==================== design 1
===== src/rtl/uart_pkg.sv =====
// Shared constants and state type for the UART transmitter.
// The state list includes PARITY; it is only reachable when UART_TX_PARITY_EN is defined.
package uart_pkg;

   localparam int   CLKS_PER_BIT_DEF = 16;
   localparam int   DATA_BITS_DEF    = 8;
   localparam logic LINE_IDLE        = 1'b1;

   typedef enum logic [2:0] {
      GUARD,
      IDLE,
      START,
      DATA,
      PARITY,
      STOP
   } tx_state_t;

endpackage


===== src/rtl/uart_tx_baud_tick.sv =====
// Bit-period timer: down-counter from CLKS_PER_BIT-1 to 0 with terminal-count flag.
// It reloads on wrap and whenever restart is high.
module uart_baud_tick #(
   parameter int CLKS_PER_BIT = 16
) (
   input  logic clk,
   input  logic reset,
   input  logic restart,
   output logic bit_end
);

   localparam int            CW     = $clog2(CLKS_PER_BIT);
   localparam logic [CW-1:0] RELOAD = CW'(CLKS_PER_BIT - 1);

   logic [CW-1:0] r_cnt;

   // Reset counts as entry into GUARD, so the first bit period starts fully loaded.
   always_ff @(posedge clk or negedge reset) begin
      if (!reset) begin
         r_cnt <= RELOAD;
      end else if (restart || (r_cnt == '0)) begin
         r_cnt <= RELOAD;
      end else begin
         r_cnt <= r_cnt - 1'b1;
      end
   end

   assign bit_end = (r_cnt == '0);

endmodule


===== src/rtl/uart_tx.sv =====
// UART transmitter: 8N1 framing with a one-entry holding register for gapless back-to-back frames.
// Optional parity bit is enabled by defining UART_TX_PARITY_EN (adds parameter PARITY_ODD).
//
// state  | meaning
// GUARD  | line held high for one bit time after reset release
// IDLE   | line high, waiting for the holding register to fill
// START  | start bit (low)
// DATA   | payload bits, LSB first
// PARITY | parity bit (only with UART_TX_PARITY_EN)
// STOP   | stop bit(s) (high); reloads directly from hold when full
module uart_tx
   import uart_pkg::*;
#(
   parameter int CLKS_PER_BIT = CLKS_PER_BIT_DEF,
   parameter int DATA_BITS    = DATA_BITS_DEF,
   parameter int STOP_BITS    = 1
`ifdef UART_TX_PARITY_EN
   ,
   parameter bit PARITY_ODD   = 1'b0
`endif
) (
   input  logic                 clk,
   input  logic                 reset,
   input  logic                 in_valid,
   input  logic [DATA_BITS-1:0] in_data,
   output logic                 in_ready,
   output logic                 tx,
   output logic                 tx_busy,
   output logic                 tx_done
);

   localparam int            IW        = (DATA_BITS > 1) ? $clog2(DATA_BITS) : 1;
   localparam logic [IW-1:0] LAST_BIT  = IW'(DATA_BITS - 1);
   localparam logic          STOP_LAST = (STOP_BITS > 1) ? 1'b1 : 1'b0;

   tx_state_t            r_state, w_state_nxt;
   logic                 r_tx, w_tx_nxt;
   logic                 r_tx_done, w_done_nxt;
   logic [DATA_BITS-1:0] r_hold;
   logic                 r_hold_full;
   logic [DATA_BITS-1:0] r_shift, w_shift_nxt, w_shift_sh;
   logic [IW-1:0]        r_bit_idx, w_bit_idx_nxt;
   logic                 r_stop_idx, w_stop_idx_nxt;
   logic                 w_load, w_accept, w_restart, w_bit_end;
`ifdef UART_TX_PARITY_EN
   logic                 r_parity;
`endif

   uart_baud_tick #(.CLKS_PER_BIT(CLKS_PER_BIT)) u_baud_tick (
      .clk     (clk),
      .reset   (reset),
      .restart (w_restart),
      .bit_end (w_bit_end)
   );

   assign w_accept   = in_valid & ~r_hold_full;
   assign w_shift_sh = r_shift >> 1;

   always_ff @(posedge clk or negedge reset) begin
      if (!reset) begin
         r_state    <= GUARD;
         r_tx       <= LINE_IDLE;
         r_tx_done  <= 1'b0;
         r_shift    <= '0;
         r_bit_idx  <= '0;
         r_stop_idx <= 1'b0;
      end else begin
         r_state    <= w_state_nxt;
         r_tx       <= w_tx_nxt;
         r_tx_done  <= w_done_nxt;
         r_shift    <= w_shift_nxt;
         r_bit_idx  <= w_bit_idx_nxt;
         r_stop_idx <= w_stop_idx_nxt;
      end
   end

   // Accept and load are mutually exclusive: one needs hold empty, the other hold full.
   always_ff @(posedge clk or negedge reset) begin
      if (!reset) begin
         r_hold      <= '0;
         r_hold_full <= 1'b0;
      end else if (w_accept) begin
         r_hold      <= in_data;
         r_hold_full <= 1'b1;
      end else if (w_load) begin
         r_hold_full <= 1'b0;
      end
   end

`ifdef UART_TX_PARITY_EN
   // Parity is taken from the byte as loaded, since the shift register is consumed during DATA.
   always_ff @(posedge clk or negedge reset) begin
      if (!reset) begin
         r_parity <= 1'b0;
      end else if (w_load) begin
         r_parity <= (^r_hold) ^ PARITY_ODD;
      end
   end
`endif

   always_comb begin
      w_state_nxt    = r_state;
      w_tx_nxt       = r_tx;
      w_done_nxt     = 1'b0;
      w_shift_nxt    = r_shift;
      w_bit_idx_nxt  = r_bit_idx;
      w_stop_idx_nxt = r_stop_idx;
      w_load         = 1'b0;
      w_restart      = 1'b0;
      case (r_state)
         GUARD: begin
            if (w_bit_end) w_state_nxt = IDLE;
         end
         IDLE: begin
            w_restart = 1'b1;
            if (r_hold_full) begin
               w_load      = 1'b1;
               w_shift_nxt = r_hold;
               w_tx_nxt    = 1'b0;
               w_state_nxt = START;
            end
         end
         START: begin
            if (w_bit_end) begin
               w_tx_nxt      = r_shift[0];
               w_bit_idx_nxt = '0;
               w_state_nxt   = DATA;
            end
         end
         DATA: begin
            if (w_bit_end) begin
               if (r_bit_idx == LAST_BIT) begin
`ifdef UART_TX_PARITY_EN
                  w_tx_nxt       = r_parity;
                  w_state_nxt    = PARITY;
`else
                  w_tx_nxt       = LINE_IDLE;
                  w_stop_idx_nxt = 1'b0;
                  w_state_nxt    = STOP;
`endif
               end else begin
                  w_shift_nxt   = w_shift_sh;
                  w_tx_nxt      = w_shift_sh[0];
                  w_bit_idx_nxt = r_bit_idx + 1'b1;
               end
            end
         end
`ifdef UART_TX_PARITY_EN
         PARITY: begin
            if (w_bit_end) begin
               w_tx_nxt       = LINE_IDLE;
               w_stop_idx_nxt = 1'b0;
               w_state_nxt    = STOP;
            end
         end
`endif
         STOP: begin
            if (w_bit_end) begin
               if (r_stop_idx == STOP_LAST) begin
                  w_done_nxt = 1'b1;
                  if (r_hold_full) begin
                     w_load      = 1'b1;
                     w_shift_nxt = r_hold;
                     w_tx_nxt    = 1'b0;
                     w_state_nxt = START;
                  end else begin
                     w_tx_nxt    = LINE_IDLE;
                     w_state_nxt = IDLE;
                  end
               end else begin
                  w_stop_idx_nxt = r_stop_idx + 1'b1;
               end
            end
         end
         default: begin
            w_tx_nxt    = LINE_IDLE;
            w_state_nxt = GUARD;
         end
      endcase
   end

   assign in_ready = ~r_hold_full;
   assign tx       = r_tx;
   assign tx_busy  = (r_state != IDLE);
   assign tx_done  = r_tx_done;

endmodule


===== config.mk =====
export PLATFORM = sky130hd
export DESIGN_NAME = uart_tx
export DESIGN_NICKNAME = d
export VERILOG_FILES = /design/src/rtl/uart_pkg.sv /design/src/rtl/uart_tx_baud_tick.sv /design/src/rtl/uart_tx.sv
export SDC_FILE = /design/constraint.sdc
export NUM_CORES = 1
export LEC_CHECK = 0
export CAP_MARGIN = 10
export CORE_UTILIZATION = 40
export CTS_BUF_LIST = sky130_fd_sc_hd__clkbuf_16
export CTS_CLUSTER_DIAMETER = 30
export DETAILED_ROUTE_END_ITERATION = 12
export DONT_BUFFER_PORTS = 1
export PLACE_DENSITY_LB_ADDON = 0.3
export SLEW_MARGIN = 10
export SYNTH_ARGS = -nofsm -noshare
export SYNTH_HDL_FRONTEND = slang
export SYNTH_SLANG_ARGS = --single-unit

===== constraint.sdc =====
create_clock -name clk -period 2.1 [get_ports clk]
set_input_delay 0.21 -clock clk [delete_from_list [all_inputs] [get_ports clk]]
set_output_delay 0.21 -clock clk [all_outputs]
set_load 0.03 [all_outputs]

==================== design 2
$ cat src/rtl/bit_flip_decode.sv
// -----------------------------------------------------------------------------
// bit_flip_decode
//   Iterative hard-decision LDPC bit-flipping decoder. A received word and its
//   parity-check matrix H are latched on i_start. Each CHECK cycle computes the
//   syndrome. If it is zero, or the flip budget is used up, the decode ends.
//   Otherwise every bit involved in the largest number of unsatisfied checks is
//   flipped, and the syndrome is evaluated again on the next cycle.
//
// Ports
//   clk            : rising-edge clock
//   i_rst_n        : asynchronous active-low reset
//   i_start        : start a decode; sampled only while idle
//   i_received     : N-bit hard-decision received word (bit i = codeword bit i)
//   i_parity_check : H flattened row-major, H[r][i] = i_parity_check[r*N + i]
//   o_codeword     : decoded word, updated with o_done and held
//   o_busy         : high from the cycle after start acceptance until o_done
//   o_done         : one-cycle pulse, results valid
//   o_success      : final syndrome was zero; updated with o_done and held
//   o_iter         : number of flip iterations used; updated with o_done and held
// -----------------------------------------------------------------------------
module bit_flip_decode #(
    parameter  int N        = 6,
    parameter  int M        = 3,
    parameter  int MAX_ITER = 8,
    localparam int ITER_W   = (MAX_ITER > 0) ? $clog2(MAX_ITER + 1) : 1,
    localparam int CNT_W    = (M > 0) ? $clog2(M + 1) : 1
) (
    input  logic              clk,
    input  logic              i_rst_n,
    input  logic              i_start,
    input  logic [N-1:0]      i_received,
    input  logic [M*N-1:0]    i_parity_check,
    output logic [N-1:0]      o_codeword,
    output logic              o_busy,
    output logic              o_done,
    output logic              o_success,
    output logic [ITER_W-1:0] o_iter
);

    localparam logic [1:0] S_IDLE  = 2'd0;
    localparam logic [1:0] S_CHECK = 2'd1;
    localparam logic [1:0] S_DONE  = 2'd2;

    logic [1:0]        state;
    logic [N-1:0]      word;
    logic [M*N-1:0]    h_q;
    logic [ITER_W-1:0] iter;
    logic              success;

    logic [M-1:0]      syn;
    logic [CNT_W-1:0]  cnt [N];
    logic [CNT_W-1:0]  maxc;
    logic [N-1:0]      flip;

    // Syndrome of the working word against the latched H.
    always_comb begin
        syn = '0;
        for (int unsigned r = 0; r < M; r++) begin
            for (int unsigned i = 0; i < N; i++) begin
                syn[r] = syn[r] ^ (word[i] & h_q[r*N + i]);
            end
        end
    end

    // Per-bit count of unsatisfied checks, the maximum count, and the flip mask.
    // Every bit that ties for the maximum is flipped. When the syndrome is
    // nonzero, maxc is never zero, so the mask is never empty in that case.
    always_comb begin
        maxc = '0;
        flip = '0;
        for (int unsigned i = 0; i < N; i++) begin
            cnt[i] = '0;
            for (int unsigned r = 0; r < M; r++) begin
                if (syn[r] && h_q[r*N + i]) begin
                    cnt[i] = cnt[i] + CNT_W'(1);
                end
            end
            if (cnt[i] > maxc) begin
                maxc = cnt[i];
            end
        end
        for (int unsigned i = 0; i < N; i++) begin
            flip[i] = (cnt[i] == maxc);
        end
    end

    always_ff @(posedge clk or negedge i_rst_n) begin
        if (!i_rst_n) begin
            state      <= S_IDLE;
            word       <= '0;
            h_q        <= '0;
            iter       <= '0;
            success    <= 1'b0;
            o_codeword <= '0;
            o_busy     <= 1'b0;
            o_done     <= 1'b0;
            o_success  <= 1'b0;
            o_iter     <= '0;
        end else begin
            o_done <= 1'b0;
            case (state)
                S_IDLE: begin
                    if (i_start) begin
                        word   <= i_received;
                        h_q    <= i_parity_check;
                        iter   <= '0;
                        o_busy <= 1'b1;
                        state  <= S_CHECK;
                    end
                end
                S_CHECK: begin
                    if (syn == '0) begin
                        success <= 1'b1;
                        state   <= S_DONE;
                    end else if (iter == ITER_W'(MAX_ITER)) begin
                        success <= 1'b0;
                        state   <= S_DONE;
                    end else begin
                        word <= word ^ flip;
                        iter <= iter + ITER_W'(1);
                    end
                end
                S_DONE: begin
                    o_done     <= 1'b1;
                    o_busy     <= 1'b0;
                    o_codeword <= word;
                    o_success  <= success;
                    o_iter     <= iter;
                    state      <= S_IDLE;
                end
                default: begin
                    o_busy <= 1'b0;
                    state  <= S_IDLE;
                end
            endcase
        end
    end

endmodule

$ cat config.mk
export PLATFORM = sky130hd
export DESIGN_NAME = bit_flip_decode
export DESIGN_NICKNAME = d
export VERILOG_FILES = /design/src/rtl/bit_flip_decode.sv
export SDC_FILE = /design/constraint.sdc
export NUM_CORES = 1
export LEC_CHECK = 0
export ABC_AREA = 1
export CAP_MARGIN = 5
export CORE_ASPECT_RATIO = 0.9
export CORE_MARGIN = 4
export CORE_UTILIZATION = 55
export DETAILED_ROUTE_END_ITERATION = 12
export PLACE_DENSITY = 0.78
export RECOVER_POWER = 50
export SETUP_SLACK_MARGIN = 0.02
export SYNTH_ARGS = -nofsm -noshare
export SYNTH_HDL_FRONTEND = slang
export SYNTH_SLANG_ARGS = --single-unit
$ cat constraint.sdc
create_clock -name clk -period 7.31 [get_ports clk]
set_input_delay 1.0965 -clock clk [delete_from_list [all_inputs] [get_ports clk]]
set_output_delay 1.0965 -clock clk [all_outputs]
set_load 0.02 [all_outputs]
==================== design 3
[config.mk]
export PLATFORM = sky130hd
export DESIGN_NAME = fetch_queue_flat
export DESIGN_NICKNAME = d
export VERILOG_FILES = /design/src/rtl/riscv_pkg.sv /design/src/rtl/fetch_queue_if.sv /design/src/rtl/fetch_fifo.sv /design/src/rtl/fetch_queue.sv /design/src/flat_wrapper.sv
export SDC_FILE = /design/constraint.sdc
export NUM_CORES = 1
export LEC_CHECK = 0
export CORE_ASPECT_RATIO = 0.9
export CORE_MARGIN = 2
export CORE_UTILIZATION = 50
export DETAILED_ROUTE_END_ITERATION = 8
export GPL_TIMING_DRIVEN = 0
export HOLD_SLACK_MARGIN = 0.05
export PLACE_DENSITY = 0.75
export SYNTH_ARGS = -nofsm -noshare
export SYNTH_HDL_FRONTEND = slang
export SYNTH_SLANG_ARGS = --single-unit
[constraint.sdc]
create_clock -name clk_i -period 20.4 [get_ports clk_i]
set_clock_uncertainty 0.1 [all_clocks]
set_input_delay 5.1 -clock clk_i [delete_from_list [all_inputs] [get_ports clk_i]]
set_output_delay 5.1 -clock clk_i [all_outputs]
set_load 0.01 [all_outputs]
[src/rtl/riscv_pkg.sv]
// ---------------------------------------------------------------------------
// riscv_pkg
// Shared definitions for the RISC-V pipeline front end.
//   XLEN          default PC / instruction width
//   RESET_PC      default first fetch address
//   INST_NOP      canonical NOP encoding (addi x0, x0, 0)
//   fetch_entry_t one fetch-queue entry {pc, inst} at the default XLEN
// ---------------------------------------------------------------------------
package riscv_pkg;

  localparam int              XLEN     = 32;
  localparam logic [XLEN-1:0] RESET_PC = '0;
  localparam logic [31:0]     INST_NOP = 32'h0000_0013;

  typedef struct packed {
    logic [XLEN-1:0] pc;
    logic [XLEN-1:0] inst;
  } fetch_entry_t;

endpackage

[src/rtl/fetch_queue_if.sv]
// ---------------------------------------------------------------------------
// fetch_queue_if
// Bundles the instruction-RAM read port, the redirect input and the decode
// valid/ready handshake of the fetch front end.
//   master : the fetch unit (drives imem_addr/imem_re and inst_*)
//   slave  : the environment (RAM, branch unit and decode)
// ---------------------------------------------------------------------------
interface fetch_queue_if #(
  parameter int XLEN = riscv_pkg::XLEN
);
  logic [XLEN-1:0] imem_addr;
  logic            imem_re;
  logic [XLEN-1:0] imem_dout;
  logic            redirect_valid;
  logic [XLEN-1:0] redirect_pc;
  logic            inst_valid;
  logic [XLEN-1:0] inst_data;
  logic [XLEN-1:0] inst_pc;
  logic            inst_ready;

  modport master (
    output imem_addr, imem_re, inst_valid, inst_data, inst_pc,
    input  imem_dout, redirect_valid, redirect_pc, inst_ready
  );

  modport slave (
    input  imem_addr, imem_re, inst_valid, inst_data, inst_pc,
    output imem_dout, redirect_valid, redirect_pc, inst_ready
  );
endinterface

[src/rtl/fetch_fifo.sv]
// ---------------------------------------------------------------------------
// fetch_fifo
// Synchronous DEPTH-entry FIFO of fetch entries. Storage is register based,
// so the head is read directly from registers and holds steady while it is
// not popped. flush empties the queue and wins over a same-cycle push.
// Ports:
//   clk_i, rst_i  clock, asynchronous active-high reset
//   push_i        write push_data_i at the tail
//   push_data_i   entry to write
//   pop_i         drop the head (ignored when empty)
//   flush_i       clear all entries
//   head_o        current head entry (all zeros after reset)
//   count_o       occupancy 0..DEPTH
//   overflow_o    push attempted into a full queue with no pop (design error)
// ---------------------------------------------------------------------------
module fetch_fifo
  import riscv_pkg::*;
#(
  parameter int  DEPTH   = 4,
  parameter type entry_t = fetch_entry_t
) (
  input  logic                       clk_i,
  input  logic                       rst_i,
  input  logic                       push_i,
  input  entry_t                     push_data_i,
  input  logic                       pop_i,
  input  logic                       flush_i,
  output entry_t                     head_o,
  output logic [$clog2(DEPTH):0]     count_o,
  output logic                       overflow_o
);

  localparam int AW = $clog2(DEPTH);

  entry_t        mem_q [DEPTH];
  logic [AW-1:0] wr_ptr_q, rd_ptr_q;
  logic [AW:0]   count_q, count_d;
  logic          full, pop_ok, push_ok;

  assign full    = (count_q == (AW+1)'(DEPTH));
  assign pop_ok  = pop_i && (count_q != '0);
  // A full queue can still take a push when the head leaves in the same cycle.
  assign push_ok = push_i && (!full || pop_ok);

  assign overflow_o = push_i && full && !pop_ok && !flush_i;

  always_comb begin
    count_d = count_q;
    if (push_ok && !pop_ok) count_d = count_q + (AW+1)'(1);
    else if (pop_ok && !push_ok) count_d = count_q - (AW+1)'(1);
  end

  always_ff @(posedge clk_i or posedge rst_i) begin
    if (rst_i) begin
      wr_ptr_q <= '0;
      rd_ptr_q <= '0;
      count_q  <= '0;
      for (int i = 0; i < DEPTH; i++) mem_q[i] <= '0;
    end else if (flush_i) begin
      wr_ptr_q <= '0;
      rd_ptr_q <= '0;
      count_q  <= '0;
    end else begin
      if (push_ok) begin
        mem_q[wr_ptr_q] <= push_data_i;
        wr_ptr_q        <= wr_ptr_q + AW'(1);
      end
      if (pop_ok) rd_ptr_q <= rd_ptr_q + AW'(1);
      count_q <= count_d;
    end
  end

  assign head_o  = mem_q[rd_ptr_q];
  assign count_o = count_q;

endmodule

[src/rtl/fetch_queue.sv]
// ---------------------------------------------------------------------------
// fetch_queue
// Instruction-fetch front end: owns the PC, issues one-cycle-latency reads to
// the instruction RAM, buffers returned {pc, inst} pairs and hands them to
// decode over valid/ready. A redirect flushes everything and refetches.
// Ports:
//   clk_i             clock
//   rst_i             asynchronous active-high reset
//   bus_io            fetch_queue_if.master (imem read port, redirect, decode)
//   perf_redirects_o  redirect cycle count
//   perf_stalls_o     count of cycles with inst_valid low
// Optional feature: define FETCH_PERF_EN to build the performance counters;
// without it both perf outputs are tied to zero.
// ---------------------------------------------------------------------------
module fetch_queue #(
  parameter int              XLEN     = 32,
  parameter int              DEPTH    = 4,
  parameter logic [XLEN-1:0] RESET_PC = '0
) (
  input  logic                 clk_i,
  input  logic                 rst_i,
  fetch_queue_if.master        bus_io,
  output logic [31:0]          perf_redirects_o,
  output logic [31:0]          perf_stalls_o
);
  import riscv_pkg::*;

  localparam int CW = $clog2(DEPTH) + 1;

  if ((DEPTH < 2) || ((DEPTH & (DEPTH - 1)) != 0)) begin : g_bad_depth
    $error("fetch_queue: DEPTH must be a power of two and at least 2");
  end

  typedef struct packed {
    logic [XLEN-1:0] pc;
    logic [XLEN-1:0] inst;
  } entry_t;

  logic [XLEN-1:0] fetch_pc_q, fetch_pc_d;
  logic [XLEN-1:0] inflight_pc_q;
  logic            inflight_q;
  logic [CW-1:0]   occupancy;
  logic [CW:0]     credit_use;
  logic            pop, push, issue;
  entry_t          head, push_entry;

  // Head is hidden during a redirect so nothing stale transfers that cycle.
  assign bus_io.inst_valid = (occupancy != '0) && !bus_io.redirect_valid;
  assign pop               = bus_io.inst_valid && bus_io.inst_ready;

  // Credit check: queued entries plus the outstanding read, minus the entry
  // leaving this cycle, must leave room for the read issued now.
  assign credit_use = {1'b0, occupancy} + (CW+1)'(inflight_q) - (CW+1)'(pop);
  assign issue      = !rst_i && !bus_io.redirect_valid
                      && (credit_use < (CW+1)'(DEPTH));

  assign bus_io.imem_re   = issue;
  assign bus_io.imem_addr = fetch_pc_q;

  // A response arriving during a redirect belongs to the old path.
  assign push = inflight_q && !bus_io.redirect_valid;

  always_comb begin
    push_entry      = '0;
    push_entry.pc   = inflight_pc_q;
    push_entry.inst = bus_io.imem_dout;
  end

  always_comb begin
    fetch_pc_d = fetch_pc_q;
    if (bus_io.redirect_valid) fetch_pc_d = {bus_io.redirect_pc[XLEN-1:2], 2'b00};
    else if (issue)            fetch_pc_d = fetch_pc_q + XLEN'(4);
  end

  always_ff @(posedge clk_i or posedge rst_i) begin
    if (rst_i) begin
      fetch_pc_q    <= {RESET_PC[XLEN-1:2], 2'b00};
      inflight_q    <= 1'b0;
      inflight_pc_q <= '0;
    end else begin
      fetch_pc_q <= fetch_pc_d;
      inflight_q <= issue;
      if (issue) inflight_pc_q <= fetch_pc_q;
    end
  end

  fetch_fifo #(
    .DEPTH   (DEPTH),
    .entry_t (entry_t)
  ) u_fifo (
    .clk_i       (clk_i),
    .rst_i       (rst_i),
    .push_i      (push),
    .push_data_i (push_entry),
    .pop_i       (pop),
    .flush_i     (bus_io.redirect_valid),
    .head_o      (head),
    .count_o     (occupancy),
    .overflow_o  ()
  );

  assign bus_io.inst_data = head.inst;
  assign bus_io.inst_pc   = head.pc;

`ifdef FETCH_PERF_EN
  logic [31:0] perf_redirects_q, perf_stalls_q;

  always_ff @(posedge clk_i or posedge rst_i) begin
    if (rst_i) begin
      perf_redirects_q <= '0;
      perf_stalls_q    <= '0;
    end else begin
      if (bus_io.redirect_valid) perf_redirects_q <= perf_redirects_q + 32'd1;
      if (!bus_io.inst_valid)    perf_stalls_q    <= perf_stalls_q + 32'd1;
    end
  end

  assign perf_redirects_o = perf_redirects_q;
  assign perf_stalls_o    = perf_stalls_q;
`else
  assign perf_redirects_o = '0;
  assign perf_stalls_o    = '0;
`endif

endmodule

[src/flat_wrapper.sv]
// flat-port wrapper written by rule: the top's interface ports become plain ports
module fetch_queue_flat import riscv_pkg::*;
#(
  parameter int              XLEN     = 32,
  parameter int              DEPTH    = 4,
  parameter logic [XLEN-1:0] RESET_PC = '0
)
  (clk_i, rst_i, perf_redirects_o, perf_stalls_o, bus_io_imem_addr, bus_io_imem_re, bus_io_inst_valid, bus_io_inst_data, bus_io_inst_pc, bus_io_imem_dout, bus_io_redirect_valid, bus_io_redirect_pc, bus_io_inst_ready);
  fetch_queue_if #(.XLEN(XLEN)) bus_io_i ();
  input  logic clk_i;
  input  logic rst_i;
  output logic [31:0] perf_redirects_o;
  output logic [31:0] perf_stalls_o;
  output wire logic [$bits(bus_io_i.imem_addr)-1:0] bus_io_imem_addr;
  output wire logic [$bits(bus_io_i.imem_re)-1:0] bus_io_imem_re;
  output wire logic [$bits(bus_io_i.inst_valid)-1:0] bus_io_inst_valid;
  output wire logic [$bits(bus_io_i.inst_data)-1:0] bus_io_inst_data;
  output wire logic [$bits(bus_io_i.inst_pc)-1:0] bus_io_inst_pc;
  input wire logic [$bits(bus_io_i.imem_dout)-1:0] bus_io_imem_dout;
  input wire logic [$bits(bus_io_i.redirect_valid)-1:0] bus_io_redirect_valid;
  input wire logic [$bits(bus_io_i.redirect_pc)-1:0] bus_io_redirect_pc;
  input wire logic [$bits(bus_io_i.inst_ready)-1:0] bus_io_inst_ready;
  assign bus_io_imem_addr = bus_io_i.imem_addr;
  assign bus_io_imem_re = bus_io_i.imem_re;
  assign bus_io_inst_valid = bus_io_i.inst_valid;
  assign bus_io_inst_data = bus_io_i.inst_data;
  assign bus_io_inst_pc = bus_io_i.inst_pc;
  assign bus_io_i.imem_dout = bus_io_imem_dout;
  assign bus_io_i.redirect_valid = bus_io_redirect_valid;
  assign bus_io_i.redirect_pc = bus_io_redirect_pc;
  assign bus_io_i.inst_ready = bus_io_inst_ready;
  fetch_queue #(.XLEN(XLEN), .DEPTH(DEPTH), .RESET_PC(RESET_PC)) u_core (.clk_i(clk_i), .rst_i(rst_i), .bus_io(bus_io_i), .perf_redirects_o(perf_redirects_o), .perf_stalls_o(perf_stalls_o));
endmodule

==> layout pictures side by side <==
Wire density map.
panel A
Scale bar: 20 um. 18 x 16 tiles, from dark blue (low) to red (high), scaled to the fullest tile. Values are wire area over tile area, all layers added.
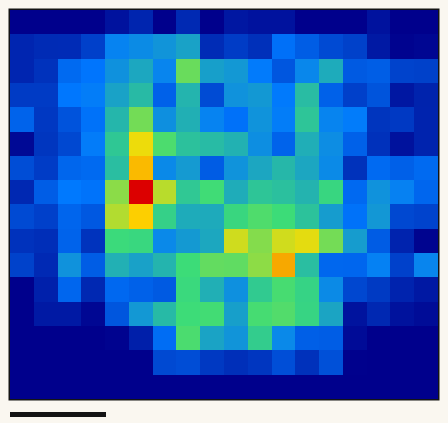
panel B
Scale bar: 20 um. 12 x 12 tiles, from dark blue (low) to red (high), scaled to the fullest tile. Values are wire area over tile area, all layers added.
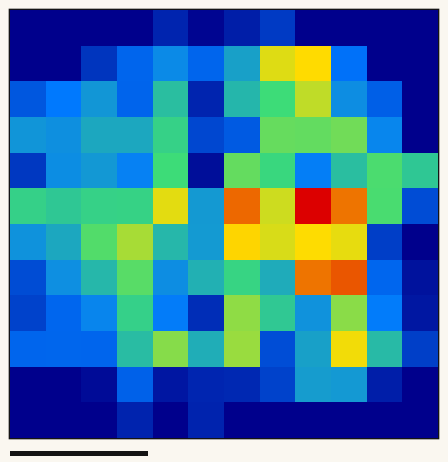
panel C
Scale bar: 50 um. 37 x 33 tiles, from dark blue (low) to red (high), scaled to the fullest tile. Values are wire area over tile area, all layers added.
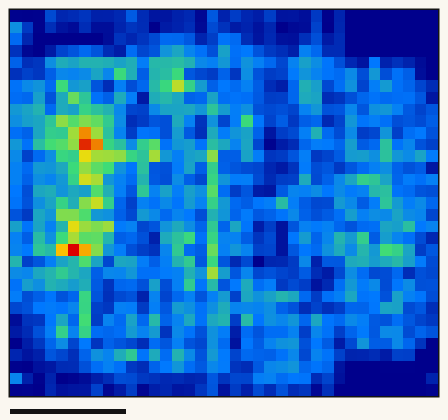
panel A -> design 2
panel B -> design 1
panel C -> design 3
- smallest die: panel B
- largest die: panel C

**Design 3: drive-strength map**

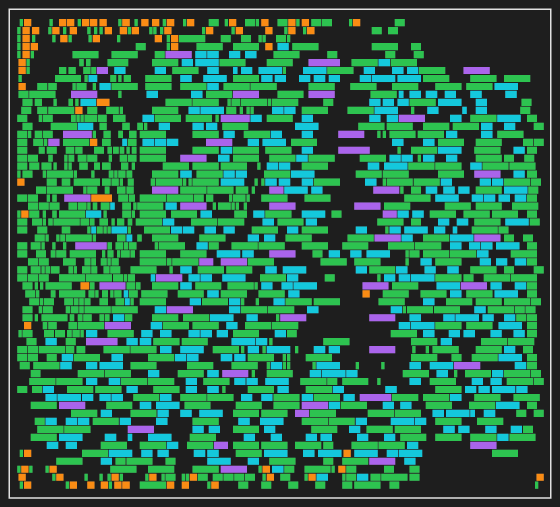
drive 2: in cyan, cells 359, share 28%, most used mux2_2. drive 1 or less: in green, cells 801, share 62%, most used dfrtp_1. drive 6 and up: in purple, cells 51, share 4.0%, most used clkbuf_16. drive 3 to 4: in orange, cells 74, share 5.8%, most used buf_4.

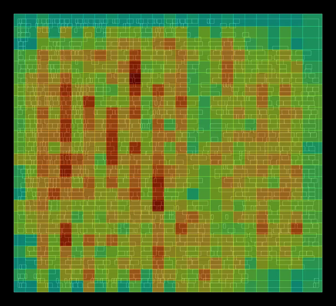
**Above:** design 3 (routing congestion map).
global-route track usage on met2: 0.328
most used routing layer in global routing: met2
met1 layer usage reported by global route: 0.316

==> notes.md, design 3 <==
Reports from this run.

- Entering global routing, the biggest net connects 135 pins.
- The count of different cell masters after synthesis is 57.
- The overall track demand over capacity in global routing reads 0.212.
- The run finished with clean final reports.
- The clock latency reported for the late side of the worst-skew pair is 0.50 ns.
- The source of the worst hold timing path reads u_core.u_fifo.mem_q[93].
- The dominant cell type by area after synthesis reads dfrtp_1.
- The share of the clock period used by the worst path after layout reads 0.711.
- After detailed routing, the average wire length per cell comes to 18.9 um.
- The layout contains a multi-input combinational cell count of 612.
- The simple logic cell fraction of the synthesized area reads 0.0383.
- The global-route wire length before repair reads 51,300 um.
- The compound-cell area share of the yosys netlist is 0.0338.
- Setup repair after global routing left no endpoint under its margin.
- The clock transition time at the flip-flop clock pins of the worst setup and hold paths reads 0.06 ns.
- The aggregate global routing overflow reads 0.
- The total cells reported by yosys after synthesis is 998.
- The highest layer touched by signal routing is met4.
- For this run, the script counts the antenna cells in the layout as 0.
- The met3 track utilization from global routing is 0.0368.
- The buffering stage count on the worst path with inverters included reads 6.
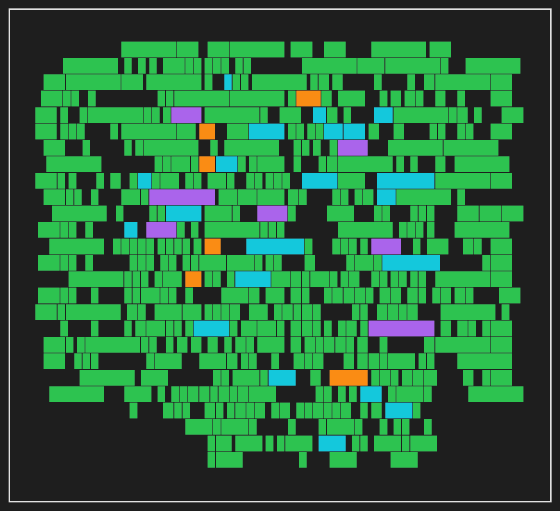
**Above:** design 2 (drive-strength map).
drive 6 and up: in purple, cells 7, share 1.4%, most used clkbuf_8. drive 1 or less: in green, cells 470, share 93%, most used nand2_1. drive 2: in cyan, cells 21, share 4.2%, most used xnor2_2. drive 3 to 4: in orange, cells 6, share 1.2%, most used buf_4.

==> notes.md, design 2 <==
Reports from this run.

- In the detailed route, the total length drawn on met3 is 462 um.
- The met1 layer usage reported by global route reads 0.283.
- The met1 layer wirelength in the final routing reads 3210 um.
- The final-layout non-clock buffer area share is 0.107.
- The non-clock buffer count in the final layout reads 43.
- The clock transition time at the flip-flop clock pins of the worst setup and hold paths reads 0.08 ns.
- The final reports fail on capacitance limit, slew limit.
- Timing would allow up to 149 MHz.
- The via density per instance reads 5.17.
- The nature of the critical path endpoint is a flop.
- The overall die area is 7280 um2.
- The fraction of final layout cells sized beyond drive strength 1 reads 0.0675.
- Setup repair after global routing left no endpoint under its margin.
- The highest cell delay on the worst timing path reads 0.45 ns.
- The number of antenna cells inserted reads 0.
- The maximum root-to-sink buffer count is 2.
- The pin count of the biggest net entering global routing reads 45.
- Yosys reports that the most numerous cell types are nand2_1 (182), inv_1 (65), nand3_1 (54).
- Per the run summary, max-cap violations total 1.
- The final-report max-slew violation count is 45.
- Data arrives at the worst endpoint at 6.91 ns.
- The post-synth tally of flip-flops with integrated enable is 0.
- The flow ran to the end, but the final reports show violations.
- The total setup violations reported at the end of the flow is 0.
- TritonCTS built the clock tree.
- The share of synthesized area in the top cell type comes to 0.335.
- In the final layout, the registers with the most flip-flops are h_q: 18 flops, o_codeword: 6 flops, word: 6 flops.
- The met2 capacity usage during global routing reads 0.352.
- The share of flip-flops with an asynchronous set or reset is 1.00.
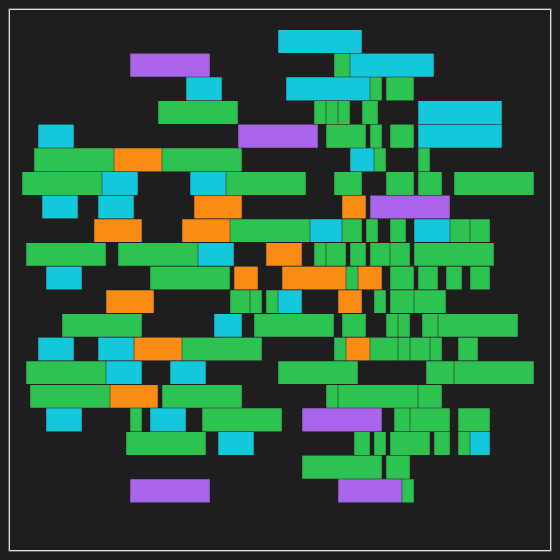
**Above:** design 1 (drive-strength map).
drive 1 or less: in green, cells 84, share 65%, most used dfrtp_1. drive 2: in cyan, cells 26, share 20%, most used mux2_2. drive 6 and up: in purple, cells 6, share 4.6%, most used clkbuf_16. drive 3 to 4: in orange, cells 14, share 11%, most used mux2_4.

==> notes.md, design 1 <==
Reports from this run.

- The worst setup path is launched from a flop.
- The main kind of combinational logic by area reads multiplexers.
- The core utilization at floorplan is 0.426.
- The worst hold path cell count is 2.
- The overall track demand over capacity in global routing reads 0.148.
- The cell type of the slowest stage on the worst timing path reads or3b_1.
- Of the total synthesized cell area, the portion taken by AND, OR, NAND and NOR gates is 0.123.
- The floorplan die height is 62.1 um.
- The area added between synthesis and finish reads 16.4%.
- The compound-cell area share of the yosys netlist reads 0.109.
- The synthesis report lists the most area-consuming cells as dfrtp_1 (42%), mux2_2 (12%), dfstp_2 (9.1%).
- The cell count after placement is 166.
- Per the detail_route log, the uppermost layer with routed signals is met4.
- The setup TNS is 0 ns.
- The buffering stage count on the worst path with inverters included reads 1.
- The met1 layer wirelength in the final routing reads 1160 um.
- The flow ran to the end, and the final reports show no timing, DRC or antenna violations.
- Summing all non-filler instances in the final layout gives an area of 1680 um2.
- The flip-flop and latch count after synthesis reads 29.
- In this run the most used layer during global routing was met2.

==================== design 4
**Design 4: cell area per tile**

Scale bar: 20 um. 10 x 10 tiles, from dark blue (low) to red (high), 0 to 100% covered.
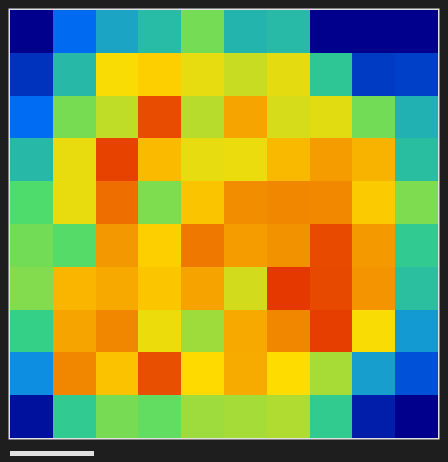

[config.mk]
export PLATFORM = sky130hd
export DESIGN_NAME = slave_rx_deframe
export DESIGN_NICKNAME = d
export VERILOG_FILES = /design/src/rtl/slave_rx_deframe.sv
export SDC_FILE = /design/constraint.sdc
export NUM_CORES = 1
export LEC_CHECK = 0
export CORE_MARGIN = 2
export CORE_UTILIZATION = 53
export CTS_BUF_LIST = sky130_fd_sc_hd__clkbuf_4 sky130_fd_sc_hd__clkbuf_8
export DETAILED_ROUTE_END_ITERATION = 7
export PLACE_DENSITY = 0.8
export SYNTH_ARGS = -nofsm -noshare
export SYNTH_HDL_FRONTEND = slang
export SYNTH_SLANG_ARGS = --single-unit
[constraint.sdc]
create_clock -name clk_i -period 6.8 [get_ports clk_i]
set_clock_uncertainty 0.15 [all_clocks]
set_input_delay 1.36 -clock clk_i [delete_from_list [all_inputs] [get_ports clk_i]]
set_output_delay 1.36 -clock clk_i [all_outputs]
set_load 0.02 [all_outputs]
[src/rtl/slave_rx_deframe.sv]
// rtl/slave_rx_deframe.sv - slave link receive deframer: header parse, word/sample reassembly, ack and error count
// Optional FRAME_TIMEOUT_EN adds an inter-byte gap timeout of TIMEOUT_CYCLES.
module slave_rx_deframe #(
  parameter real         TCQ            = 0.1,
  parameter logic [15:0] CMD_READBACK   = 16'h0001,
  parameter logic [15:0] CMD_RAW_ADC    = 16'h0002,
  parameter int          TIMEOUT_CYCLES = 1024
) (
  input  logic        clk_i,
  input  logic        rst_i,
  input  logic        slave_rx_byte_num_en_i,
  input  logic [15:0] slave_rx_byte_num_i,
  input  logic        slave_rx_byte_en_i,
  input  logic [7:0]  slave_rx_byte_i,
  output logic        slave_rx_ack_o,
  output logic        readback_vld_o,
  output logic        readback_last_o,
  output logic [31:0] readback_data_o,
  output logic        raw_adc_vld_o,
  output logic [15:0] raw_adc_data_o,
  output logic        frame_err_o,
  output logic [7:0]  frame_err_cnt_o
);

  typedef enum logic [2:0] {IDLE, CMD_HI, CMD_LO, PAYLOAD, DISCARD} state_t;

  state_t      state;
  logic [15:0] remaining;
  logic [7:0]  cmd_hi;
  logic        is_adc;
  logic [1:0]  elem_cnt;
  logic [31:0] acc;

  logic [15:0] rem_dec;
  logic [31:0] acc_next;
  logic [15:0] cmd_word;
  logic        elem_done;
  logic        cmd_known;
  logic        timeout;

  assign rem_dec   = remaining - 16'd1;
  assign acc_next  = {acc[23:0], slave_rx_byte_i};
  assign cmd_word  = {cmd_hi, slave_rx_byte_i};
  assign elem_done = is_adc ? (elem_cnt == 2'd1) : (elem_cnt == 2'd3);
  assign cmd_known = (cmd_word == CMD_READBACK) || (cmd_word == CMD_RAW_ADC);

`ifdef FRAME_TIMEOUT_EN
  localparam int GAP_W = $clog2(TIMEOUT_CYCLES + 1);
  logic [GAP_W-1:0] gap_cnt;

  assign timeout = (state != IDLE) && !slave_rx_byte_en_i && !slave_rx_byte_num_en_i &&
                   (gap_cnt == GAP_W'(TIMEOUT_CYCLES - 1));

  always_ff @(posedge clk_i or posedge rst_i) begin
    if (rst_i) begin
      gap_cnt <= '0;
    end else if (state == IDLE || slave_rx_byte_en_i || slave_rx_byte_num_en_i || timeout) begin
      gap_cnt <= '0;
    end else begin
      gap_cnt <= gap_cnt + GAP_W'(1);
    end
  end
`else
  assign timeout = 1'b0;
`endif

  always_ff @(posedge clk_i or posedge rst_i) begin
    if (rst_i) begin
      state           <= IDLE;
      remaining       <= '0;
      cmd_hi          <= '0;
      is_adc          <= 1'b0;
      elem_cnt        <= '0;
      acc             <= '0;
      slave_rx_ack_o  <= 1'b0;
      readback_vld_o  <= 1'b0;
      readback_last_o <= 1'b0;
      readback_data_o <= '0;
      raw_adc_vld_o   <= 1'b0;
      raw_adc_data_o  <= '0;
      frame_err_o     <= 1'b0;
      frame_err_cnt_o <= '0;
    end else begin
      slave_rx_ack_o  <= 1'b0;
      readback_vld_o  <= 1'b0;
      readback_last_o <= 1'b0;
      raw_adc_vld_o   <= 1'b0;
      frame_err_o     <= 1'b0;

      // Count trails the error pulse by one cycle so it can be taken from the registered strobe
      if (frame_err_o && frame_err_cnt_o != 8'hFF) begin
        frame_err_cnt_o <= frame_err_cnt_o + 8'd1;
      end

      if (slave_rx_byte_num_en_i) begin
        // Frame start wins over any byte in the same cycle; a start mid-frame aborts it
        remaining <= slave_rx_byte_num_i;
        elem_cnt  <= '0;
        acc       <= '0;
        if (state != IDLE || slave_rx_byte_num_i < 16'd2) begin
          frame_err_o <= 1'b1;
        end
        state <= (slave_rx_byte_num_i < 16'd2) ? IDLE : CMD_HI;
      end else if (timeout) begin
        frame_err_o <= 1'b1;
        elem_cnt    <= '0;
        state       <= IDLE;
      end else if (slave_rx_byte_en_i) begin
        case (state)
          IDLE: begin
          end
          CMD_HI: begin
            cmd_hi    <= slave_rx_byte_i;
            remaining <= rem_dec;
            state     <= CMD_LO;
          end
          CMD_LO: begin
            remaining <= rem_dec;
            elem_cnt  <= '0;
            is_adc    <= (cmd_word == CMD_RAW_ADC);
            if (rem_dec == 16'd0) begin
              slave_rx_ack_o <= cmd_known;
              frame_err_o    <= !cmd_known;
              state          <= IDLE;
            end else begin
              state <= cmd_known ? PAYLOAD : DISCARD;
            end
          end
          PAYLOAD: begin
            remaining <= rem_dec;
            acc       <= acc_next;
            if (elem_done) begin
              elem_cnt <= '0;
              if (is_adc) begin
                raw_adc_vld_o  <= 1'b1;
                raw_adc_data_o <= acc_next[15:0];
              end else begin
                readback_vld_o  <= 1'b1;
                readback_data_o <= acc_next;
                // Fewer than four bytes left means no further whole word can follow
                readback_last_o <= (rem_dec < 16'd4);
              end
            end else begin
              elem_cnt <= elem_cnt + 2'd1;
            end
            if (rem_dec == 16'd0) begin
              state          <= IDLE;
              slave_rx_ack_o <= elem_done;
              frame_err_o    <= !elem_done;
            end
          end
          DISCARD: begin
            remaining <= rem_dec;
            if (rem_dec == 16'd0) begin
              frame_err_o <= 1'b1;
              state       <= IDLE;
            end
          end
          default: state <= IDLE;
        endcase
      end
    end
  end

endmodule

==================== design 5
## config.mk

```make
export PLATFORM = sky130hd
export DESIGN_NAME = pkt_axis_egress
export DESIGN_NICKNAME = d
export VERILOG_FILES = /design/src/rtl/pkt_mover_pkg.sv /design/src/rtl/pkt_prefetch_buf.sv /design/src/rtl/pkt_axis_egress.sv
export SDC_FILE = /design/constraint.sdc
export NUM_CORES = 1
export LEC_CHECK = 0
export CAP_MARGIN = 20
export CORE_ASPECT_RATIO = 0.6
export CORE_MARGIN = 5
export CORE_UTILIZATION = 41
export DETAILED_ROUTE_END_ITERATION = 8
export PLACE_DENSITY = 0.65
export RECOVER_POWER = 50
export SKIP_CTS_REPAIR_TIMING = 1
export SLEW_MARGIN = 20
export SYNTH_ARGS = -nofsm -noshare
export SYNTH_HDL_FRONTEND = slang
export SYNTH_SLANG_ARGS = --single-unit
```

## constraint.sdc

```tcl
create_clock -name clk -period 2.5 [get_ports clk]
set_input_delay 0.375 -clock clk [delete_from_list [all_inputs] [get_ports clk]]
set_output_delay 0.375 -clock clk [all_outputs]
set_load 0.1 [all_outputs]
```

## src/rtl/pkt_mover_pkg.sv

```systemverilog
// Shared types and constants for the packet mover read-side egress path.
//   egress_state_e : egress FSM states (HEADER consumes the length word,
//                    PAYLOAD streams the data beats).
//   HDR_LEN_LSB    : bit position of the length field in a header word.
//   HDR_LEN_W      : default width of the length field.
package pkt_mover_pkg;

  typedef enum logic [0:0] {
    HEADER  = 1'b0,
    PAYLOAD = 1'b1
  } egress_state_e;

  localparam int HDR_LEN_LSB = 0;
  localparam int HDR_LEN_W   = 16;

endpackage

```

## src/rtl/pkt_prefetch_buf.sv

```systemverilog
// Two-entry synchronous prefetch buffer that absorbs the FIFO's registered
// read latency. The caller guarantees it never loads when full without a
// simultaneous deq and never deqs when empty.
// Ports:
//   clk, rst_n : clock, synchronous active-low reset
//   i_load     : write i_data into the tail this cycle
//   i_data     : word to store
//   i_deq      : consume the head this cycle
//   o_head     : current head word (meaningful when o_count != 0)
//   o_count    : occupancy, 0..2
module pkt_prefetch_buf #(
  parameter int DATA_W = 32
) (
  input  logic              clk,
  input  logic              rst_n,
  input  logic              i_load,
  input  logic [DATA_W-1:0] i_data,
  input  logic              i_deq,
  output logic [DATA_W-1:0] o_head,
  output logic [1:0]        o_count
);

  logic [DATA_W-1:0] r_mem [2];
  logic              r_wr_ptr;
  logic              r_rd_ptr;
  logic [1:0]        r_count;

  always_ff @(posedge clk) begin
    if (!rst_n) begin
      r_wr_ptr <= 1'b0;
      r_rd_ptr <= 1'b0;
      r_count  <= 2'd0;
    end else begin
      if (i_load) r_wr_ptr <= ~r_wr_ptr;
      if (i_deq)  r_rd_ptr <= ~r_rd_ptr;
      // Load together with deq leaves the occupancy unchanged.
      case ({i_load, i_deq})
        2'b10:   r_count <= r_count + 2'd1;
        2'b01:   r_count <= r_count - 2'd1;
        default: r_count <= r_count;
      endcase
    end
  end

  // NOTE: the storage array is deliberately not reset; occupancy and pointers
  // are, so stale contents are never observed and the array maps to plain flops.
  always_ff @(posedge clk) begin
    if (i_load) r_mem[r_wr_ptr] <= i_data;
  end

  assign o_head  = r_mem[r_rd_ptr];
  assign o_count = r_count;

endmodule

```

## src/rtl/pkt_axis_egress.sv

```systemverilog
// Read-side consumer of the packet mover's async FIFO. Pops FIFO words into a
// 2-entry prefetch buffer, strips the length header of each packet and emits
// the payload as an AXI4-Stream master with tlast on the final beat.
// Ports:
//   clk, rst_n          : FIFO read clock, synchronous active-low reset
//   fifo_rd_en          : pop request (never asserted while fifo_empty)
//   fifo_rd_data        : FIFO word, valid the cycle after an accepted pop
//   fifo_empty          : FIFO empty flag
//   m_axis_t*           : AXI4-Stream master (tvalid/tready/tdata/tlast)
//   pkt_done            : pulse on the tlast handshake
//   zero_len_err        : pulse when a length-0 header is discarded
//   pkt_cnt             : completed packets, wrapping
//   busy                : mid-packet or words held/in flight
module pkt_axis_egress
  import pkt_mover_pkg::*;
#(
  parameter int DATA_W = 32,
  parameter int LEN_W  = HDR_LEN_W,
  parameter int CNT_W  = 16
) (
  input  logic              clk,
  input  logic              rst_n,
  output logic              fifo_rd_en,
  input  logic [DATA_W-1:0] fifo_rd_data,
  input  logic              fifo_empty,
  output logic              m_axis_tvalid,
  input  logic              m_axis_tready,
  output logic [DATA_W-1:0] m_axis_tdata,
  output logic              m_axis_tlast,
  output logic              pkt_done,
  output logic              zero_len_err,
  output logic [CNT_W-1:0]  pkt_cnt,
  output logic              busy
);

  egress_state_e     r_state;
  egress_state_e     w_state_nxt;
  logic [LEN_W-1:0]  r_remaining;
  logic              r_inflight;
  logic [CNT_W-1:0]  r_pkt_cnt;

  logic [DATA_W-1:0] w_head;
  logic [1:0]        w_count;
  logic              w_head_valid;
  logic              w_deq;
  logic              w_load;
  logic [LEN_W-1:0]  w_hdr_len;
  logic [2:0]        w_level;

  pkt_prefetch_buf #(.DATA_W(DATA_W)) u_buf (
    .clk     (clk),
    .rst_n   (rst_n),
    .i_load  (w_load),
    .i_data  (fifo_rd_data),
    .i_deq   (w_deq),
    .o_head  (w_head),
    .o_count (w_count)
  );

  // A word popped last cycle lands in the buffer now; clearing r_inflight on
  // reset drops a word that returns right after a mid-packet reset.
  assign w_load       = r_inflight;
  assign w_head_valid = (w_count != 2'd0);
  assign w_hdr_len    = w_head[HDR_LEN_LSB +: LEN_W];

  // Occupancy after this cycle's deq, counting the word still in flight.
  // Popping only while this is below 2 guarantees the buffer never overflows.
  assign w_level    = {1'b0, w_count} + {2'b00, r_inflight} - {2'b00, w_deq};
  assign fifo_rd_en = rst_n & ~fifo_empty & (w_level < 3'd2);

  // State register
  // NOTE: sequential state uses non-blocking assignments so every flop samples
  // pre-edge values regardless of process ordering.
  always_ff @(posedge clk) begin
    if (!rst_n) r_state <= HEADER;
    else        r_state <= w_state_nxt;
  end

  // Next-state logic
  always_comb begin
    w_state_nxt = r_state;
    case (r_state)
      HEADER:  if (w_head_valid && (w_hdr_len != '0)) w_state_nxt = PAYLOAD;
      PAYLOAD: if (pkt_done)                          w_state_nxt = HEADER;
      default: w_state_nxt = HEADER;
    endcase
  end

  // Output logic. tvalid depends only on registered state and buffer
  // occupancy, never on tready; the head stays put until deq, so tdata/tlast
  // are stable across stalls.
  // NOTE: every output gets a default first so no path through the case can
  // infer a latch.
  always_comb begin
    m_axis_tvalid = 1'b0;
    m_axis_tdata  = '0;
    m_axis_tlast  = 1'b0;
    w_deq         = 1'b0;
    pkt_done      = 1'b0;
    zero_len_err  = 1'b0;
    case (r_state)
      HEADER: begin
        if (w_head_valid) begin
          w_deq        = 1'b1;
          zero_len_err = (w_hdr_len == '0);
        end
      end
      PAYLOAD: begin
        m_axis_tvalid = w_head_valid;
        m_axis_tdata  = w_head;
        m_axis_tlast  = w_head_valid & (r_remaining == LEN_W'(1));
        w_deq         = w_head_valid & m_axis_tready;
        pkt_done      = w_deq & m_axis_tlast;
      end
      default: ;
    endcase
  end

  // Datapath: remaining-beat counter, pop tracking, packet counter.
  // remaining is only decremented in PAYLOAD while >= 1 and PAYLOAD is left at
  // 1, so it cannot wrap even for the maximum length.
  always_ff @(posedge clk) begin
    if (!rst_n) begin
      r_remaining <= '0;
      r_inflight  <= 1'b0;
      r_pkt_cnt   <= '0;
    end else begin
      r_inflight <= fifo_rd_en;
      if (w_deq) begin
        if (r_state == HEADER) r_remaining <= w_hdr_len;
        else                   r_remaining <= r_remaining - LEN_W'(1);
      end
      if (pkt_done) r_pkt_cnt <= r_pkt_cnt + CNT_W'(1);
    end
  end

  assign pkt_cnt = r_pkt_cnt;
  assign busy    = (r_state == PAYLOAD) | w_head_valid | r_inflight;

endmodule

```

==================== design 6
`src/rtl/text_char_renderer_pkg.sv`:
```
// Shared constants, attribute layout and address helpers for the 100x60 text-mode renderer.
package text_char_renderer_pkg;

    localparam int TEXT_COLS       = 100;
    localparam int TEXT_ADDR_WIDTH = 13;
    localparam int FONT_ADDR_WIDTH = 12;
    localparam int COLOUR_WIDTH    = 4;
    localparam int BLINK_BIT       = 5;
    localparam int FRAME_CNT_WIDTH = 6;

    // Text RAM word: background in the top nibble, foreground next, code in the low byte.
    typedef struct packed {
        logic [COLOUR_WIDTH-1:0] bg;
        logic [COLOUR_WIDTH-1:0] fg;
        logic [7:0]              code;
    } attr_t;

    // Row-major cell address; the largest value (5999) fits in 13 bits.
    function automatic logic [TEXT_ADDR_WIDTH-1:0] cell_addr(input logic [6:0] x,
                                                             input logic [5:0] y);
        return TEXT_ADDR_WIDTH'(y) * TEXT_ADDR_WIDTH'(TEXT_COLS) + TEXT_ADDR_WIDTH'(x);
    endfunction

    // The cursor underline occupies the two bottom glyph rows.
    function automatic logic cursor_band(input logic [3:0] ychar);
        return (ychar == 4'd8) || (ychar == 4'd9);
    endfunction

endpackage

```
`src/rtl/text_char_renderer_char_shifter.sv`:
```
// Glyph design register, 8-bit pixel shifter and fg/bg selection driving the registered colour/blank.
module char_shifter
    import text_char_renderer_pkg::*;
(
    input  logic                    clk,
    input  logic                    rst_n,
    input  logic                    font_latch_i,
    input  logic                    invert_i,
    input  logic [7:0]              font_data_i,
    input  logic                    draw_i,
    input  logic                    drawing_i,
    input  logic [COLOUR_WIDTH-1:0] fg_i,
    input  logic [COLOUR_WIDTH-1:0] bg_i,
    output logic [COLOUR_WIDTH-1:0] colour_o,
    output logic                    blank_o
);

    logic [7:0]              design_q, design_d;
    logic [7:0]              shift_q, shift_d;
    logic [COLOUR_WIDTH-1:0] fg_q, fg_d, bg_q, bg_d;
    logic [COLOUR_WIDTH-1:0] colour_q, colour_d;
    logic                    blank_q, blank_d;

    always_comb begin
        design_d = design_q;
        shift_d  = shift_q;
        fg_d     = fg_q;
        bg_d     = bg_q;
        colour_d = '0;
        blank_d  = 1'b1;
        if (font_latch_i) begin
            design_d = font_data_i ^ {8{invert_i}};
        end
        // Private attribute copy so the next cell's prefetch cannot recolour this one.
        if (draw_i) begin
            fg_d = fg_i;
            bg_d = bg_i;
        end
        if (drawing_i) begin
            blank_d = 1'b0;
            if (draw_i) begin
                shift_d  = design_q << 1;
                colour_d = design_q[7] ? fg_i : bg_i;
            end else begin
                shift_d  = shift_q << 1;
                colour_d = shift_q[7] ? fg_q : bg_q;
            end
        end
    end

    always_ff @(posedge clk or negedge rst_n) begin
        if (!rst_n) begin
            design_q <= '0;
            shift_q  <= '0;
            fg_q     <= '0;
            bg_q     <= '0;
            colour_q <= '0;
            blank_q  <= 1'b1;
        end else begin
            design_q <= design_d;
            shift_q  <= shift_d;
            fg_q     <= fg_d;
            bg_q     <= bg_d;
            colour_q <= colour_d;
            blank_q  <= blank_d;
        end
    end

    assign colour_o = colour_q;
    assign blank_o  = blank_q;

endmodule

```
`src/rtl/text_char_renderer.sv`:
```
// Character-cell renderer: text RAM fetch, font ROM fetch, pixel serialisation.
// Optional blinking cursor is built when the CURSOR_EN macro is defined.
module text_char_renderer
    import text_char_renderer_pkg::*;
(
    input  logic                       clk,
    input  logic                       reset_n,
    input  logic                       clk_load_char,
    input  logic                       clk_load_design,
    input  logic                       clk_draw_char,
    input  logic                       drawing,
    input  logic                       vsync,
    input  logic [6:0]                 xtext,
    input  logic [5:0]                 ytext,
    input  logic [3:0]                 ychar,
    output logic [TEXT_ADDR_WIDTH-1:0] text_addr,
    input  logic [15:0]                text_data,
    output logic [FONT_ADDR_WIDTH-1:0] font_addr,
    input  logic [7:0]                 font_data,
    input  logic [6:0]                 cursor_col,
    input  logic [5:0]                 cursor_row,
    output logic [COLOUR_WIDTH-1:0]    colour,
    output logic                       blank
);

    attr_t                      word;
    logic [TEXT_ADDR_WIDTH-1:0] text_addr_q, text_addr_d;
    logic [FONT_ADDR_WIDTH-1:0] font_addr_q, font_addr_d;
    logic [3:0]                 ychar_q, ychar_d;
    logic [COLOUR_WIDTH-1:0]    fg_q, fg_d, bg_q, bg_d;
    logic [1:0]                 ld_dly_q;
    logic                       invert;

    assign word = attr_t'(text_data);

    always_comb begin
        text_addr_d = text_addr_q;
        ychar_d     = ychar_q;
        font_addr_d = font_addr_q;
        fg_d        = fg_q;
        bg_d        = bg_q;
        if (clk_load_char) begin
            text_addr_d = cell_addr(xtext, ytext);
            ychar_d     = ychar;
        end
        if (clk_load_design) begin
            font_addr_d = {word.code, ychar_q};
            fg_d        = word.fg;
            bg_d        = word.bg;
        end
    end

    // ld_dly_q[1] marks the cycle the font ROM output belongs to this cell.
    always_ff @(posedge clk or negedge reset_n) begin
        if (!reset_n) begin
            text_addr_q <= '0;
            font_addr_q <= '0;
            ychar_q     <= '0;
            fg_q        <= '0;
            bg_q        <= '0;
            ld_dly_q    <= '0;
        end else begin
            text_addr_q <= text_addr_d;
            font_addr_q <= font_addr_d;
            ychar_q     <= ychar_d;
            fg_q        <= fg_d;
            bg_q        <= bg_d;
            ld_dly_q    <= {ld_dly_q[0], clk_load_design};
        end
    end

`ifdef CURSOR_EN
    logic                       vsync_q;
    logic [FRAME_CNT_WIDTH-1:0] frame_q, frame_d;
    logic                       hit_q, hit_d;

    always_comb begin
        frame_d = frame_q;
        hit_d   = hit_q;
        if (vsync_q && !vsync) begin
            frame_d = frame_q + 1'b1;
        end
        if (clk_load_char) begin
            hit_d = (xtext == cursor_col) && (ytext == cursor_row);
        end
    end

    always_ff @(posedge clk or negedge reset_n) begin
        if (!reset_n) begin
            vsync_q <= 1'b0;
            frame_q <= '0;
            hit_q   <= 1'b0;
        end else begin
            vsync_q <= vsync;
            frame_q <= frame_d;
            hit_q   <= hit_d;
        end
    end

    assign invert = hit_q && frame_q[BLINK_BIT] && cursor_band(ychar_q);
`else
    logic unused_cursor;
    assign unused_cursor = ^{vsync, cursor_col, cursor_row};
    assign invert        = 1'b0;
`endif

    char_shifter u_shifter (
        .clk          (clk),
        .rst_n        (reset_n),
        .font_latch_i (ld_dly_q[1]),
        .invert_i     (invert),
        .font_data_i  (font_data),
        .draw_i       (clk_draw_char),
        .drawing_i    (drawing),
        .fg_i         (fg_q),
        .bg_i         (bg_q),
        .colour_o     (colour),
        .blank_o      (blank)
    );

    assign text_addr = text_addr_q;
    assign font_addr = font_addr_q;

endmodule

```
`config.mk`:
```
export PLATFORM = sky130hd
export DESIGN_NAME = text_char_renderer
export DESIGN_NICKNAME = d
export VERILOG_FILES = /design/src/rtl/text_char_renderer_pkg.sv /design/src/rtl/text_char_renderer_char_shifter.sv /design/src/rtl/text_char_renderer.sv
export SDC_FILE = /design/constraint.sdc
export NUM_CORES = 1
export LEC_CHECK = 0
export CAP_MARGIN = 30
export CORE_MARGIN = 10
export CORE_UTILIZATION = 46
export DETAILED_ROUTE_END_ITERATION = 12
export DONT_BUFFER_PORTS = 1
export PLACE_DENSITY = 0.63
export SLEW_MARGIN = 20
export SYNTH_ARGS = -nofsm -noshare
export SYNTH_HDL_FRONTEND = slang
export SYNTH_HIERARCHICAL = 1
export SYNTH_SLANG_ARGS = --single-unit
```
`constraint.sdc`:
```
create_clock -name clk -period 1.3 [get_ports clk]
set_clock_uncertainty 0.15 [all_clocks]
set_input_delay 0.26 -clock clk [delete_from_list [all_inputs] [get_ports clk]]
set_output_delay 0.26 -clock clk [all_outputs]
set_load 0.01 [all_outputs]
```
==================== design 7
**config.mk**
```make
export PLATFORM = sky130hd
export DESIGN_NAME = monitor_scheduler
export DESIGN_NICKNAME = d
export VERILOG_FILES = /design/src/rtl/monitor_pkg.sv /design/src/rtl/period_timer.sv /design/src/rtl/monitor_scheduler.sv
export SDC_FILE = /design/constraint.sdc
export NUM_CORES = 1
export LEC_CHECK = 0
export ABC_CLOCK_PERIOD_IN_PS = 4100
export CELL_PAD_IN_SITES_DETAIL_PLACEMENT = 0
export CELL_PAD_IN_SITES_GLOBAL_PLACEMENT = 1
export CORE_MARGIN = 5
export CORE_UTILIZATION = 46
export CTS_BUF_LIST = sky130_fd_sc_hd__clkbuf_4 sky130_fd_sc_hd__clkbuf_8 sky130_fd_sc_hd__clkbuf_16
export DETAILED_ROUTE_END_ITERATION = 8
export PLACE_DENSITY_LB_ADDON = 0.1
export SETUP_SLACK_MARGIN = 0.4
export SYNTH_ARGS = -nofsm -noshare
export SYNTH_HDL_FRONTEND = slang
export SYNTH_HIERARCHICAL = 1
export SYNTH_SLANG_ARGS = --single-unit
```
**constraint.sdc**
```tcl
create_clock -name clk -period 4.1 [get_ports clk]
set_input_delay 0.82 -clock clk [delete_from_list [all_inputs] [get_ports clk]]
set_output_delay 0.82 -clock clk [all_outputs]
set_load 0.02 [all_outputs]
```
**src/rtl/monitor_pkg.sv**
```systemverilog
// monitor_pkg: classification codes, scheduler FSM encoding and shared types
// for the thermal monitor sample scheduler.
package monitor_pkg;

   localparam logic [3:0] ST_NORMAL     = 4'd0;
   localparam logic [3:0] ST_BORDERLINE = 4'd1;
   localparam logic [3:0] ST_ATTENTION  = 4'd2;
   localparam logic [3:0] ST_EMERGENCY  = 4'd3;

   localparam logic [2:0] S_IDLE   = 3'd0;
   localparam logic [2:0] S_REQ    = 3'd1;
   localparam logic [2:0] S_LOAD   = 3'd2;
   localparam logic [2:0] S_SETTLE = 3'd3;
   localparam logic [2:0] S_EVAL   = 3'd4;

   // Clocks from the ack edge to the cur_state update.
   localparam int unsigned EVAL_LATENCY = 3;

   typedef struct packed {
      logic [5:0] temp;
      logic [3:0] frac;
   } sample_t;

   // Codes above EMERGENCY are undefined at the monitor and are treated as EMERGENCY.
   function automatic logic [3:0] clamp_class(input logic [3:0] raw);
      return (raw > ST_EMERGENCY) ? ST_EMERGENCY : raw;
   endfunction

endpackage

```
**src/rtl/period_timer.sv**
```systemverilog
// period_timer: reusable down-counter; clr reloads COUNT-1, en counts down,
// term pulses on the COUNT-th enabled cycle after a clear.
module period_timer #(
   parameter int unsigned COUNT = 2
) (
   input  logic clk,
   input  logic rst,
   input  logic clr,
   input  logic en,
   output logic term
);

   localparam int unsigned W = (COUNT > 1) ? $clog2(COUNT) : 1;
   localparam logic [W-1:0] RELOAD = W'(COUNT - 1);

   logic [W-1:0] cnt_q;
   logic [W-1:0] cnt_d;

   // NOTE: every always_comb output gets a default first so no path leaves it unassigned (no latch).
   always_comb begin
      cnt_d = cnt_q;
      if (clr) begin
         cnt_d = RELOAD;
      end else if (en && (cnt_q != '0)) begin
         cnt_d = cnt_q - 1'b1;
      end
   end

   assign term = en && !clr && (cnt_q == '0);

   // NOTE: sequential state uses non-blocking assignments so all flops update from pre-edge values.
   always_ff @(posedge clk) begin
      if (rst) begin
         cnt_q <= RELOAD;
      end else begin
         cnt_q <= cnt_d;
      end
   end

endmodule

```
**src/rtl/monitor_scheduler.sv**
```systemverilog
// monitor_scheduler: periodic sensor req/ack sampling, held monitor inputs, classification
// capture and latched alarm. Define MONITOR_SCHED_MANUAL_EN to add the manual_trig input.
module monitor_scheduler
   import monitor_pkg::*;
#(
   parameter int unsigned SAMPLE_PERIOD  = 50_000_000,
   parameter int unsigned SENSOR_TIMEOUT = 1024
) (
   input  logic       clk,
   input  logic       rst,
`ifdef MONITOR_SCHED_MANUAL_EN
   input  logic       manual_trig,
`endif
   output logic       sensor_req,
   input  logic       sensor_ack,
   input  logic [5:0] sensor_temp,
   input  logic [3:0] sensor_frac,
   output logic [5:0] mon_temp,
   output logic [3:0] mon_frac,
   input  logic [3:0] mon_state,
   input  logic       alarm_ack,
   output logic       alarm,
   output logic [3:0] cur_state,
   output logic       sensor_fault,
   output logic [7:0] sample_cnt
);

   logic [2:0] state_q, state_d;
   sample_t    cap_q, cap_d;
   sample_t    mon_q, mon_d;
   logic [3:0] cur_state_q, cur_state_d;
   logic       sensor_fault_q, sensor_fault_d;
   logic       alarm_q, alarm_d;
   logic [7:0] sample_cnt_q, sample_cnt_d;
   logic       sensor_req_q, sensor_req_d;

   logic       alarm_set;
   logic       period_term;
   logic       timeout_term;
   logic       manual_go;
   logic [3:0] eval_class;
   logic       in_idle;
   logic       in_req;

`ifdef MONITOR_SCHED_MANUAL_EN
   assign manual_go = manual_trig;
`else
   assign manual_go = 1'b0;
`endif

   assign in_idle    = (state_q == S_IDLE);
   assign in_req     = (state_q == S_REQ);
   assign eval_class = clamp_class(mon_state);

   // Both timers reload whenever their state is not active, so each entry starts a fresh count.
   period_timer #(
      .COUNT (SAMPLE_PERIOD)
   ) u_period_timer (
      .clk  (clk),
      .rst  (rst),
      .clr  (!in_idle),
      .en   (in_idle),
      .term (period_term)
   );

   period_timer #(
      .COUNT (SENSOR_TIMEOUT)
   ) u_timeout_timer (
      .clk  (clk),
      .rst  (rst),
      .clr  (!in_req),
      .en   (in_req),
      .term (timeout_term)
   );

   always_comb begin
      state_d        = state_q;
      cap_d          = cap_q;
      mon_d          = mon_q;
      cur_state_d    = cur_state_q;
      sensor_fault_d = sensor_fault_q;
      sample_cnt_d   = sample_cnt_q;
      alarm_set      = 1'b0;

      case (state_q)
         S_IDLE: begin
            if (period_term || manual_go) begin
               state_d = S_REQ;
            end
         end
         S_REQ: begin
            // An ack on the final timeout cycle still wins over the timeout.
            if (sensor_ack) begin
               cap_d   = '{temp: sensor_temp, frac: sensor_frac};
               state_d = S_LOAD;
            end else if (timeout_term) begin
               sensor_fault_d = 1'b1;
               cur_state_d    = ST_EMERGENCY;
               sample_cnt_d   = sample_cnt_q + 8'd1;
               alarm_set      = 1'b1;
               state_d        = S_IDLE;
            end
         end
         S_LOAD: begin
            mon_d          = cap_q;
            sensor_fault_d = 1'b0;
            state_d        = S_SETTLE;
         end
         S_SETTLE: begin
            state_d = S_EVAL;
         end
         S_EVAL: begin
            cur_state_d  = eval_class;
            sample_cnt_d = sample_cnt_q + 8'd1;
            alarm_set    = (eval_class == ST_EMERGENCY);
            state_d      = S_IDLE;
         end
         default: begin
            state_d = S_IDLE;
         end
      endcase

      sensor_req_d = (state_d == S_REQ);

      // A set event beats a simultaneous clear; clears are refused while still in emergency.
      alarm_d = alarm_q;
      if (alarm_set) begin
         alarm_d = 1'b1;
      end else if (alarm_ack && (cur_state_q != ST_EMERGENCY) && !sensor_fault_q) begin
         alarm_d = 1'b0;
      end
   end

   always_ff @(posedge clk) begin
      if (rst) begin
         state_q        <= S_IDLE;
         mon_q          <= '0;
         cur_state_q    <= ST_NORMAL;
         sensor_fault_q <= 1'b0;
         alarm_q        <= 1'b0;
         sample_cnt_q   <= '0;
         sensor_req_q   <= 1'b0;
      end else begin
         state_q        <= state_d;
         mon_q          <= mon_d;
         cur_state_q    <= cur_state_d;
         sensor_fault_q <= sensor_fault_d;
         alarm_q        <= alarm_d;
         sample_cnt_q   <= sample_cnt_d;
         sensor_req_q   <= sensor_req_d;
      end
   end

   // NOTE: the capture register is only read in LOAD after an ack wrote it, so it needs no reset.
   always_ff @(posedge clk) begin
      cap_q <= cap_d;
   end

   assign sensor_req   = sensor_req_q;
   assign mon_temp     = mon_q.temp;
   assign mon_frac     = mon_q.frac;
   assign cur_state    = cur_state_q;
   assign sensor_fault = sensor_fault_q;
   assign alarm        = alarm_q;
   assign sample_cnt   = sample_cnt_q;

endmodule
```

==> notes/layouts.md <==
Pictures saved along the way, in no particular order.

Wire density map.
image #1
Scale bar: 20 um. 20 x 20 tiles, from dark blue (low) to red (high), scaled to the fullest tile. Values are wire area over tile area, all layers added.
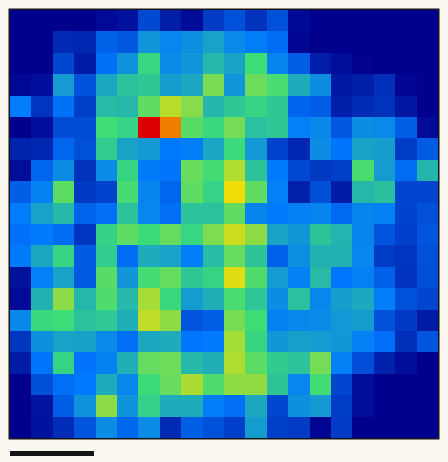
image #2
Scale bar: 20 um. 21 x 21 tiles, from dark blue (low) to red (high), scaled to the fullest tile. Values are wire area over tile area, all layers added.
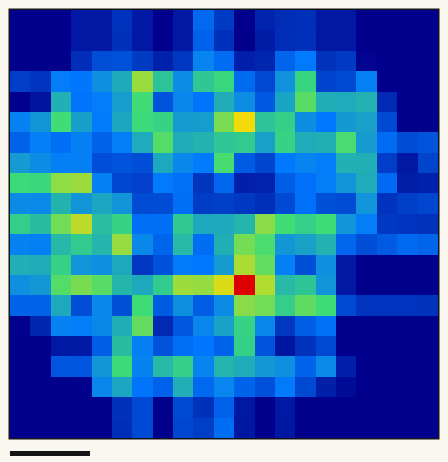
image #3
Scale bar: 20 um. 19 x 19 tiles, from dark blue (low) to red (high), scaled to the fullest tile. Values are wire area over tile area, all layers added.
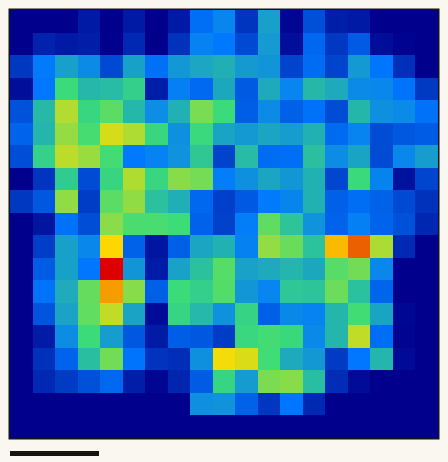
image #4
Scale bar: 50 um. 30 x 19 tiles, from dark blue (low) to red (high), scaled to the fullest tile. Values are wire area over tile area, all layers added.
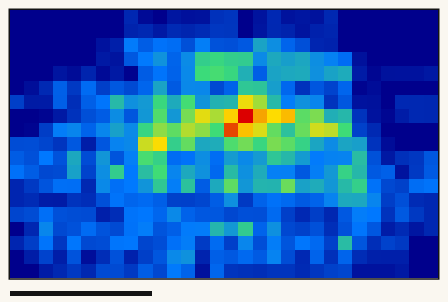
Image #4 is design 5.
Image #1 is design 4.
Image #2 is design 6.
Image #3 is design 7.

**Design 5: cell area per tile**

Scale bar: 50 um. 15 x 9 tiles, from dark blue (low) to red (high), 0 to 100% covered.
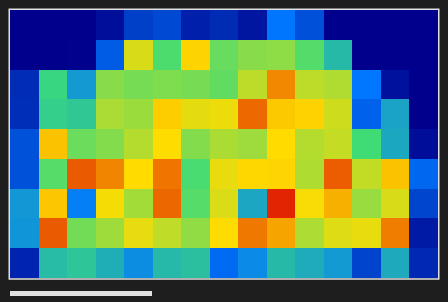
The mean over all tiles is 47%. The fullest tile reaches 96%. 19% of the tiles are over 75% full.

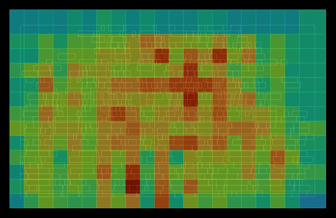
**Above:** design 5 (routing congestion map).
global routing met3 resource utilization: 0.0604
detailed-route wire length per cell: 18.2 um
global-route track usage on met2: 0.276

==> notes.md, design 5 <==
Reports from this run.

- The flow ran to the end, but the final reports show violations.
- The final reports fail on setup timing.
- The fraction of synthesized cell area taken by the top area cell type reads 0.395.
- The post-synthesis average cell area reads 11.0 um2.
- In this run the number of cells on the critical path is 9.
- Summed over all layers, the routed wires come to 12,900 um.
- Setup violations remaining at the end of the flow were counted as 1.
- By count the netlist is led by edfxtp_1 (64), nor2_1 (56), dfxtp_1 (39).
- The met1 layer usage reported by global route reads 0.270.
- The via count of the first global-routing pass reads 3,737.
- For this floorplan the total number of well-tap instances is 160.
- The via density per instance is 5.54.
- The number of clock sinks seen by CTS is 103.
- The warning tally printed by Yosys for this design is 0.
- The startpoint identified for the worst hold timing path is pkt_cnt[15].
- The post-synthesis cell type with the largest instance count is edfxtp_1.
- The OpenROAD warning count reads 29.
- The most common flop cell mapped by yosys is edfxtp_1.
- The net count of the finished layout is 584.
- The combinational cell fraction of total power is 0.585.
- After layout, the minimum clock period comes to 2.79 ns.
- The final-report max-slew violation count reads 0.
- The pin count of the biggest net entering global routing reads 33.
- The final setup slack of the worst path is -0.289 ns.
- The highest cell delay on the worst timing path reads 0.55 ns.
- Setup repair after global routing could not meet its margin everywhere.
- The number of flip-flops and latches is 103.
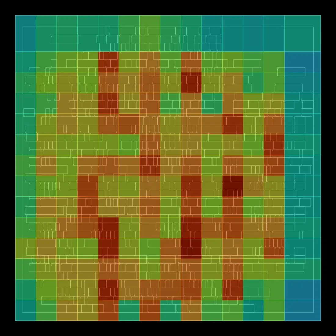
**Above:** design 4 (routing congestion map).
global routing met3 resource utilization: 0.0483
detailed-route wire length per cell: 15.4 um
GRT Util Overall: 0.238

## Picture notes: 'cell area per tile' of design 4
The emptiest ninth of the die: north-east. 5.0% of the tiles are nearly empty. The fullest tile reaches 94%. The mean over all tiles is 60%. 38% of the tiles are over 75% full.

==> notes.md, design 4 <==
Reports from this run.

- For reference, the top cells by area after synthesis are dfrtp_1 (57%), nand2_1 (13%), a22o_1 (4.1%).
- The logic depth of the worst setup path including buffers reads 8.
- The maximum operating frequency reads 259 MHz.
- Per the final report, the share of cell area in clock cells is 0.0604.
- In this run the clock root is driven by a clkbuf_8.
- The chip width is 102 um.
- The critical path startpoint category reads an input port.
- The max-slew headroom at the worst pin reads 0.252.
- The number of hold buffers added after cts is 0.
- The setup TNS reads 0 ns.
- Looking at the reg2reg group, the worst path starts from state[2].
- The layout multi-input combinational cell count is 361.
- The non-clock buffer count in the final layout is 92.
- The sequential power is 0.779 mW.
- After detailed routing, the total wire length is 11,400 um.
- The post-synthesis cell type with the largest instance count is nand2_1.
- The share of the clock period used by the worst path after layout reads 0.568.
- The run finished with clean final reports.
- In the final layout, the registers with the most flip-flops are readback_data_o: 32 flops, acc: 24 flops.
- The report lists the cells along the critical path as clkdlybuf4s50_1, nand2_1, nor3_2, buf_4, nand3_1, inv_2, nand2_1, nand2_1.
- The detailed router reports a met2 wire length of 5550 um.
- The number of filler instances in the final layout is 703.
- The kind of path behind the tightest hold check is reg2reg.
- The cell class ranked first by area is flip-flops and latches.
- In this run the full chip footprint comes out at 10,400 um2.
- The end of the critical path is readback_data_o[19].
- The final layout report lists a non-clock inverter count of 11.
- The max-capacitance violation count reads 0.
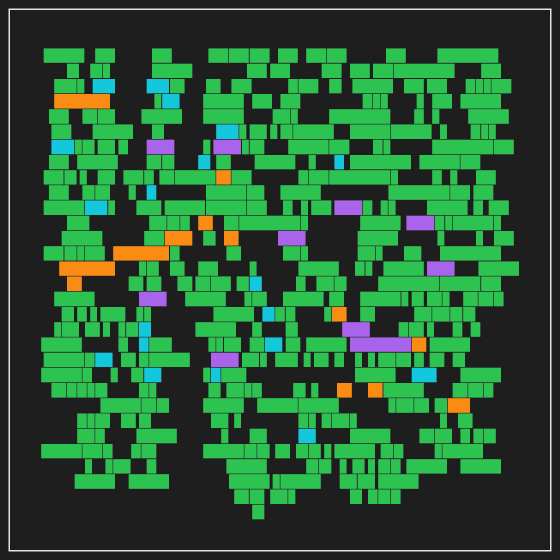
**Above:** design 7 (drive-strength map).
drive 1 or less: in green, cells 368, share 90%, most used dfxtp_1. drive 2: in cyan, cells 19, share 4.6%. drive 6 and up: in purple, cells 10, share 2.4%, most used clkbuf_8. drive 3 to 4: in orange, cells 13, share 3.2%, most used buf_4.

==> notes.md, design 7 <==
Reports from this run.

- The flow ran to the end, and the final reports show no timing, DRC or antenna violations.
- The cell area after placement is 3920 um2.
- The clock network area share is 0.0460.
- The number of hold buffers added after cts reads 0.
- The most common flop cell mapped by yosys is dfxtp_1.
- After detailed routing, the average wire length per cell comes to 14.4 um.
- The power report lists the sequential group at 0.738 mW.
- Yosys shows that the main logic family after synthesis is simple AND/OR/NAND/NOR gates.
- The number of antenna cells inserted is 0.
- The number of flip-flops and latches is 74.
- The aggregate global routing overflow is 0.
- The setup TNS reads 0 ns.
- The number of clock sinks came to 74.
- The worst hold path cell count is 2.
- The share of the clock period used by the worst path after layout is 0.748.
- The net switching power in the latest report is 0.283 mW.
- The sequential power share reads 0.557.
- The count of buffers added on input and output ports is 42.
- The met2 capacity usage during global routing reads 0.281.
- The compound-cell area share of the yosys netlist reads 0.149.
- Counting buffers and inverters, the worst setup path is 6 cells deep.
- The amount of wire on met2 after detailed routing is 3600 um.
- The cell count after placement reads 493.
- The maximum operating frequency reads 326 MHz.
- For this run, the detailed router's first-pass iteration total came to 4.
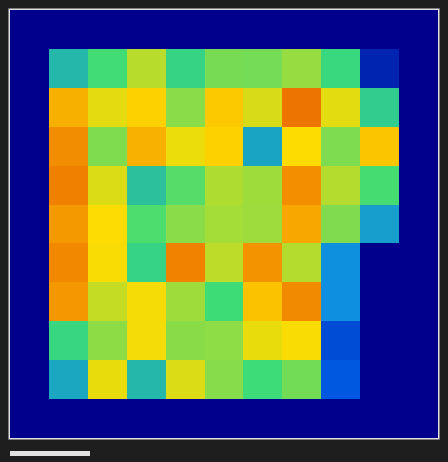
**Above:** design 6 (cell area per tile).
Scale bar: 20 um. 11 x 11 tiles, from dark blue (low) to red (high), 0 to 100% covered.
The fullest tile reaches 87%. The densest ninth of the die: centre. 36% of the tiles are nearly empty. The mean over all tiles is 40%. The emptiest ninth of the die: south-east.

==> notes.md, design 6 <==
Reports from this run.

- The maximum root-to-sink buffer count reads 2.
- The met1 layer usage reported by global route is 0.170.
- The final setup slack of the worst path reads -1.30 ns.
- The final-layout worst hold slack is -0.540 ns.
- The total combinational power is 1.79 mW.
- The final hold violation count is 67.
- The met3 track utilization from global routing reads 0.0760.
- The OpenROAD report gives the critical path a data arrival time of 2.68 ns.
- The count of yosys warnings during synthesis reads 6.
- The pin count of the biggest net entering global routing is 68.
- In the final report, the number of endpoints failing setup comes to 22.
- The clock transition time at the flip-flop clock pins of the worst setup and hold paths reads 0.07 ns.
- Per report_power, the Clock row totals 1.72 mW.
- The post-synth tally of flip-flops with integrated enable is 0.
- The sum of net half-perimeters after detailed placement reads 5760 um.
- The final reports fail on hold timing, setup timing.
- The number of top-level pins is 91.
- The run finished, with violations left.

==================== design 8
**Design 8: wire density map**

Scale bar: 20 um. 15 x 15 tiles, from dark blue (low) to red (high), scaled to the fullest tile. Values are wire area over tile area, all layers added.
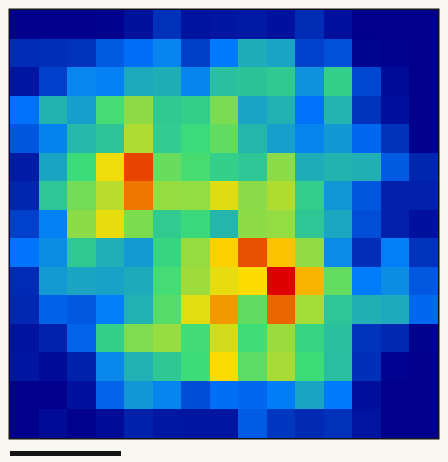

<file path="config.mk">
export PLATFORM = sky130hd
export DESIGN_NAME = calendar_date_ctrl
export DESIGN_NICKNAME = d
export VERILOG_FILES = /design/src/rtl/calendar_date_ctrl.sv
export SDC_FILE = /design/constraint.sdc
export NUM_CORES = 1
export LEC_CHECK = 0
export ABC_AREA = 0
export CAP_MARGIN = 20
export CORE_UTILIZATION = 58
export DETAILED_ROUTE_END_ITERATION = 10
export PLACE_DENSITY = 0.93
export SLEW_MARGIN = 20
export SYNTH_ARGS = -nofsm -noshare
export SYNTH_HDL_FRONTEND = slang
export SYNTH_HIERARCHICAL = 1
export SYNTH_SLANG_ARGS = --single-unit
</file>
<file path="constraint.sdc">
create_clock -name clk -period 6.8 [get_ports clk]
set_clock_uncertainty 0.2 [all_clocks]
set_input_delay 1.36 -clock clk [delete_from_list [all_inputs] [get_ports clk]]
set_output_delay 1.36 -clock clk [all_outputs]
set_load 0.03 [all_outputs]
</file>
<file path="src/rtl/calendar_date_ctrl.sv">
`default_nettype none
// ============================================================================
// Module      : leap_year / calendar_date_ctrl
// Description : Calendar date register (year offset from 2000, month, day) with
//               midnight advance, button-driven set mode and day clamping.
// Revision    : 1.0 - initial release
// ============================================================================

// Leap flag for a 3-digit BCD year offset from 2000 (years 2000..2199).
module leap_year (
  input  logic [11:0] year_bcd_i,
  output logic        is_leap_o
);

  logic [3:0] w_hund;
  logic [3:0] w_tens;
  logic [3:0] w_ones;
  logic       w_div4;
  logic       w_century;
  logic       w_cent_leap;

  assign w_hund = year_bcd_i[11:8];
  assign w_tens = year_bcd_i[7:4];
  assign w_ones = year_bcd_i[3:0];

  // Last two decimal digits divisible by 4: even tens needs ones 0/4/8, odd tens needs 2/6.
  assign w_div4 = w_tens[0] ? ((w_ones == 4'd2) || (w_ones == 4'd6))
                            : ((w_ones == 4'd0) || (w_ones == 4'd4) || (w_ones == 4'd8));

  // Century years are leap only when (20 + hundreds) is divisible by 4.
  assign w_century   = (w_tens == 4'd0) && (w_ones == 4'd0);
  assign w_cent_leap = (w_hund == 4'd0) || (w_hund == 4'd4) || (w_hund == 4'd8);

  assign is_leap_o = w_century ? w_cent_leap : w_div4;

endmodule

module calendar_date_ctrl #(
  parameter logic [11:0] YEAR_MAX_BCD = 12'h199,
  parameter logic [11:0] RST_YEAR_BCD = 12'h000
) (
  input  logic        clk,
  input  logic        rst_n,
  input  logic        day_tick,
  input  logic        btn_mode,
  input  logic        btn_inc,
  output logic [11:0] year_bcd,
  output logic [7:0]  month_bcd,
  output logic [7:0]  day_bcd,
  output logic        is_leap,
  output logic [1:0]  set_sel
);

  typedef enum logic [1:0] {
    ST_RUN       = 2'b00,
    ST_SET_YEAR  = 2'b01,
    ST_SET_MONTH = 2'b10,
    ST_SET_DAY   = 2'b11
  } state_e;

  state_e      state_q, state_d;
  logic [11:0] year_q,  year_d;
  logic [7:0]  month_q, month_d;
  logic [7:0]  day_q,   day_d;

  logic [7:0]  w_day_base;
  logic [11:0] w_year_inc;
  logic [7:0]  w_month_inc;
  logic [7:0]  w_day_inc;
  logic [7:0]  w_dim_cur;
  logic [7:0]  w_dim_next;
  logic        w_leap_next;

  // Two-digit BCD increment, no range wrap.
  function automatic logic [7:0] bcd_inc2(input logic [7:0] v);
    if (v[3:0] == 4'd9) return {v[7:4] + 4'd1, 4'd0};
    else                return {v[7:4], v[3:0] + 4'd1};
  endfunction

  // Three-digit BCD increment, no range wrap.
  function automatic logic [11:0] bcd_inc3(input logic [11:0] v);
    if (v[3:0] == 4'd9) begin
      if (v[7:4] == 4'd9) return {v[11:8] + 4'd1, 8'h00};
      else                return {v[11:8], v[7:4] + 4'd1, 4'd0};
    end else begin
      return {v[11:4], v[3:0] + 4'd1};
    end
  endfunction

  // Days in month, returned as BCD.
  function automatic logic [7:0] days_in_month(input logic [7:0] m, input logic leap);
    case (m)
      8'h04, 8'h06, 8'h09, 8'h11: return 8'h30;
      8'h02:                      return leap ? 8'h29 : 8'h28;
      default:                    return 8'h31;
    endcase
  endfunction

  // Current year drives the status flag and the current month length.
  leap_year u_leap_cur (
    .year_bcd_i (year_q),
    .is_leap_o  (is_leap)
  );

  // Candidate next year drives the clamp limit for set-mode edits.
  leap_year u_leap_next (
    .year_bcd_i (year_d),
    .is_leap_o  (w_leap_next)
  );

  assign w_dim_cur   = days_in_month(month_q, is_leap);
  assign w_year_inc  = (year_q == YEAR_MAX_BCD) ? 12'h000 : bcd_inc3(year_q);
  assign w_month_inc = (month_q == 8'h12) ? 8'h01 : bcd_inc2(month_q);
  assign w_day_inc   = (day_q == w_dim_cur) ? 8'h01 : bcd_inc2(day_q);

  // State and date registers.
  always_ff @(posedge clk or negedge rst_n) begin
    if (!rst_n) begin
      state_q <= ST_RUN;
      year_q  <= RST_YEAR_BCD;
      month_q <= 8'h01;
      day_q   <= 8'h01;
    end else begin
      state_q <= state_d;
      year_q  <= year_d;
      month_q <= month_d;
      day_q   <= day_d;
    end
  end

  // Mode sequencing, midnight advance and set-mode field increments.
  always_comb begin
    state_d    = state_q;
    year_d     = year_q;
    month_d    = month_q;
    w_day_base = day_q;
    case (state_q)
      ST_RUN: begin
        // The tick is applied even when btn_mode arrives in the same cycle.
        if (day_tick) begin
          if (day_q == w_dim_cur) begin
            w_day_base = 8'h01;
            month_d    = w_month_inc;
            if (month_q == 8'h12) year_d = w_year_inc;
          end else begin
            w_day_base = bcd_inc2(day_q);
          end
        end
        if (btn_mode) state_d = ST_SET_YEAR;
      end
      ST_SET_YEAR: begin
        if (btn_mode)     state_d = ST_SET_MONTH;
        else if (btn_inc) year_d  = w_year_inc;
      end
      ST_SET_MONTH: begin
        if (btn_mode)     state_d = ST_SET_DAY;
        else if (btn_inc) month_d = w_month_inc;
      end
      ST_SET_DAY: begin
        if (btn_mode)     state_d    = ST_RUN;
        else if (btn_inc) w_day_base = w_day_inc;
      end
      default: state_d = ST_RUN;
    endcase
  end

  // Clamp the day when a set-mode edit shortens the month.
  always_comb begin
    w_dim_next = days_in_month(month_d, w_leap_next);
    day_d      = w_day_base;
    if ((state_q != ST_RUN) && ((year_d != year_q) || (month_d != month_q)) &&
        (w_day_base > w_dim_next)) begin
      day_d = w_dim_next;
    end
  end

  assign year_bcd  = year_q;
  assign month_bcd = month_q;
  assign day_bcd   = day_q;
  assign set_sel   = state_q;

`ifndef SYNTHESIS
  logic w_digits_ok;
  logic w_date_ok;

  assign w_digits_ok = (year_q[11:8] <= 4'd9) && (year_q[7:4] <= 4'd9) &&
                       (year_q[3:0] <= 4'd9) && (month_q[7:4] <= 4'd9) &&
                       (month_q[3:0] <= 4'd9) && (day_q[7:4] <= 4'd9) &&
                       (day_q[3:0] <= 4'd9);
  assign w_date_ok   = (year_q <= YEAR_MAX_BCD) &&
                       (month_q >= 8'h01) && (month_q <= 8'h12) &&
                       (day_q >= 8'h01) && (day_q <= w_dim_cur);

  // Registered date must always be a legal BCD calendar date.
  always @(posedge clk) begin
    if (rst_n) begin
      assert (w_digits_ok);
      assert (w_date_ok);
    end
  end
`endif

endmodule
`default_nettype wire

</file>
==================== design 9
### src/rtl/stream_serializer_if.sv
// Stream bundle for stream_serializer: wide input word stream plus narrow
// output beat stream. Signal names keep the serializer's point of view
// (i_* flows into the serializer, o_* flows out of it).
//   slave  : the serializer itself
//   master : the surrounding logic (upstream producer + downstream consumer)
interface stream_serializer_if #(
    parameter int unsigned DLEN  = 8,
    parameter int unsigned RATIO = 4
);
    // Wide input word handshake
    logic                    i_valid;
    logic                    o_ready;
    logic [DLEN*RATIO-1:0]   i_data;
    logic                    i_last;

    // Narrow output beat handshake
    logic                    o_valid;
    logic                    i_ready;
    logic [DLEN-1:0]         o_data;
    logic                    o_last;

    modport slave (
        input  i_valid,
        input  i_data,
        input  i_last,
        input  i_ready,
        output o_ready,
        output o_valid,
        output o_data,
        output o_last
    );

    modport master (
        output i_valid,
        output i_data,
        output i_last,
        output i_ready,
        input  o_ready,
        input  o_valid,
        input  o_data,
        input  o_last
    );
endinterface

### src/rtl/stream_serializer.sv
// stream_serializer: accepts one DLEN*RATIO-bit word per handshake and emits
// it as RATIO DLEN-bit beats, LSB beat first. A word's frame-end flag is
// presented on its final beat only. A new word may be accepted in the same
// cycle the previous word's final beat is taken, so a always-ready consumer
// sees back-to-back beats with no bubbles.
//
// Optional build macro:
//   STREAM_SERIALIZER_MSB_FIRST_EN - emit the most significant beat first.
//   Handshake timing is unchanged.
//
// RATIO must be >= 2.
module stream_serializer #(
    parameter int unsigned DLEN  = 8,
    parameter int unsigned RATIO = 4
) (
    input logic                clk,
    input logic                rstn,
    stream_serializer_if.slave bus
);

    localparam int unsigned WLEN = DLEN * RATIO;
    localparam int unsigned CntW = (RATIO > 1) ? $clog2(RATIO) : 1;
    localparam logic [CntW-1:0] CntMax = CntW'(RATIO - 1);

    // State
    logic              busy_q, busy_d;
    logic [CntW-1:0]   cnt_q,  cnt_d;
    logic [WLEN-1:0]   wbuf_q, wbuf_d;
    logic              lbuf_q, lbuf_d;

    // Handshakes and decode
    logic              ihs;
    logic              ohs;
    logic              last_beat;
    logic              ready;
    logic [CntW-1:0]   beat_sel;
    logic [DLEN-1:0]   beat_data;

    assign last_beat = busy_q & (cnt_q == CntMax);

    // Ready whenever idle, or when the word in flight is leaving this cycle.
    assign ready = ~busy_q | (last_beat & bus.i_ready);

    assign ihs = bus.i_valid & ready;
    assign ohs = busy_q & bus.i_ready;

    // Beat order: map beat counter to a slice index of the word buffer.
`ifdef STREAM_SERIALIZER_MSB_FIRST_EN
    assign beat_sel = CntMax - cnt_q;
`else
    assign beat_sel = cnt_q;
`endif

    // Select the current beat out of the word buffer.
    always_comb begin
        beat_data = '0;
        for (int unsigned k = 0; k < RATIO; k++) begin
            if (beat_sel == CntW'(k)) begin
                beat_data = wbuf_q[k*DLEN +: DLEN];
            end
        end
    end

    // Next-state: load on input handshake, advance or retire on output handshake.
    always_comb begin
        busy_d = busy_q;
        cnt_d  = cnt_q;
        wbuf_d = wbuf_q;
        lbuf_d = lbuf_q;
        if (ihs) begin
            // Covers both the idle load and the overlap with the final beat.
            busy_d = 1'b1;
            cnt_d  = '0;
            wbuf_d = bus.i_data;
            lbuf_d = bus.i_last;
        end else if (ohs) begin
            if (last_beat) begin
                busy_d = 1'b0;
                cnt_d  = '0;
            end else begin
                cnt_d  = cnt_q + 1'b1;
            end
        end
    end

    // State registers; reset drops any partially emitted word.
    always_ff @(posedge clk or negedge rstn) begin
        if (!rstn) begin
            busy_q <= 1'b0;
            cnt_q  <= '0;
            wbuf_q <= '0;
            lbuf_q <= 1'b0;
        end else begin
            busy_q <= busy_d;
            cnt_q  <= cnt_d;
            wbuf_q <= wbuf_d;
            lbuf_q <= lbuf_d;
        end
    end

    // Outputs: beat data and last are forced to zero while idle.
    always_comb begin
        bus.o_ready = ready;
        bus.o_valid = busy_q;
        bus.o_data  = busy_q ? beat_data : '0;
        bus.o_last  = last_beat & lbuf_q;
    end

    // Structural invariants of the beat counter and the stall rule.
    a_cnt_bound: assert property (@(posedge clk) disable iff (!rstn) cnt_q <= CntMax);

    a_idle_cnt_zero: assert property (@(posedge clk) disable iff (!rstn)
        !busy_q |-> (cnt_q == '0));

    a_stall_stable: assert property (@(posedge clk) disable iff (!rstn)
        (bus.o_valid && !bus.i_ready) |=>
            (bus.o_valid && $stable(bus.o_data) && $stable(bus.o_last)));

endmodule

### src/flat_wrapper.sv
// flat-port wrapper written by rule: the top's interface ports become plain ports
module stream_serializer_flat 
#(
    parameter int unsigned DLEN  = 8,
    parameter int unsigned RATIO = 4
)
  (clk, rstn, bus_i_valid, bus_i_data, bus_i_last, bus_i_ready, bus_o_ready, bus_o_valid, bus_o_data, bus_o_last);
  stream_serializer_if #(.DLEN(DLEN), .RATIO(RATIO)) bus_i ();
  input logic clk;
  input logic rstn;
  input wire logic [$bits(bus_i.i_valid)-1:0] bus_i_valid;
  input wire logic [$bits(bus_i.i_data)-1:0] bus_i_data;
  input wire logic [$bits(bus_i.i_last)-1:0] bus_i_last;
  input wire logic [$bits(bus_i.i_ready)-1:0] bus_i_ready;
  output wire logic [$bits(bus_i.o_ready)-1:0] bus_o_ready;
  output wire logic [$bits(bus_i.o_valid)-1:0] bus_o_valid;
  output wire logic [$bits(bus_i.o_data)-1:0] bus_o_data;
  output wire logic [$bits(bus_i.o_last)-1:0] bus_o_last;
  assign bus_i.i_valid = bus_i_valid;
  assign bus_i.i_data = bus_i_data;
  assign bus_i.i_last = bus_i_last;
  assign bus_i.i_ready = bus_i_ready;
  assign bus_o_ready = bus_i.o_ready;
  assign bus_o_valid = bus_i.o_valid;
  assign bus_o_data = bus_i.o_data;
  assign bus_o_last = bus_i.o_last;
  stream_serializer #(.DLEN(DLEN), .RATIO(RATIO)) u_core (.clk(clk), .rstn(rstn), .bus(bus_i));
endmodule
### config.mk
export PLATFORM = sky130hd
export DESIGN_NAME = stream_serializer_flat
export DESIGN_NICKNAME = d
export VERILOG_FILES = /design/src/rtl/stream_serializer_if.sv /design/src/rtl/stream_serializer.sv /design/src/flat_wrapper.sv
export SDC_FILE = /design/constraint.sdc
export NUM_CORES = 1
export LEC_CHECK = 0
export ABC_AREA = 1
export CAP_MARGIN = 25
export CORE_AREA = 8 8 72 74
export DETAILED_ROUTE_END_ITERATION = 10
export DIE_AREA = 0 0 80 82
export GPL_TIMING_DRIVEN = 0
export PLACE_DENSITY = 0.77
export SLEW_MARGIN = 20
export SYNTH_ARGS = -nofsm -noshare
export SYNTH_HDL_FRONTEND = slang
export SYNTH_SLANG_ARGS = --single-unit
### constraint.sdc
create_clock -name clk -period 2 [get_ports clk]
set_input_delay 0.4 -clock clk [delete_from_list [all_inputs] [get_ports clk]]
set_output_delay 0.4 -clock clk [all_outputs]
set_load 0.03 [all_outputs]
==================== design 10
[src/rtl/gauss_sa_ctrl.sv]
// Sequencing controller for the comb_SA Gaussian-elimination array: buffers a
// DAT_W x DAT_W matrix, streams it in, returns the rank verdict. Optional WAIT
// watchdog is built when GE_SA_TIMEOUT_EN is defined.
module gauss_sa_ctrl #(
  parameter int DAT_W   = 4,
  parameter int TIMEOUT = 64
) (
  input  logic             clk,
  input  logic             rst_b,
  input  logic             row_valid,
  output logic             row_ready,
  input  logic [DAT_W-1:0] row_data,
  input  logic             abort,
  output logic             sa_start,
  output logic [DAT_W-1:0] sa_data,
  input  logic             sa_finish,
  input  logic             sa_full_rank,
  output logic             res_valid,
  input  logic             res_ready,
  output logic             res_full_rank,
  output logic             res_timeout,
  output logic             busy
);

  localparam int CNT_W = (DAT_W > 1) ? $clog2(DAT_W) : 1;
  localparam logic [CNT_W-1:0] LAST_ROW = CNT_W'(DAT_W - 1);

  if (TIMEOUT < 2) begin : g_timeout_check
    $error("gauss_sa_ctrl: TIMEOUT must be at least 2");
  end

  typedef enum logic [1:0] {ST_LOAD, ST_FEED, ST_WAIT, ST_DONE} state_t;

  state_t           state_q, state_d;
  logic [DAT_W-1:0] buf_q [DAT_W];
  logic [CNT_W-1:0] row_cnt;
  logic [CNT_W-1:0] row_nxt;
  logic             accept, last_row, wd_hit, finish_hit, timeout_hit;

  assign row_ready = (state_q == ST_LOAD);
  assign res_valid = (state_q == ST_DONE);
  assign busy      = (state_q == ST_FEED) || (state_q == ST_WAIT);

  assign row_nxt     = row_cnt + CNT_W'(1);
  assign last_row    = (row_cnt == LAST_ROW);
  assign accept      = row_ready && row_valid && !abort;
  assign finish_hit  = (state_q == ST_WAIT) && sa_finish && !abort;
  // finish has priority over a coincident watchdog expiry
  assign timeout_hit = (state_q == ST_WAIT) && !sa_finish && wd_hit && !abort;

  always_ff @(posedge clk or negedge rst_b) begin
    if (!rst_b) state_q <= ST_LOAD;
    else        state_q <= state_d;
  end

  always_comb begin
    state_d = state_q;
    if (abort) begin
      state_d = ST_LOAD;
    end else begin
      unique case (state_q)
        ST_LOAD: if (accept && last_row) state_d = ST_FEED;
        ST_FEED: if (last_row)           state_d = ST_WAIT;
        ST_WAIT: if (sa_finish || wd_hit) state_d = ST_DONE;
        ST_DONE: if (res_ready)          state_d = ST_LOAD;
        default:                         state_d = ST_LOAD;
      endcase
    end
  end

  always_ff @(posedge clk) begin
    if (accept) buf_q[row_cnt] <= row_data;
  end

  // sa_data is registered one row ahead: the edge that accepts the last row
  // already loads row 0, and each FEED edge loads the following row.
  always_ff @(posedge clk or negedge rst_b) begin
    if (!rst_b) begin
      row_cnt  <= '0;
      sa_start <= 1'b0;
      sa_data  <= '0;
    end else if (abort) begin
      row_cnt  <= '0;
      sa_start <= 1'b0;
      sa_data  <= '0;
    end else begin
      sa_start <= 1'b0;
      sa_data  <= '0;
      case (state_q)
        ST_LOAD: begin
          if (accept) begin
            if (last_row) begin
              row_cnt  <= '0;
              sa_start <= 1'b1;
              sa_data  <= (DAT_W == 1) ? row_data : buf_q[0];
            end else begin
              row_cnt <= row_nxt;
            end
          end
        end
        ST_FEED: begin
          if (last_row) begin
            row_cnt <= '0;
          end else begin
            row_cnt <= row_nxt;
            sa_data <= buf_q[row_nxt];
          end
        end
        ST_DONE: if (res_ready) row_cnt <= '0;
        default: ;
      endcase
    end
  end

  always_ff @(posedge clk or negedge rst_b) begin
    if (!rst_b)           res_full_rank <= 1'b0;
    else if (finish_hit)  res_full_rank <= sa_full_rank;
    else if (timeout_hit) res_full_rank <= 1'b0;
  end

`ifdef GE_SA_TIMEOUT_EN
  localparam int WD_W = $clog2(TIMEOUT);

  logic [WD_W-1:0] wd_cnt;

  assign wd_hit = (wd_cnt == WD_W'(TIMEOUT - 1));

  always_ff @(posedge clk or negedge rst_b) begin
    if (!rst_b) begin
      wd_cnt <= '0;
    end else if (state_q == ST_WAIT && state_d == ST_WAIT) begin
      wd_cnt <= wd_cnt + WD_W'(1);
    end else begin
      wd_cnt <= '0;
    end
  end

  always_ff @(posedge clk or negedge rst_b) begin
    if (!rst_b)           res_timeout <= 1'b0;
    else if (finish_hit)  res_timeout <= 1'b0;
    else if (timeout_hit) res_timeout <= 1'b1;
  end
`else
  assign wd_hit      = 1'b0;
  assign res_timeout = 1'b0;
`endif

endmodule

[config.mk]
export PLATFORM = sky130hd
export DESIGN_NAME = gauss_sa_ctrl
export DESIGN_NICKNAME = d
export VERILOG_FILES = /design/src/rtl/gauss_sa_ctrl.sv
export SDC_FILE = /design/constraint.sdc
export NUM_CORES = 1
export LEC_CHECK = 0
export ABC_AREA = 0
export CORE_AREA = 2 2 44 76
export CTS_CLUSTER_DIAMETER = 40
export DETAILED_ROUTE_END_ITERATION = 10
export DIE_AREA = 0 0 46 78
export PLACE_DENSITY = 0.66
export RECOVER_POWER = 25
export SYNTH_ARGS = -nofsm -noshare
export SYNTH_HDL_FRONTEND = slang
export SYNTH_SLANG_ARGS = --single-unit
[constraint.sdc]
create_clock -name clk -period 2.15 [get_ports clk]
set_clock_uncertainty 0.2 [all_clocks]
set_input_delay 0.3225 -clock clk [delete_from_list [all_inputs] [get_ports clk]]
set_output_delay 0.3225 -clock clk [all_outputs]
set_load 0.01 [all_outputs]
==================== design 11
===== src/rtl/mips_ctrl_pkg.sv =====
// rtl/mips_ctrl_pkg.sv - shared state encodings and select constants for the multi-cycle MIPS control FSM
package mips_ctrl_pkg;

  // FSM states; encodings are visible on state_dbg and must stay fixed
  typedef enum logic [3:0] {
    ST_FETCH     = 4'd0,
    ST_DECODE    = 4'd1,
    ST_MEM_ADDR  = 4'd2,
    ST_MEM_READ  = 4'd3,
    ST_MEM_WB    = 4'd4,
    ST_MEM_WRITE = 4'd5,
    ST_EXEC      = 4'd6,
    ST_R_WB      = 4'd7,
    ST_BRANCH    = 4'd8,
    ST_JUMP      = 4'd9,
    ST_ADDI_EX   = 4'd10,
    ST_ADDI_WB   = 4'd11,
    ST_ERROR     = 4'd15
  } state_t;

  // Instruction opcodes (instr[31:26])
  localparam logic [5:0] OP_RTYPE = 6'h00;
  localparam logic [5:0] OP_J     = 6'h02;
  localparam logic [5:0] OP_BEQ   = 6'h04;
  localparam logic [5:0] OP_ADDI  = 6'h08;
  localparam logic [5:0] OP_LW    = 6'h23;
  localparam logic [5:0] OP_SW    = 6'h2B;

  // ALU operation selects
  localparam logic [1:0] ALUOP_ADD   = 2'b00;
  localparam logic [1:0] ALUOP_SUB   = 2'b01;
  localparam logic [1:0] ALUOP_FUNCT = 2'b10;

  // ALU A operand selects
  localparam logic SRCA_PC  = 1'b0;
  localparam logic SRCA_REG = 1'b1;

  // ALU B operand selects
  localparam logic [1:0] SRCB_B       = 2'b00;
  localparam logic [1:0] SRCB_FOUR    = 2'b01;
  localparam logic [1:0] SRCB_IMM     = 2'b10;
  localparam logic [1:0] SRCB_IMM_SH2 = 2'b11;

  // PC source selects
  localparam logic [1:0] PCSRC_ALU    = 2'b00;
  localparam logic [1:0] PCSRC_ALUOUT = 2'b01;
  localparam logic [1:0] PCSRC_JUMP   = 2'b10;

  // States that hold the memory port and therefore stall on mem_ready
  function automatic logic is_wait_state(input state_t s);
    return (s == ST_FETCH) || (s == ST_MEM_READ) || (s == ST_MEM_WRITE);
  endfunction

endpackage


===== src/rtl/mc_wait_timer.sv =====
// rtl/mc_wait_timer.sv - consecutive memory wait-cycle counter with timeout detect
module mc_wait_timer #(
  parameter int WAIT_LIMIT = 15,
  parameter int CNT_W      = 4
) (
  input  logic clk,
  input  logic reset,
  input  logic waiting,
  input  logic ready,
  output logic timeout
);

  localparam logic [CNT_W-1:0] LAST_WAIT = CNT_W'(WAIT_LIMIT - 1);

  logic [CNT_W-1:0] count;

  // Count stalled cycles; any non-wait state or a completed access clears it,
  // so every entry into a wait state starts from zero
  always_ff @(posedge clk or posedge reset) begin
    if (reset) begin
      count <= '0;
    end else if (!waiting || ready) begin
      count <= '0;
    end else begin
      count <= count + CNT_W'(1);
    end
  end

  // The cycle that would bring the count to WAIT_LIMIT with no ready is the
  // last one tolerated; ready in that same cycle still completes the access
  always_comb begin
    timeout = waiting && !ready && (count == LAST_WAIT);
  end

endmodule


===== src/rtl/multicycle_control.sv =====
// rtl/multicycle_control.sv - multi-cycle MIPS sequencing FSM driving datapath selects and strobes
module multicycle_control
  import mips_ctrl_pkg::*;
#(
  parameter int WAIT_LIMIT = 15,
  parameter int CNT_W      = 4
) (
  input  logic       clk,
  input  logic       reset,
  input  logic [5:0] opcode,
  input  logic       zero,
  input  logic       mem_ready,
  output logic       PCWrite,
  output logic       PCWriteCond,
  output logic       IorD,
  output logic       MemRead,
  output logic       MemWrite,
  output logic       IRWrite,
  output logic       MemtoReg,
  output logic [1:0] PCSource,
  output logic [1:0] ALUOp,
  output logic       ALUSrcA,
  output logic [1:0] ALUSrcB,
  output logic       RegWrite,
  output logic       RegDst,
  output logic [3:0] state_dbg,
  output logic       error
);

  state_t state;
  state_t next_state;
  logic   error_q;
  logic   timeout;
  logic   unused_zero;

  // The branch decision (PCWriteCond & zero) is formed in the datapath
  assign unused_zero = zero;

  mc_wait_timer #(
    .WAIT_LIMIT (WAIT_LIMIT),
    .CNT_W      (CNT_W)
  ) u_wait_timer (
    .clk     (clk),
    .reset   (reset),
    .waiting (is_wait_state(state)),
    .ready   (mem_ready),
    .timeout (timeout)
  );

  // State register and sticky error flag
  always_ff @(posedge clk or posedge reset) begin
    if (reset) begin
      state   <= ST_FETCH;
      error_q <= 1'b0;
    end else begin
      state   <= next_state;
      error_q <= error_q || (next_state == ST_ERROR);
    end
  end

  // Next-state decode; ready wins over timeout in the memory states
  always_comb begin
    next_state = state;
    case (state)
      ST_FETCH: begin
        if (mem_ready)    next_state = ST_DECODE;
        else if (timeout) next_state = ST_ERROR;
      end
      ST_DECODE: begin
        case (opcode)
          OP_RTYPE:     next_state = ST_EXEC;
          OP_LW, OP_SW: next_state = ST_MEM_ADDR;
          OP_BEQ:       next_state = ST_BRANCH;
          OP_J:         next_state = ST_JUMP;
          OP_ADDI:      next_state = ST_ADDI_EX;
          default:      next_state = ST_ERROR;
        endcase
      end
      ST_MEM_ADDR: begin
        next_state = (opcode == OP_LW) ? ST_MEM_READ : ST_MEM_WRITE;
      end
      ST_MEM_READ: begin
        if (mem_ready)    next_state = ST_MEM_WB;
        else if (timeout) next_state = ST_ERROR;
      end
      ST_MEM_WB:    next_state = ST_FETCH;
      ST_MEM_WRITE: begin
        if (mem_ready)    next_state = ST_FETCH;
        else if (timeout) next_state = ST_ERROR;
      end
      ST_EXEC:      next_state = ST_R_WB;
      ST_R_WB:      next_state = ST_FETCH;
      ST_BRANCH:    next_state = ST_FETCH;
      ST_JUMP:      next_state = ST_FETCH;
      ST_ADDI_EX:   next_state = ST_ADDI_WB;
      ST_ADDI_WB:   next_state = ST_FETCH;
      ST_ERROR:     next_state = ST_ERROR;
      default:      next_state = ST_ERROR;
    endcase
  end

  // Output decode; Moore except IRWrite/PCWrite in FETCH, and strobes gated by reset
  always_comb begin
    PCWrite     = 1'b0;
    PCWriteCond = 1'b0;
    IorD        = 1'b0;
    MemRead     = 1'b0;
    MemWrite    = 1'b0;
    IRWrite     = 1'b0;
    MemtoReg    = 1'b0;
    PCSource    = PCSRC_ALU;
    ALUOp       = ALUOP_ADD;
    ALUSrcA     = SRCA_PC;
    ALUSrcB     = SRCB_B;
    RegWrite    = 1'b0;
    RegDst      = 1'b0;
    case (state)
      ST_FETCH: begin
        MemRead  = 1'b1;
        IorD     = 1'b0;
        ALUSrcA  = SRCA_PC;
        ALUSrcB  = SRCB_FOUR;
        ALUOp    = ALUOP_ADD;
        PCSource = PCSRC_ALU;
        IRWrite  = mem_ready;
        PCWrite  = mem_ready;
      end
      ST_DECODE: begin
        ALUSrcA = SRCA_PC;
        ALUSrcB = SRCB_IMM_SH2;
        ALUOp   = ALUOP_ADD;
      end
      ST_MEM_ADDR: begin
        ALUSrcA = SRCA_REG;
        ALUSrcB = SRCB_IMM;
        ALUOp   = ALUOP_ADD;
      end
      ST_MEM_READ: begin
        MemRead = 1'b1;
        IorD    = 1'b1;
      end
      ST_MEM_WB: begin
        RegWrite = 1'b1;
        MemtoReg = 1'b1;
        RegDst   = 1'b0;
      end
      ST_MEM_WRITE: begin
        MemWrite = 1'b1;
        IorD     = 1'b1;
      end
      ST_EXEC: begin
        ALUSrcA = SRCA_REG;
        ALUSrcB = SRCB_B;
        ALUOp   = ALUOP_FUNCT;
      end
      ST_R_WB: begin
        RegWrite = 1'b1;
        RegDst   = 1'b1;
        MemtoReg = 1'b0;
      end
      ST_BRANCH: begin
        ALUSrcA     = SRCA_REG;
        ALUSrcB     = SRCB_B;
        ALUOp       = ALUOP_SUB;
        PCWriteCond = 1'b1;
        PCSource    = PCSRC_ALUOUT;
      end
      ST_JUMP: begin
        PCWrite  = 1'b1;
        PCSource = PCSRC_JUMP;
      end
      ST_ADDI_EX: begin
        ALUSrcA = SRCA_REG;
        ALUSrcB = SRCB_IMM;
        ALUOp   = ALUOP_ADD;
      end
      ST_ADDI_WB: begin
        RegWrite = 1'b1;
        RegDst   = 1'b0;
        MemtoReg = 1'b0;
      end
      default: ;
    endcase
    if (reset) begin
      PCWrite     = 1'b0;
      PCWriteCond = 1'b0;
      MemRead     = 1'b0;
      MemWrite    = 1'b0;
      IRWrite     = 1'b0;
      RegWrite    = 1'b0;
    end
  end

  assign state_dbg = state;
  assign error     = error_q;

endmodule

===== config.mk =====
export PLATFORM = sky130hd
export DESIGN_NAME = multicycle_control
export DESIGN_NICKNAME = d
export VERILOG_FILES = /design/src/rtl/mips_ctrl_pkg.sv /design/src/rtl/mc_wait_timer.sv /design/src/rtl/multicycle_control.sv
export SDC_FILE = /design/constraint.sdc
export NUM_CORES = 1
export LEC_CHECK = 0
export ABC_AREA = 1
export CAP_MARGIN = 5
export CORE_MARGIN = 5
export CORE_UTILIZATION = 43
export DETAILED_ROUTE_END_ITERATION = 10
export GPL_ROUTABILITY_DRIVEN = 0
export PLACE_DENSITY = 0.74
export SYNTH_ARGS = -nofsm -noshare
export SYNTH_HDL_FRONTEND = slang
export SYNTH_HIERARCHICAL = 1
export SYNTH_SLANG_ARGS = --single-unit

===== constraint.sdc =====
create_clock -name clk -period 1.9 [get_ports clk]
set_input_delay 0.57 -clock clk [delete_from_list [all_inputs] [get_ports clk]]
set_output_delay 0.57 -clock clk [all_outputs]
set_load 0.01 [all_outputs]


==> notes/layouts.md <==
Pictures saved along the way, in no particular order.

Cell area per tile.
(a)
Scale bar: 20 um. 11 x 11 tiles, from dark blue (low) to red (high), 0 to 100% covered.
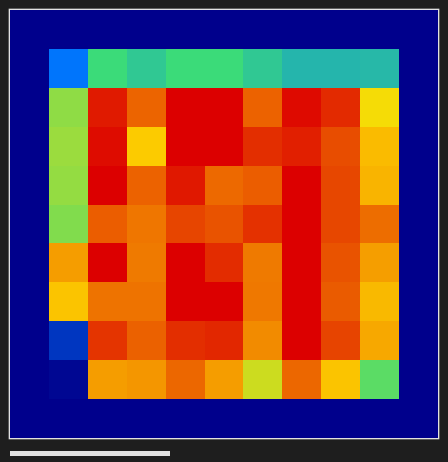
(b)
Scale bar: 20 um. 8 x 8 tiles, from dark blue (low) to red (high), 0 to 100% covered.
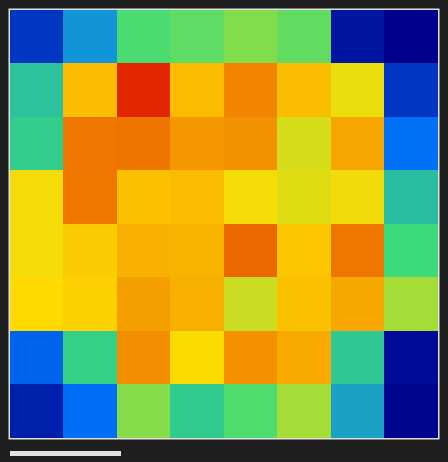
(c)
Scale bar: 20 um. 8 x 8 tiles, from dark blue (low) to red (high), 0 to 100% covered.
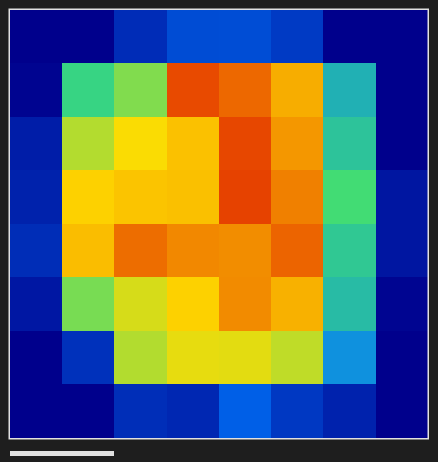
(d)
Scale bar: 10 um. 5 x 8 tiles, from dark blue (low) to red (high), 0 to 100% covered.
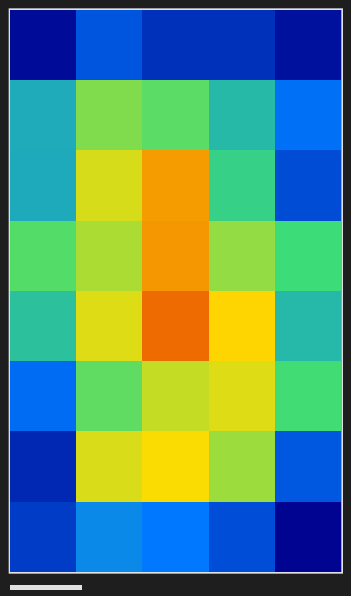
design 10: (d)
design 11: (a)
design 9: (c)
design 8: (b)
The one with the highest utilization is (a).

**Design 11: wire density map**

Scale bar: 20 um. 11 x 11 tiles, from dark blue (low) to red (high), scaled to the fullest tile. Values are wire area over tile area, all layers added.
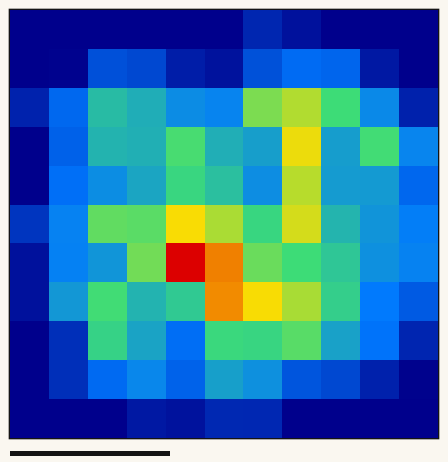
The mean over all tiles is 0.22. 18% of the tiles are over half the peak. The fullest tile reaches 0.80. The densest ninth of the die: centre. The emptiest ninth of the die: north-west.

==> notes.md, design 11 <==
Reports from this run.

- The run finished, with violations left.
- The final reports fail on setup timing.
- The worst setup path startpoint reads state_dbg[2].
- The skew report gives the latency at the later pin of the worst-skew pair as 0.26 ns.
- The overall track demand over capacity in global routing is 0.247.
- The count of mapped cells out of synthesis is 129.
- Per the synthesis report, the simple-gate share of the synthesized area is 0.425.
- The count of clock buffers in the final design reads 4.
- Subtracting the final worst setup slack from the clock period gives 2.08 ns.
- The area of the core reads 1760 um2.
- The power density of the placed cells is 1520 nW/um2.
- The via count of the first global-routing pass is 1,187.
- In the post-synthesis netlist, the cell with the most instances is nor2_1.
- Of the total power, the share spent switching nets is 0.479.
- The total setup violations reported at the end of the flow is 14.
- The number of DRC markers in iteration 0 reads 49.
- The critical path in the final layout is reported with a setup slack of -0.178 ns.
- The non-clock buffer count in the final layout reads 73.
- The final-report max-slew violation count reads 0.
- TritonCTS built the clock tree.
- The worst flop-to-flop path endpoint reads error.
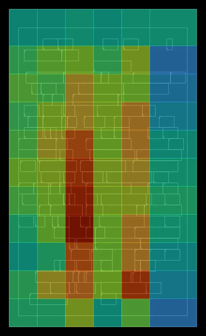
**Above:** design 10 (routing congestion map).
global routing met3 resource utilization: 0.0209
detailed-route wire length per cell: 15.9 um
GRT Util Overall: 0.150
most used routing layer in global routing: met2
utilization after layout: 0.541

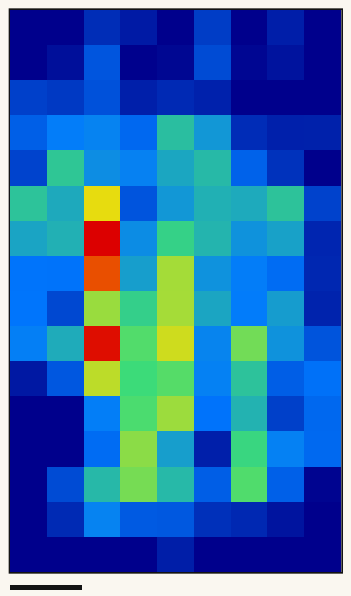
**Above:** design 10 (wire density map).
Scale bar: 10 um. 9 x 16 tiles, from dark blue (low) to red (high), scaled to the fullest tile. Values are wire area over tile area, all layers added.
The emptiest ninth of the die: north-east. The mean over all tiles is 0.10. The fullest tile reaches 0.42. 21% of the tiles are nearly empty.

==> notes.md, design 10 <==
Reports from this run.

- Yosys instantiated no cell more often than edfxtp_1.
- The end of the critical path is row_ready.
- The aggregate routed wire length is 2300 um.
- The top register by number of flip-flops reads buf_q.
- The synthesis report gives the async set-or-reset register share as 0.385.
- The core utilization at floorplan is 0.434.
- The flow ran to the end, and the final reports show no timing, DRC or antenna violations.
- The logic share of the area is 0.326.
- The floorplan die height reads 78 um.
- The final setup slack of the worst path reads 0.0599 ns.
- The combinational cell fraction of total power reads 0.324.
- The clock latency reported for the late side of the worst-skew pair reads 0.27 ns.
- The number of gates given a new drive strength after cts reads 1.
- The pin count of the biggest net entering global routing is 16.
- Subtracting the final worst setup slack from the clock period gives 2.09 ns.
- The setup TNS is 0 ns.
- The max-slew headroom at the worst pin reads 0.657.
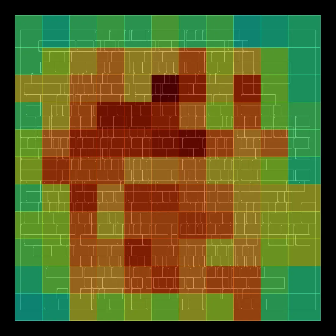
**Above:** design 8 (routing congestion map).
GRT Util Overall: 0.333
met1 layer usage reported by global route: 0.441

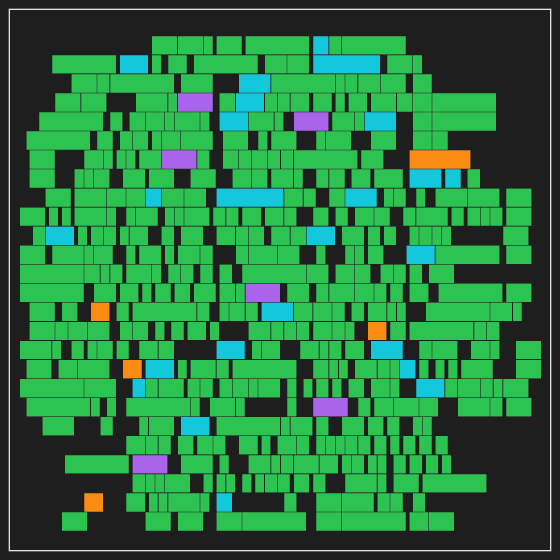
**Above:** design 8 (drive-strength map).
drive 2: in cyan, cells 24, share 5.4%, most used mux2_2. drive 3 to 4: in orange, cells 5, share 1.1%, most used buf_4. drive 6 and up: in purple, cells 6, share 1.3%, most used clkbuf_8. drive 1 or less: in green, cells 413, share 92%, most used nand2_1.

About 'wire density map' of design 8:
The mean over all tiles is 0.28. The emptiest ninth of the die: north-east. 11% of the tiles are nearly empty. The fullest tile reaches 0.88. 23% of the tiles are over half the peak.

==> notes.md, design 8 <==
Reports from this run.

- The end point of the most critical hold path reads set_sel[0].
- The most common flop cell mapped by yosys is dfrtp_1.
- In the hold timing report, the worst path depth is 2.
- Among the non-sequential cells, AND-OR/OR-AND gates take the most area.
- The register with the most flip-flops in the layout has 12 of them.
- The sum of internal, switching and leakage power is 1.22 mW.
- The number of flip-flops and latches reads 30.
- Pin placement for this block handled 36 I/O pins.
- The clock network area share is 0.0247.
- The maximum root-to-sink buffer count reads 2.
- The commonest cells after synthesis are nand2_1 (51), o21ai_0 (45), nor2_1 (29).
- The OpenROAD warning count is 35.
- Buffers added to address setup during post-CTS repair amount to 0.
- Clock buffers in the final layout number 7.
- The kind of path behind the tightest hold check is reg2reg.
- The flow ran to the end, and the final reports show no timing, DRC or antenna violations.
- The nature of the critical path endpoint is a flop.
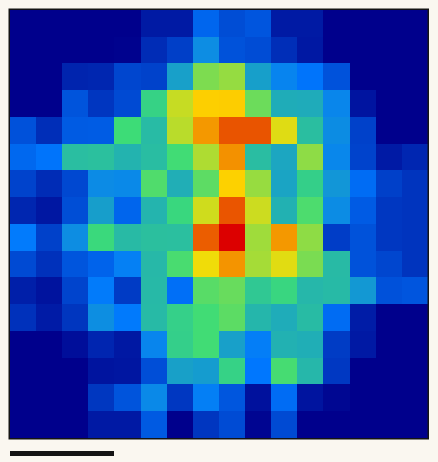
**Above:** design 9 (wire density map).
Scale bar: 20 um. 16 x 16 tiles, from dark blue (low) to red (high), scaled to the fullest tile. Values are wire area over tile area, all layers added.
The densest ninth of the die: centre. The fullest tile reaches 0.51. 23% of the tiles are nearly empty. The emptiest ninth of the die: south-west. 16% of the tiles are over half the peak.

==> notes.md, design 9 <==
Reports from this run.

- The run finished, with violations left.
- The checks that failed: setup timing.
- In the post-route analysis, the smallest setup slack over all paths is -0.0804 ns.
- The cell class ranked first by area reads logic gates.
- The post-synthesis average cell area reads 7.97 um2.
- Yosys attributes the largest share of cell area to dfrtp_1 (47%), nand2_1 (17%), nand3_1 (10%).
- In the detailed route, the total length drawn on met2 is 2680 um.
- Setup violations remaining at the end of the flow were counted as 8.
- The cell-mix breakdown from Yosys lists the compound-gate area share as 0.0597.
- The leakage power reads 1.39 nW.
- Measured on the final layout, buffering overhead outside the clock network stands at 0.245.
- The worst endpoint required time reads 1.60 ns.
- The main kind of combinational logic by area reads simple AND/OR/NAND/NOR gates.
- The share of total power dissipated in sequential elements is 0.291.
- The design received a total of 52 well taps at floorplan.
- The number of clock sinks seen by CTS is 36.


==> screenshots <==
Routing congestion map.
picture 1
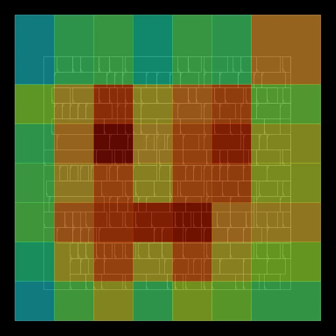
picture 2
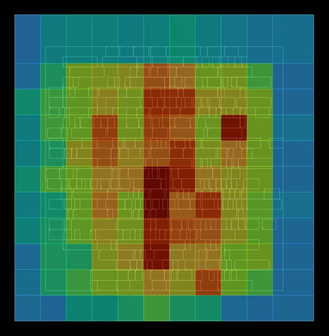
picture 3
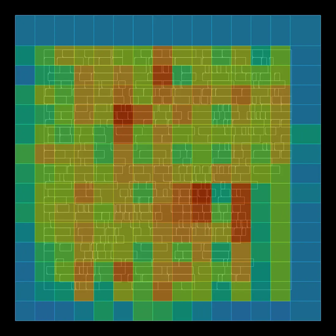
picture 4
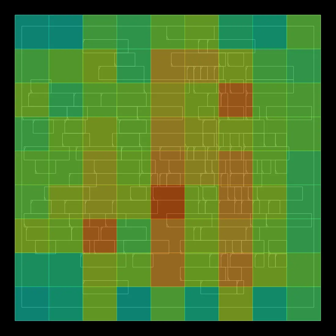
- lowest utilization: picture 4
- highest utilization: picture 1
- picture 1 = design 11
- picture 4 = design 1
- picture 2 = design 9
- picture 3 = design 6


## Gallery

Placement by cell class.
shot_01.png
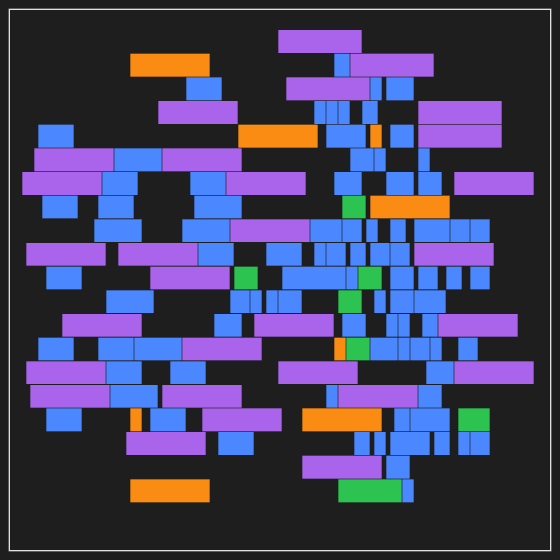
shot_02.png
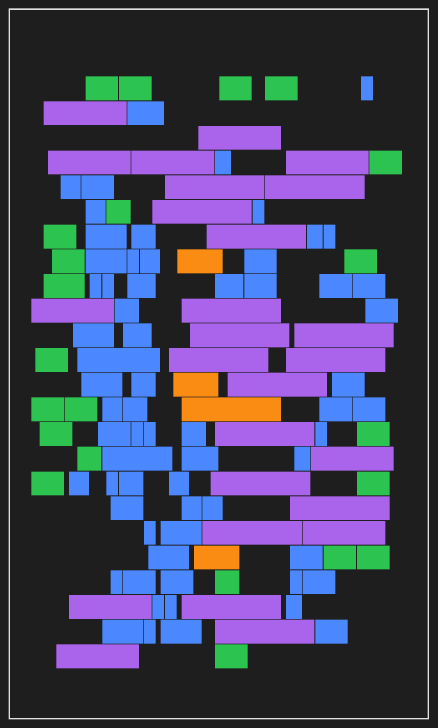
shot_03.png
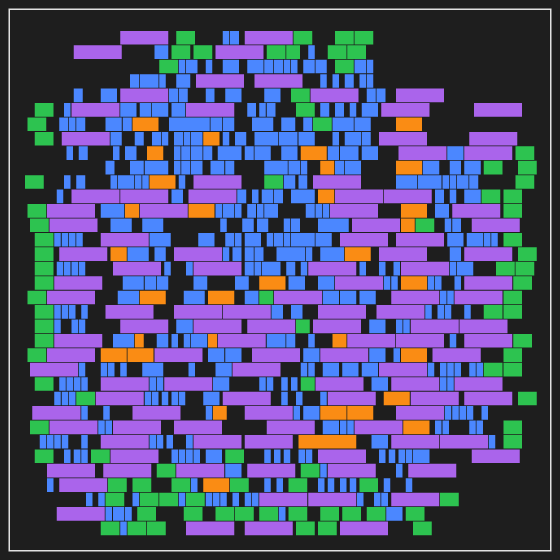
shot_04.png
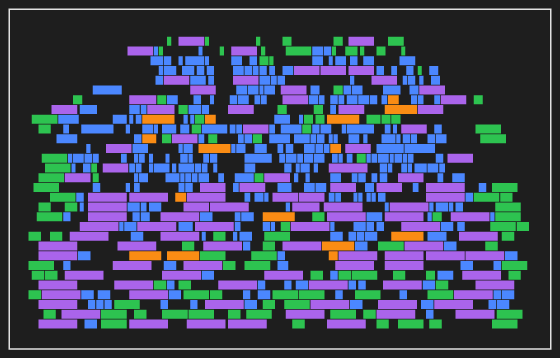
shot_05.png
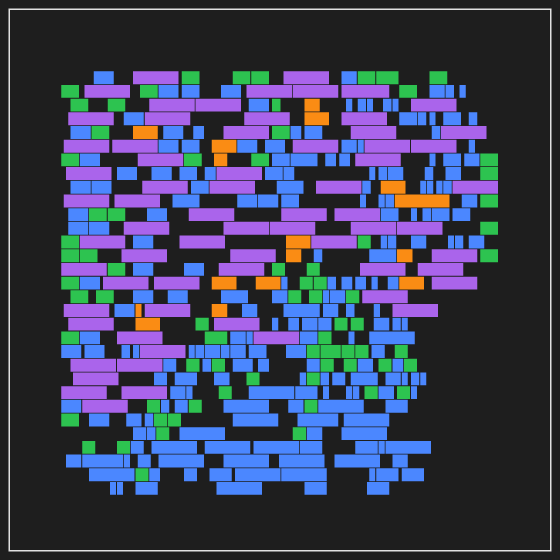
shot_06.png
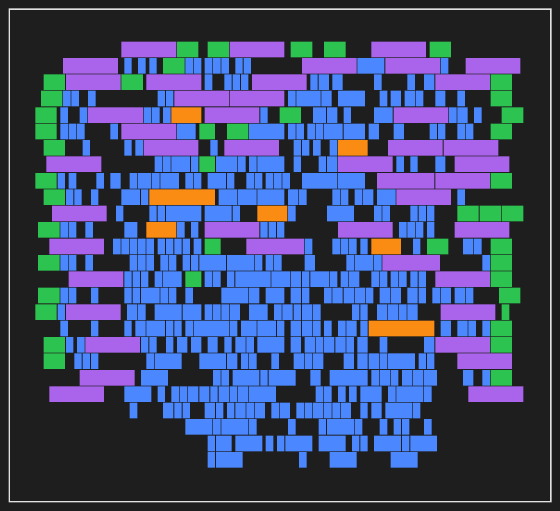
| picture | from |
|---|---|
| shot_06.png | design 2 |
| shot_01.png | design 1 |
| shot_02.png | design 10 |
| shot_03.png | design 4 |
| shot_05.png | design 6 |
| shot_04.png | design 5 |
Of these, fewest cells: shot_02.png

Key to shot_06.png:
all other logic: in blue, cells 410, share of their area 57%. flip-flops: in purple, cells 44, share of their area 29%. clock drivers and dummy loads: in orange, cells 7, share of their area 3.4%. other buffers and delay cells: in green, cells 43, share of their area 11%.

Power and IR drop assume default switching activity.
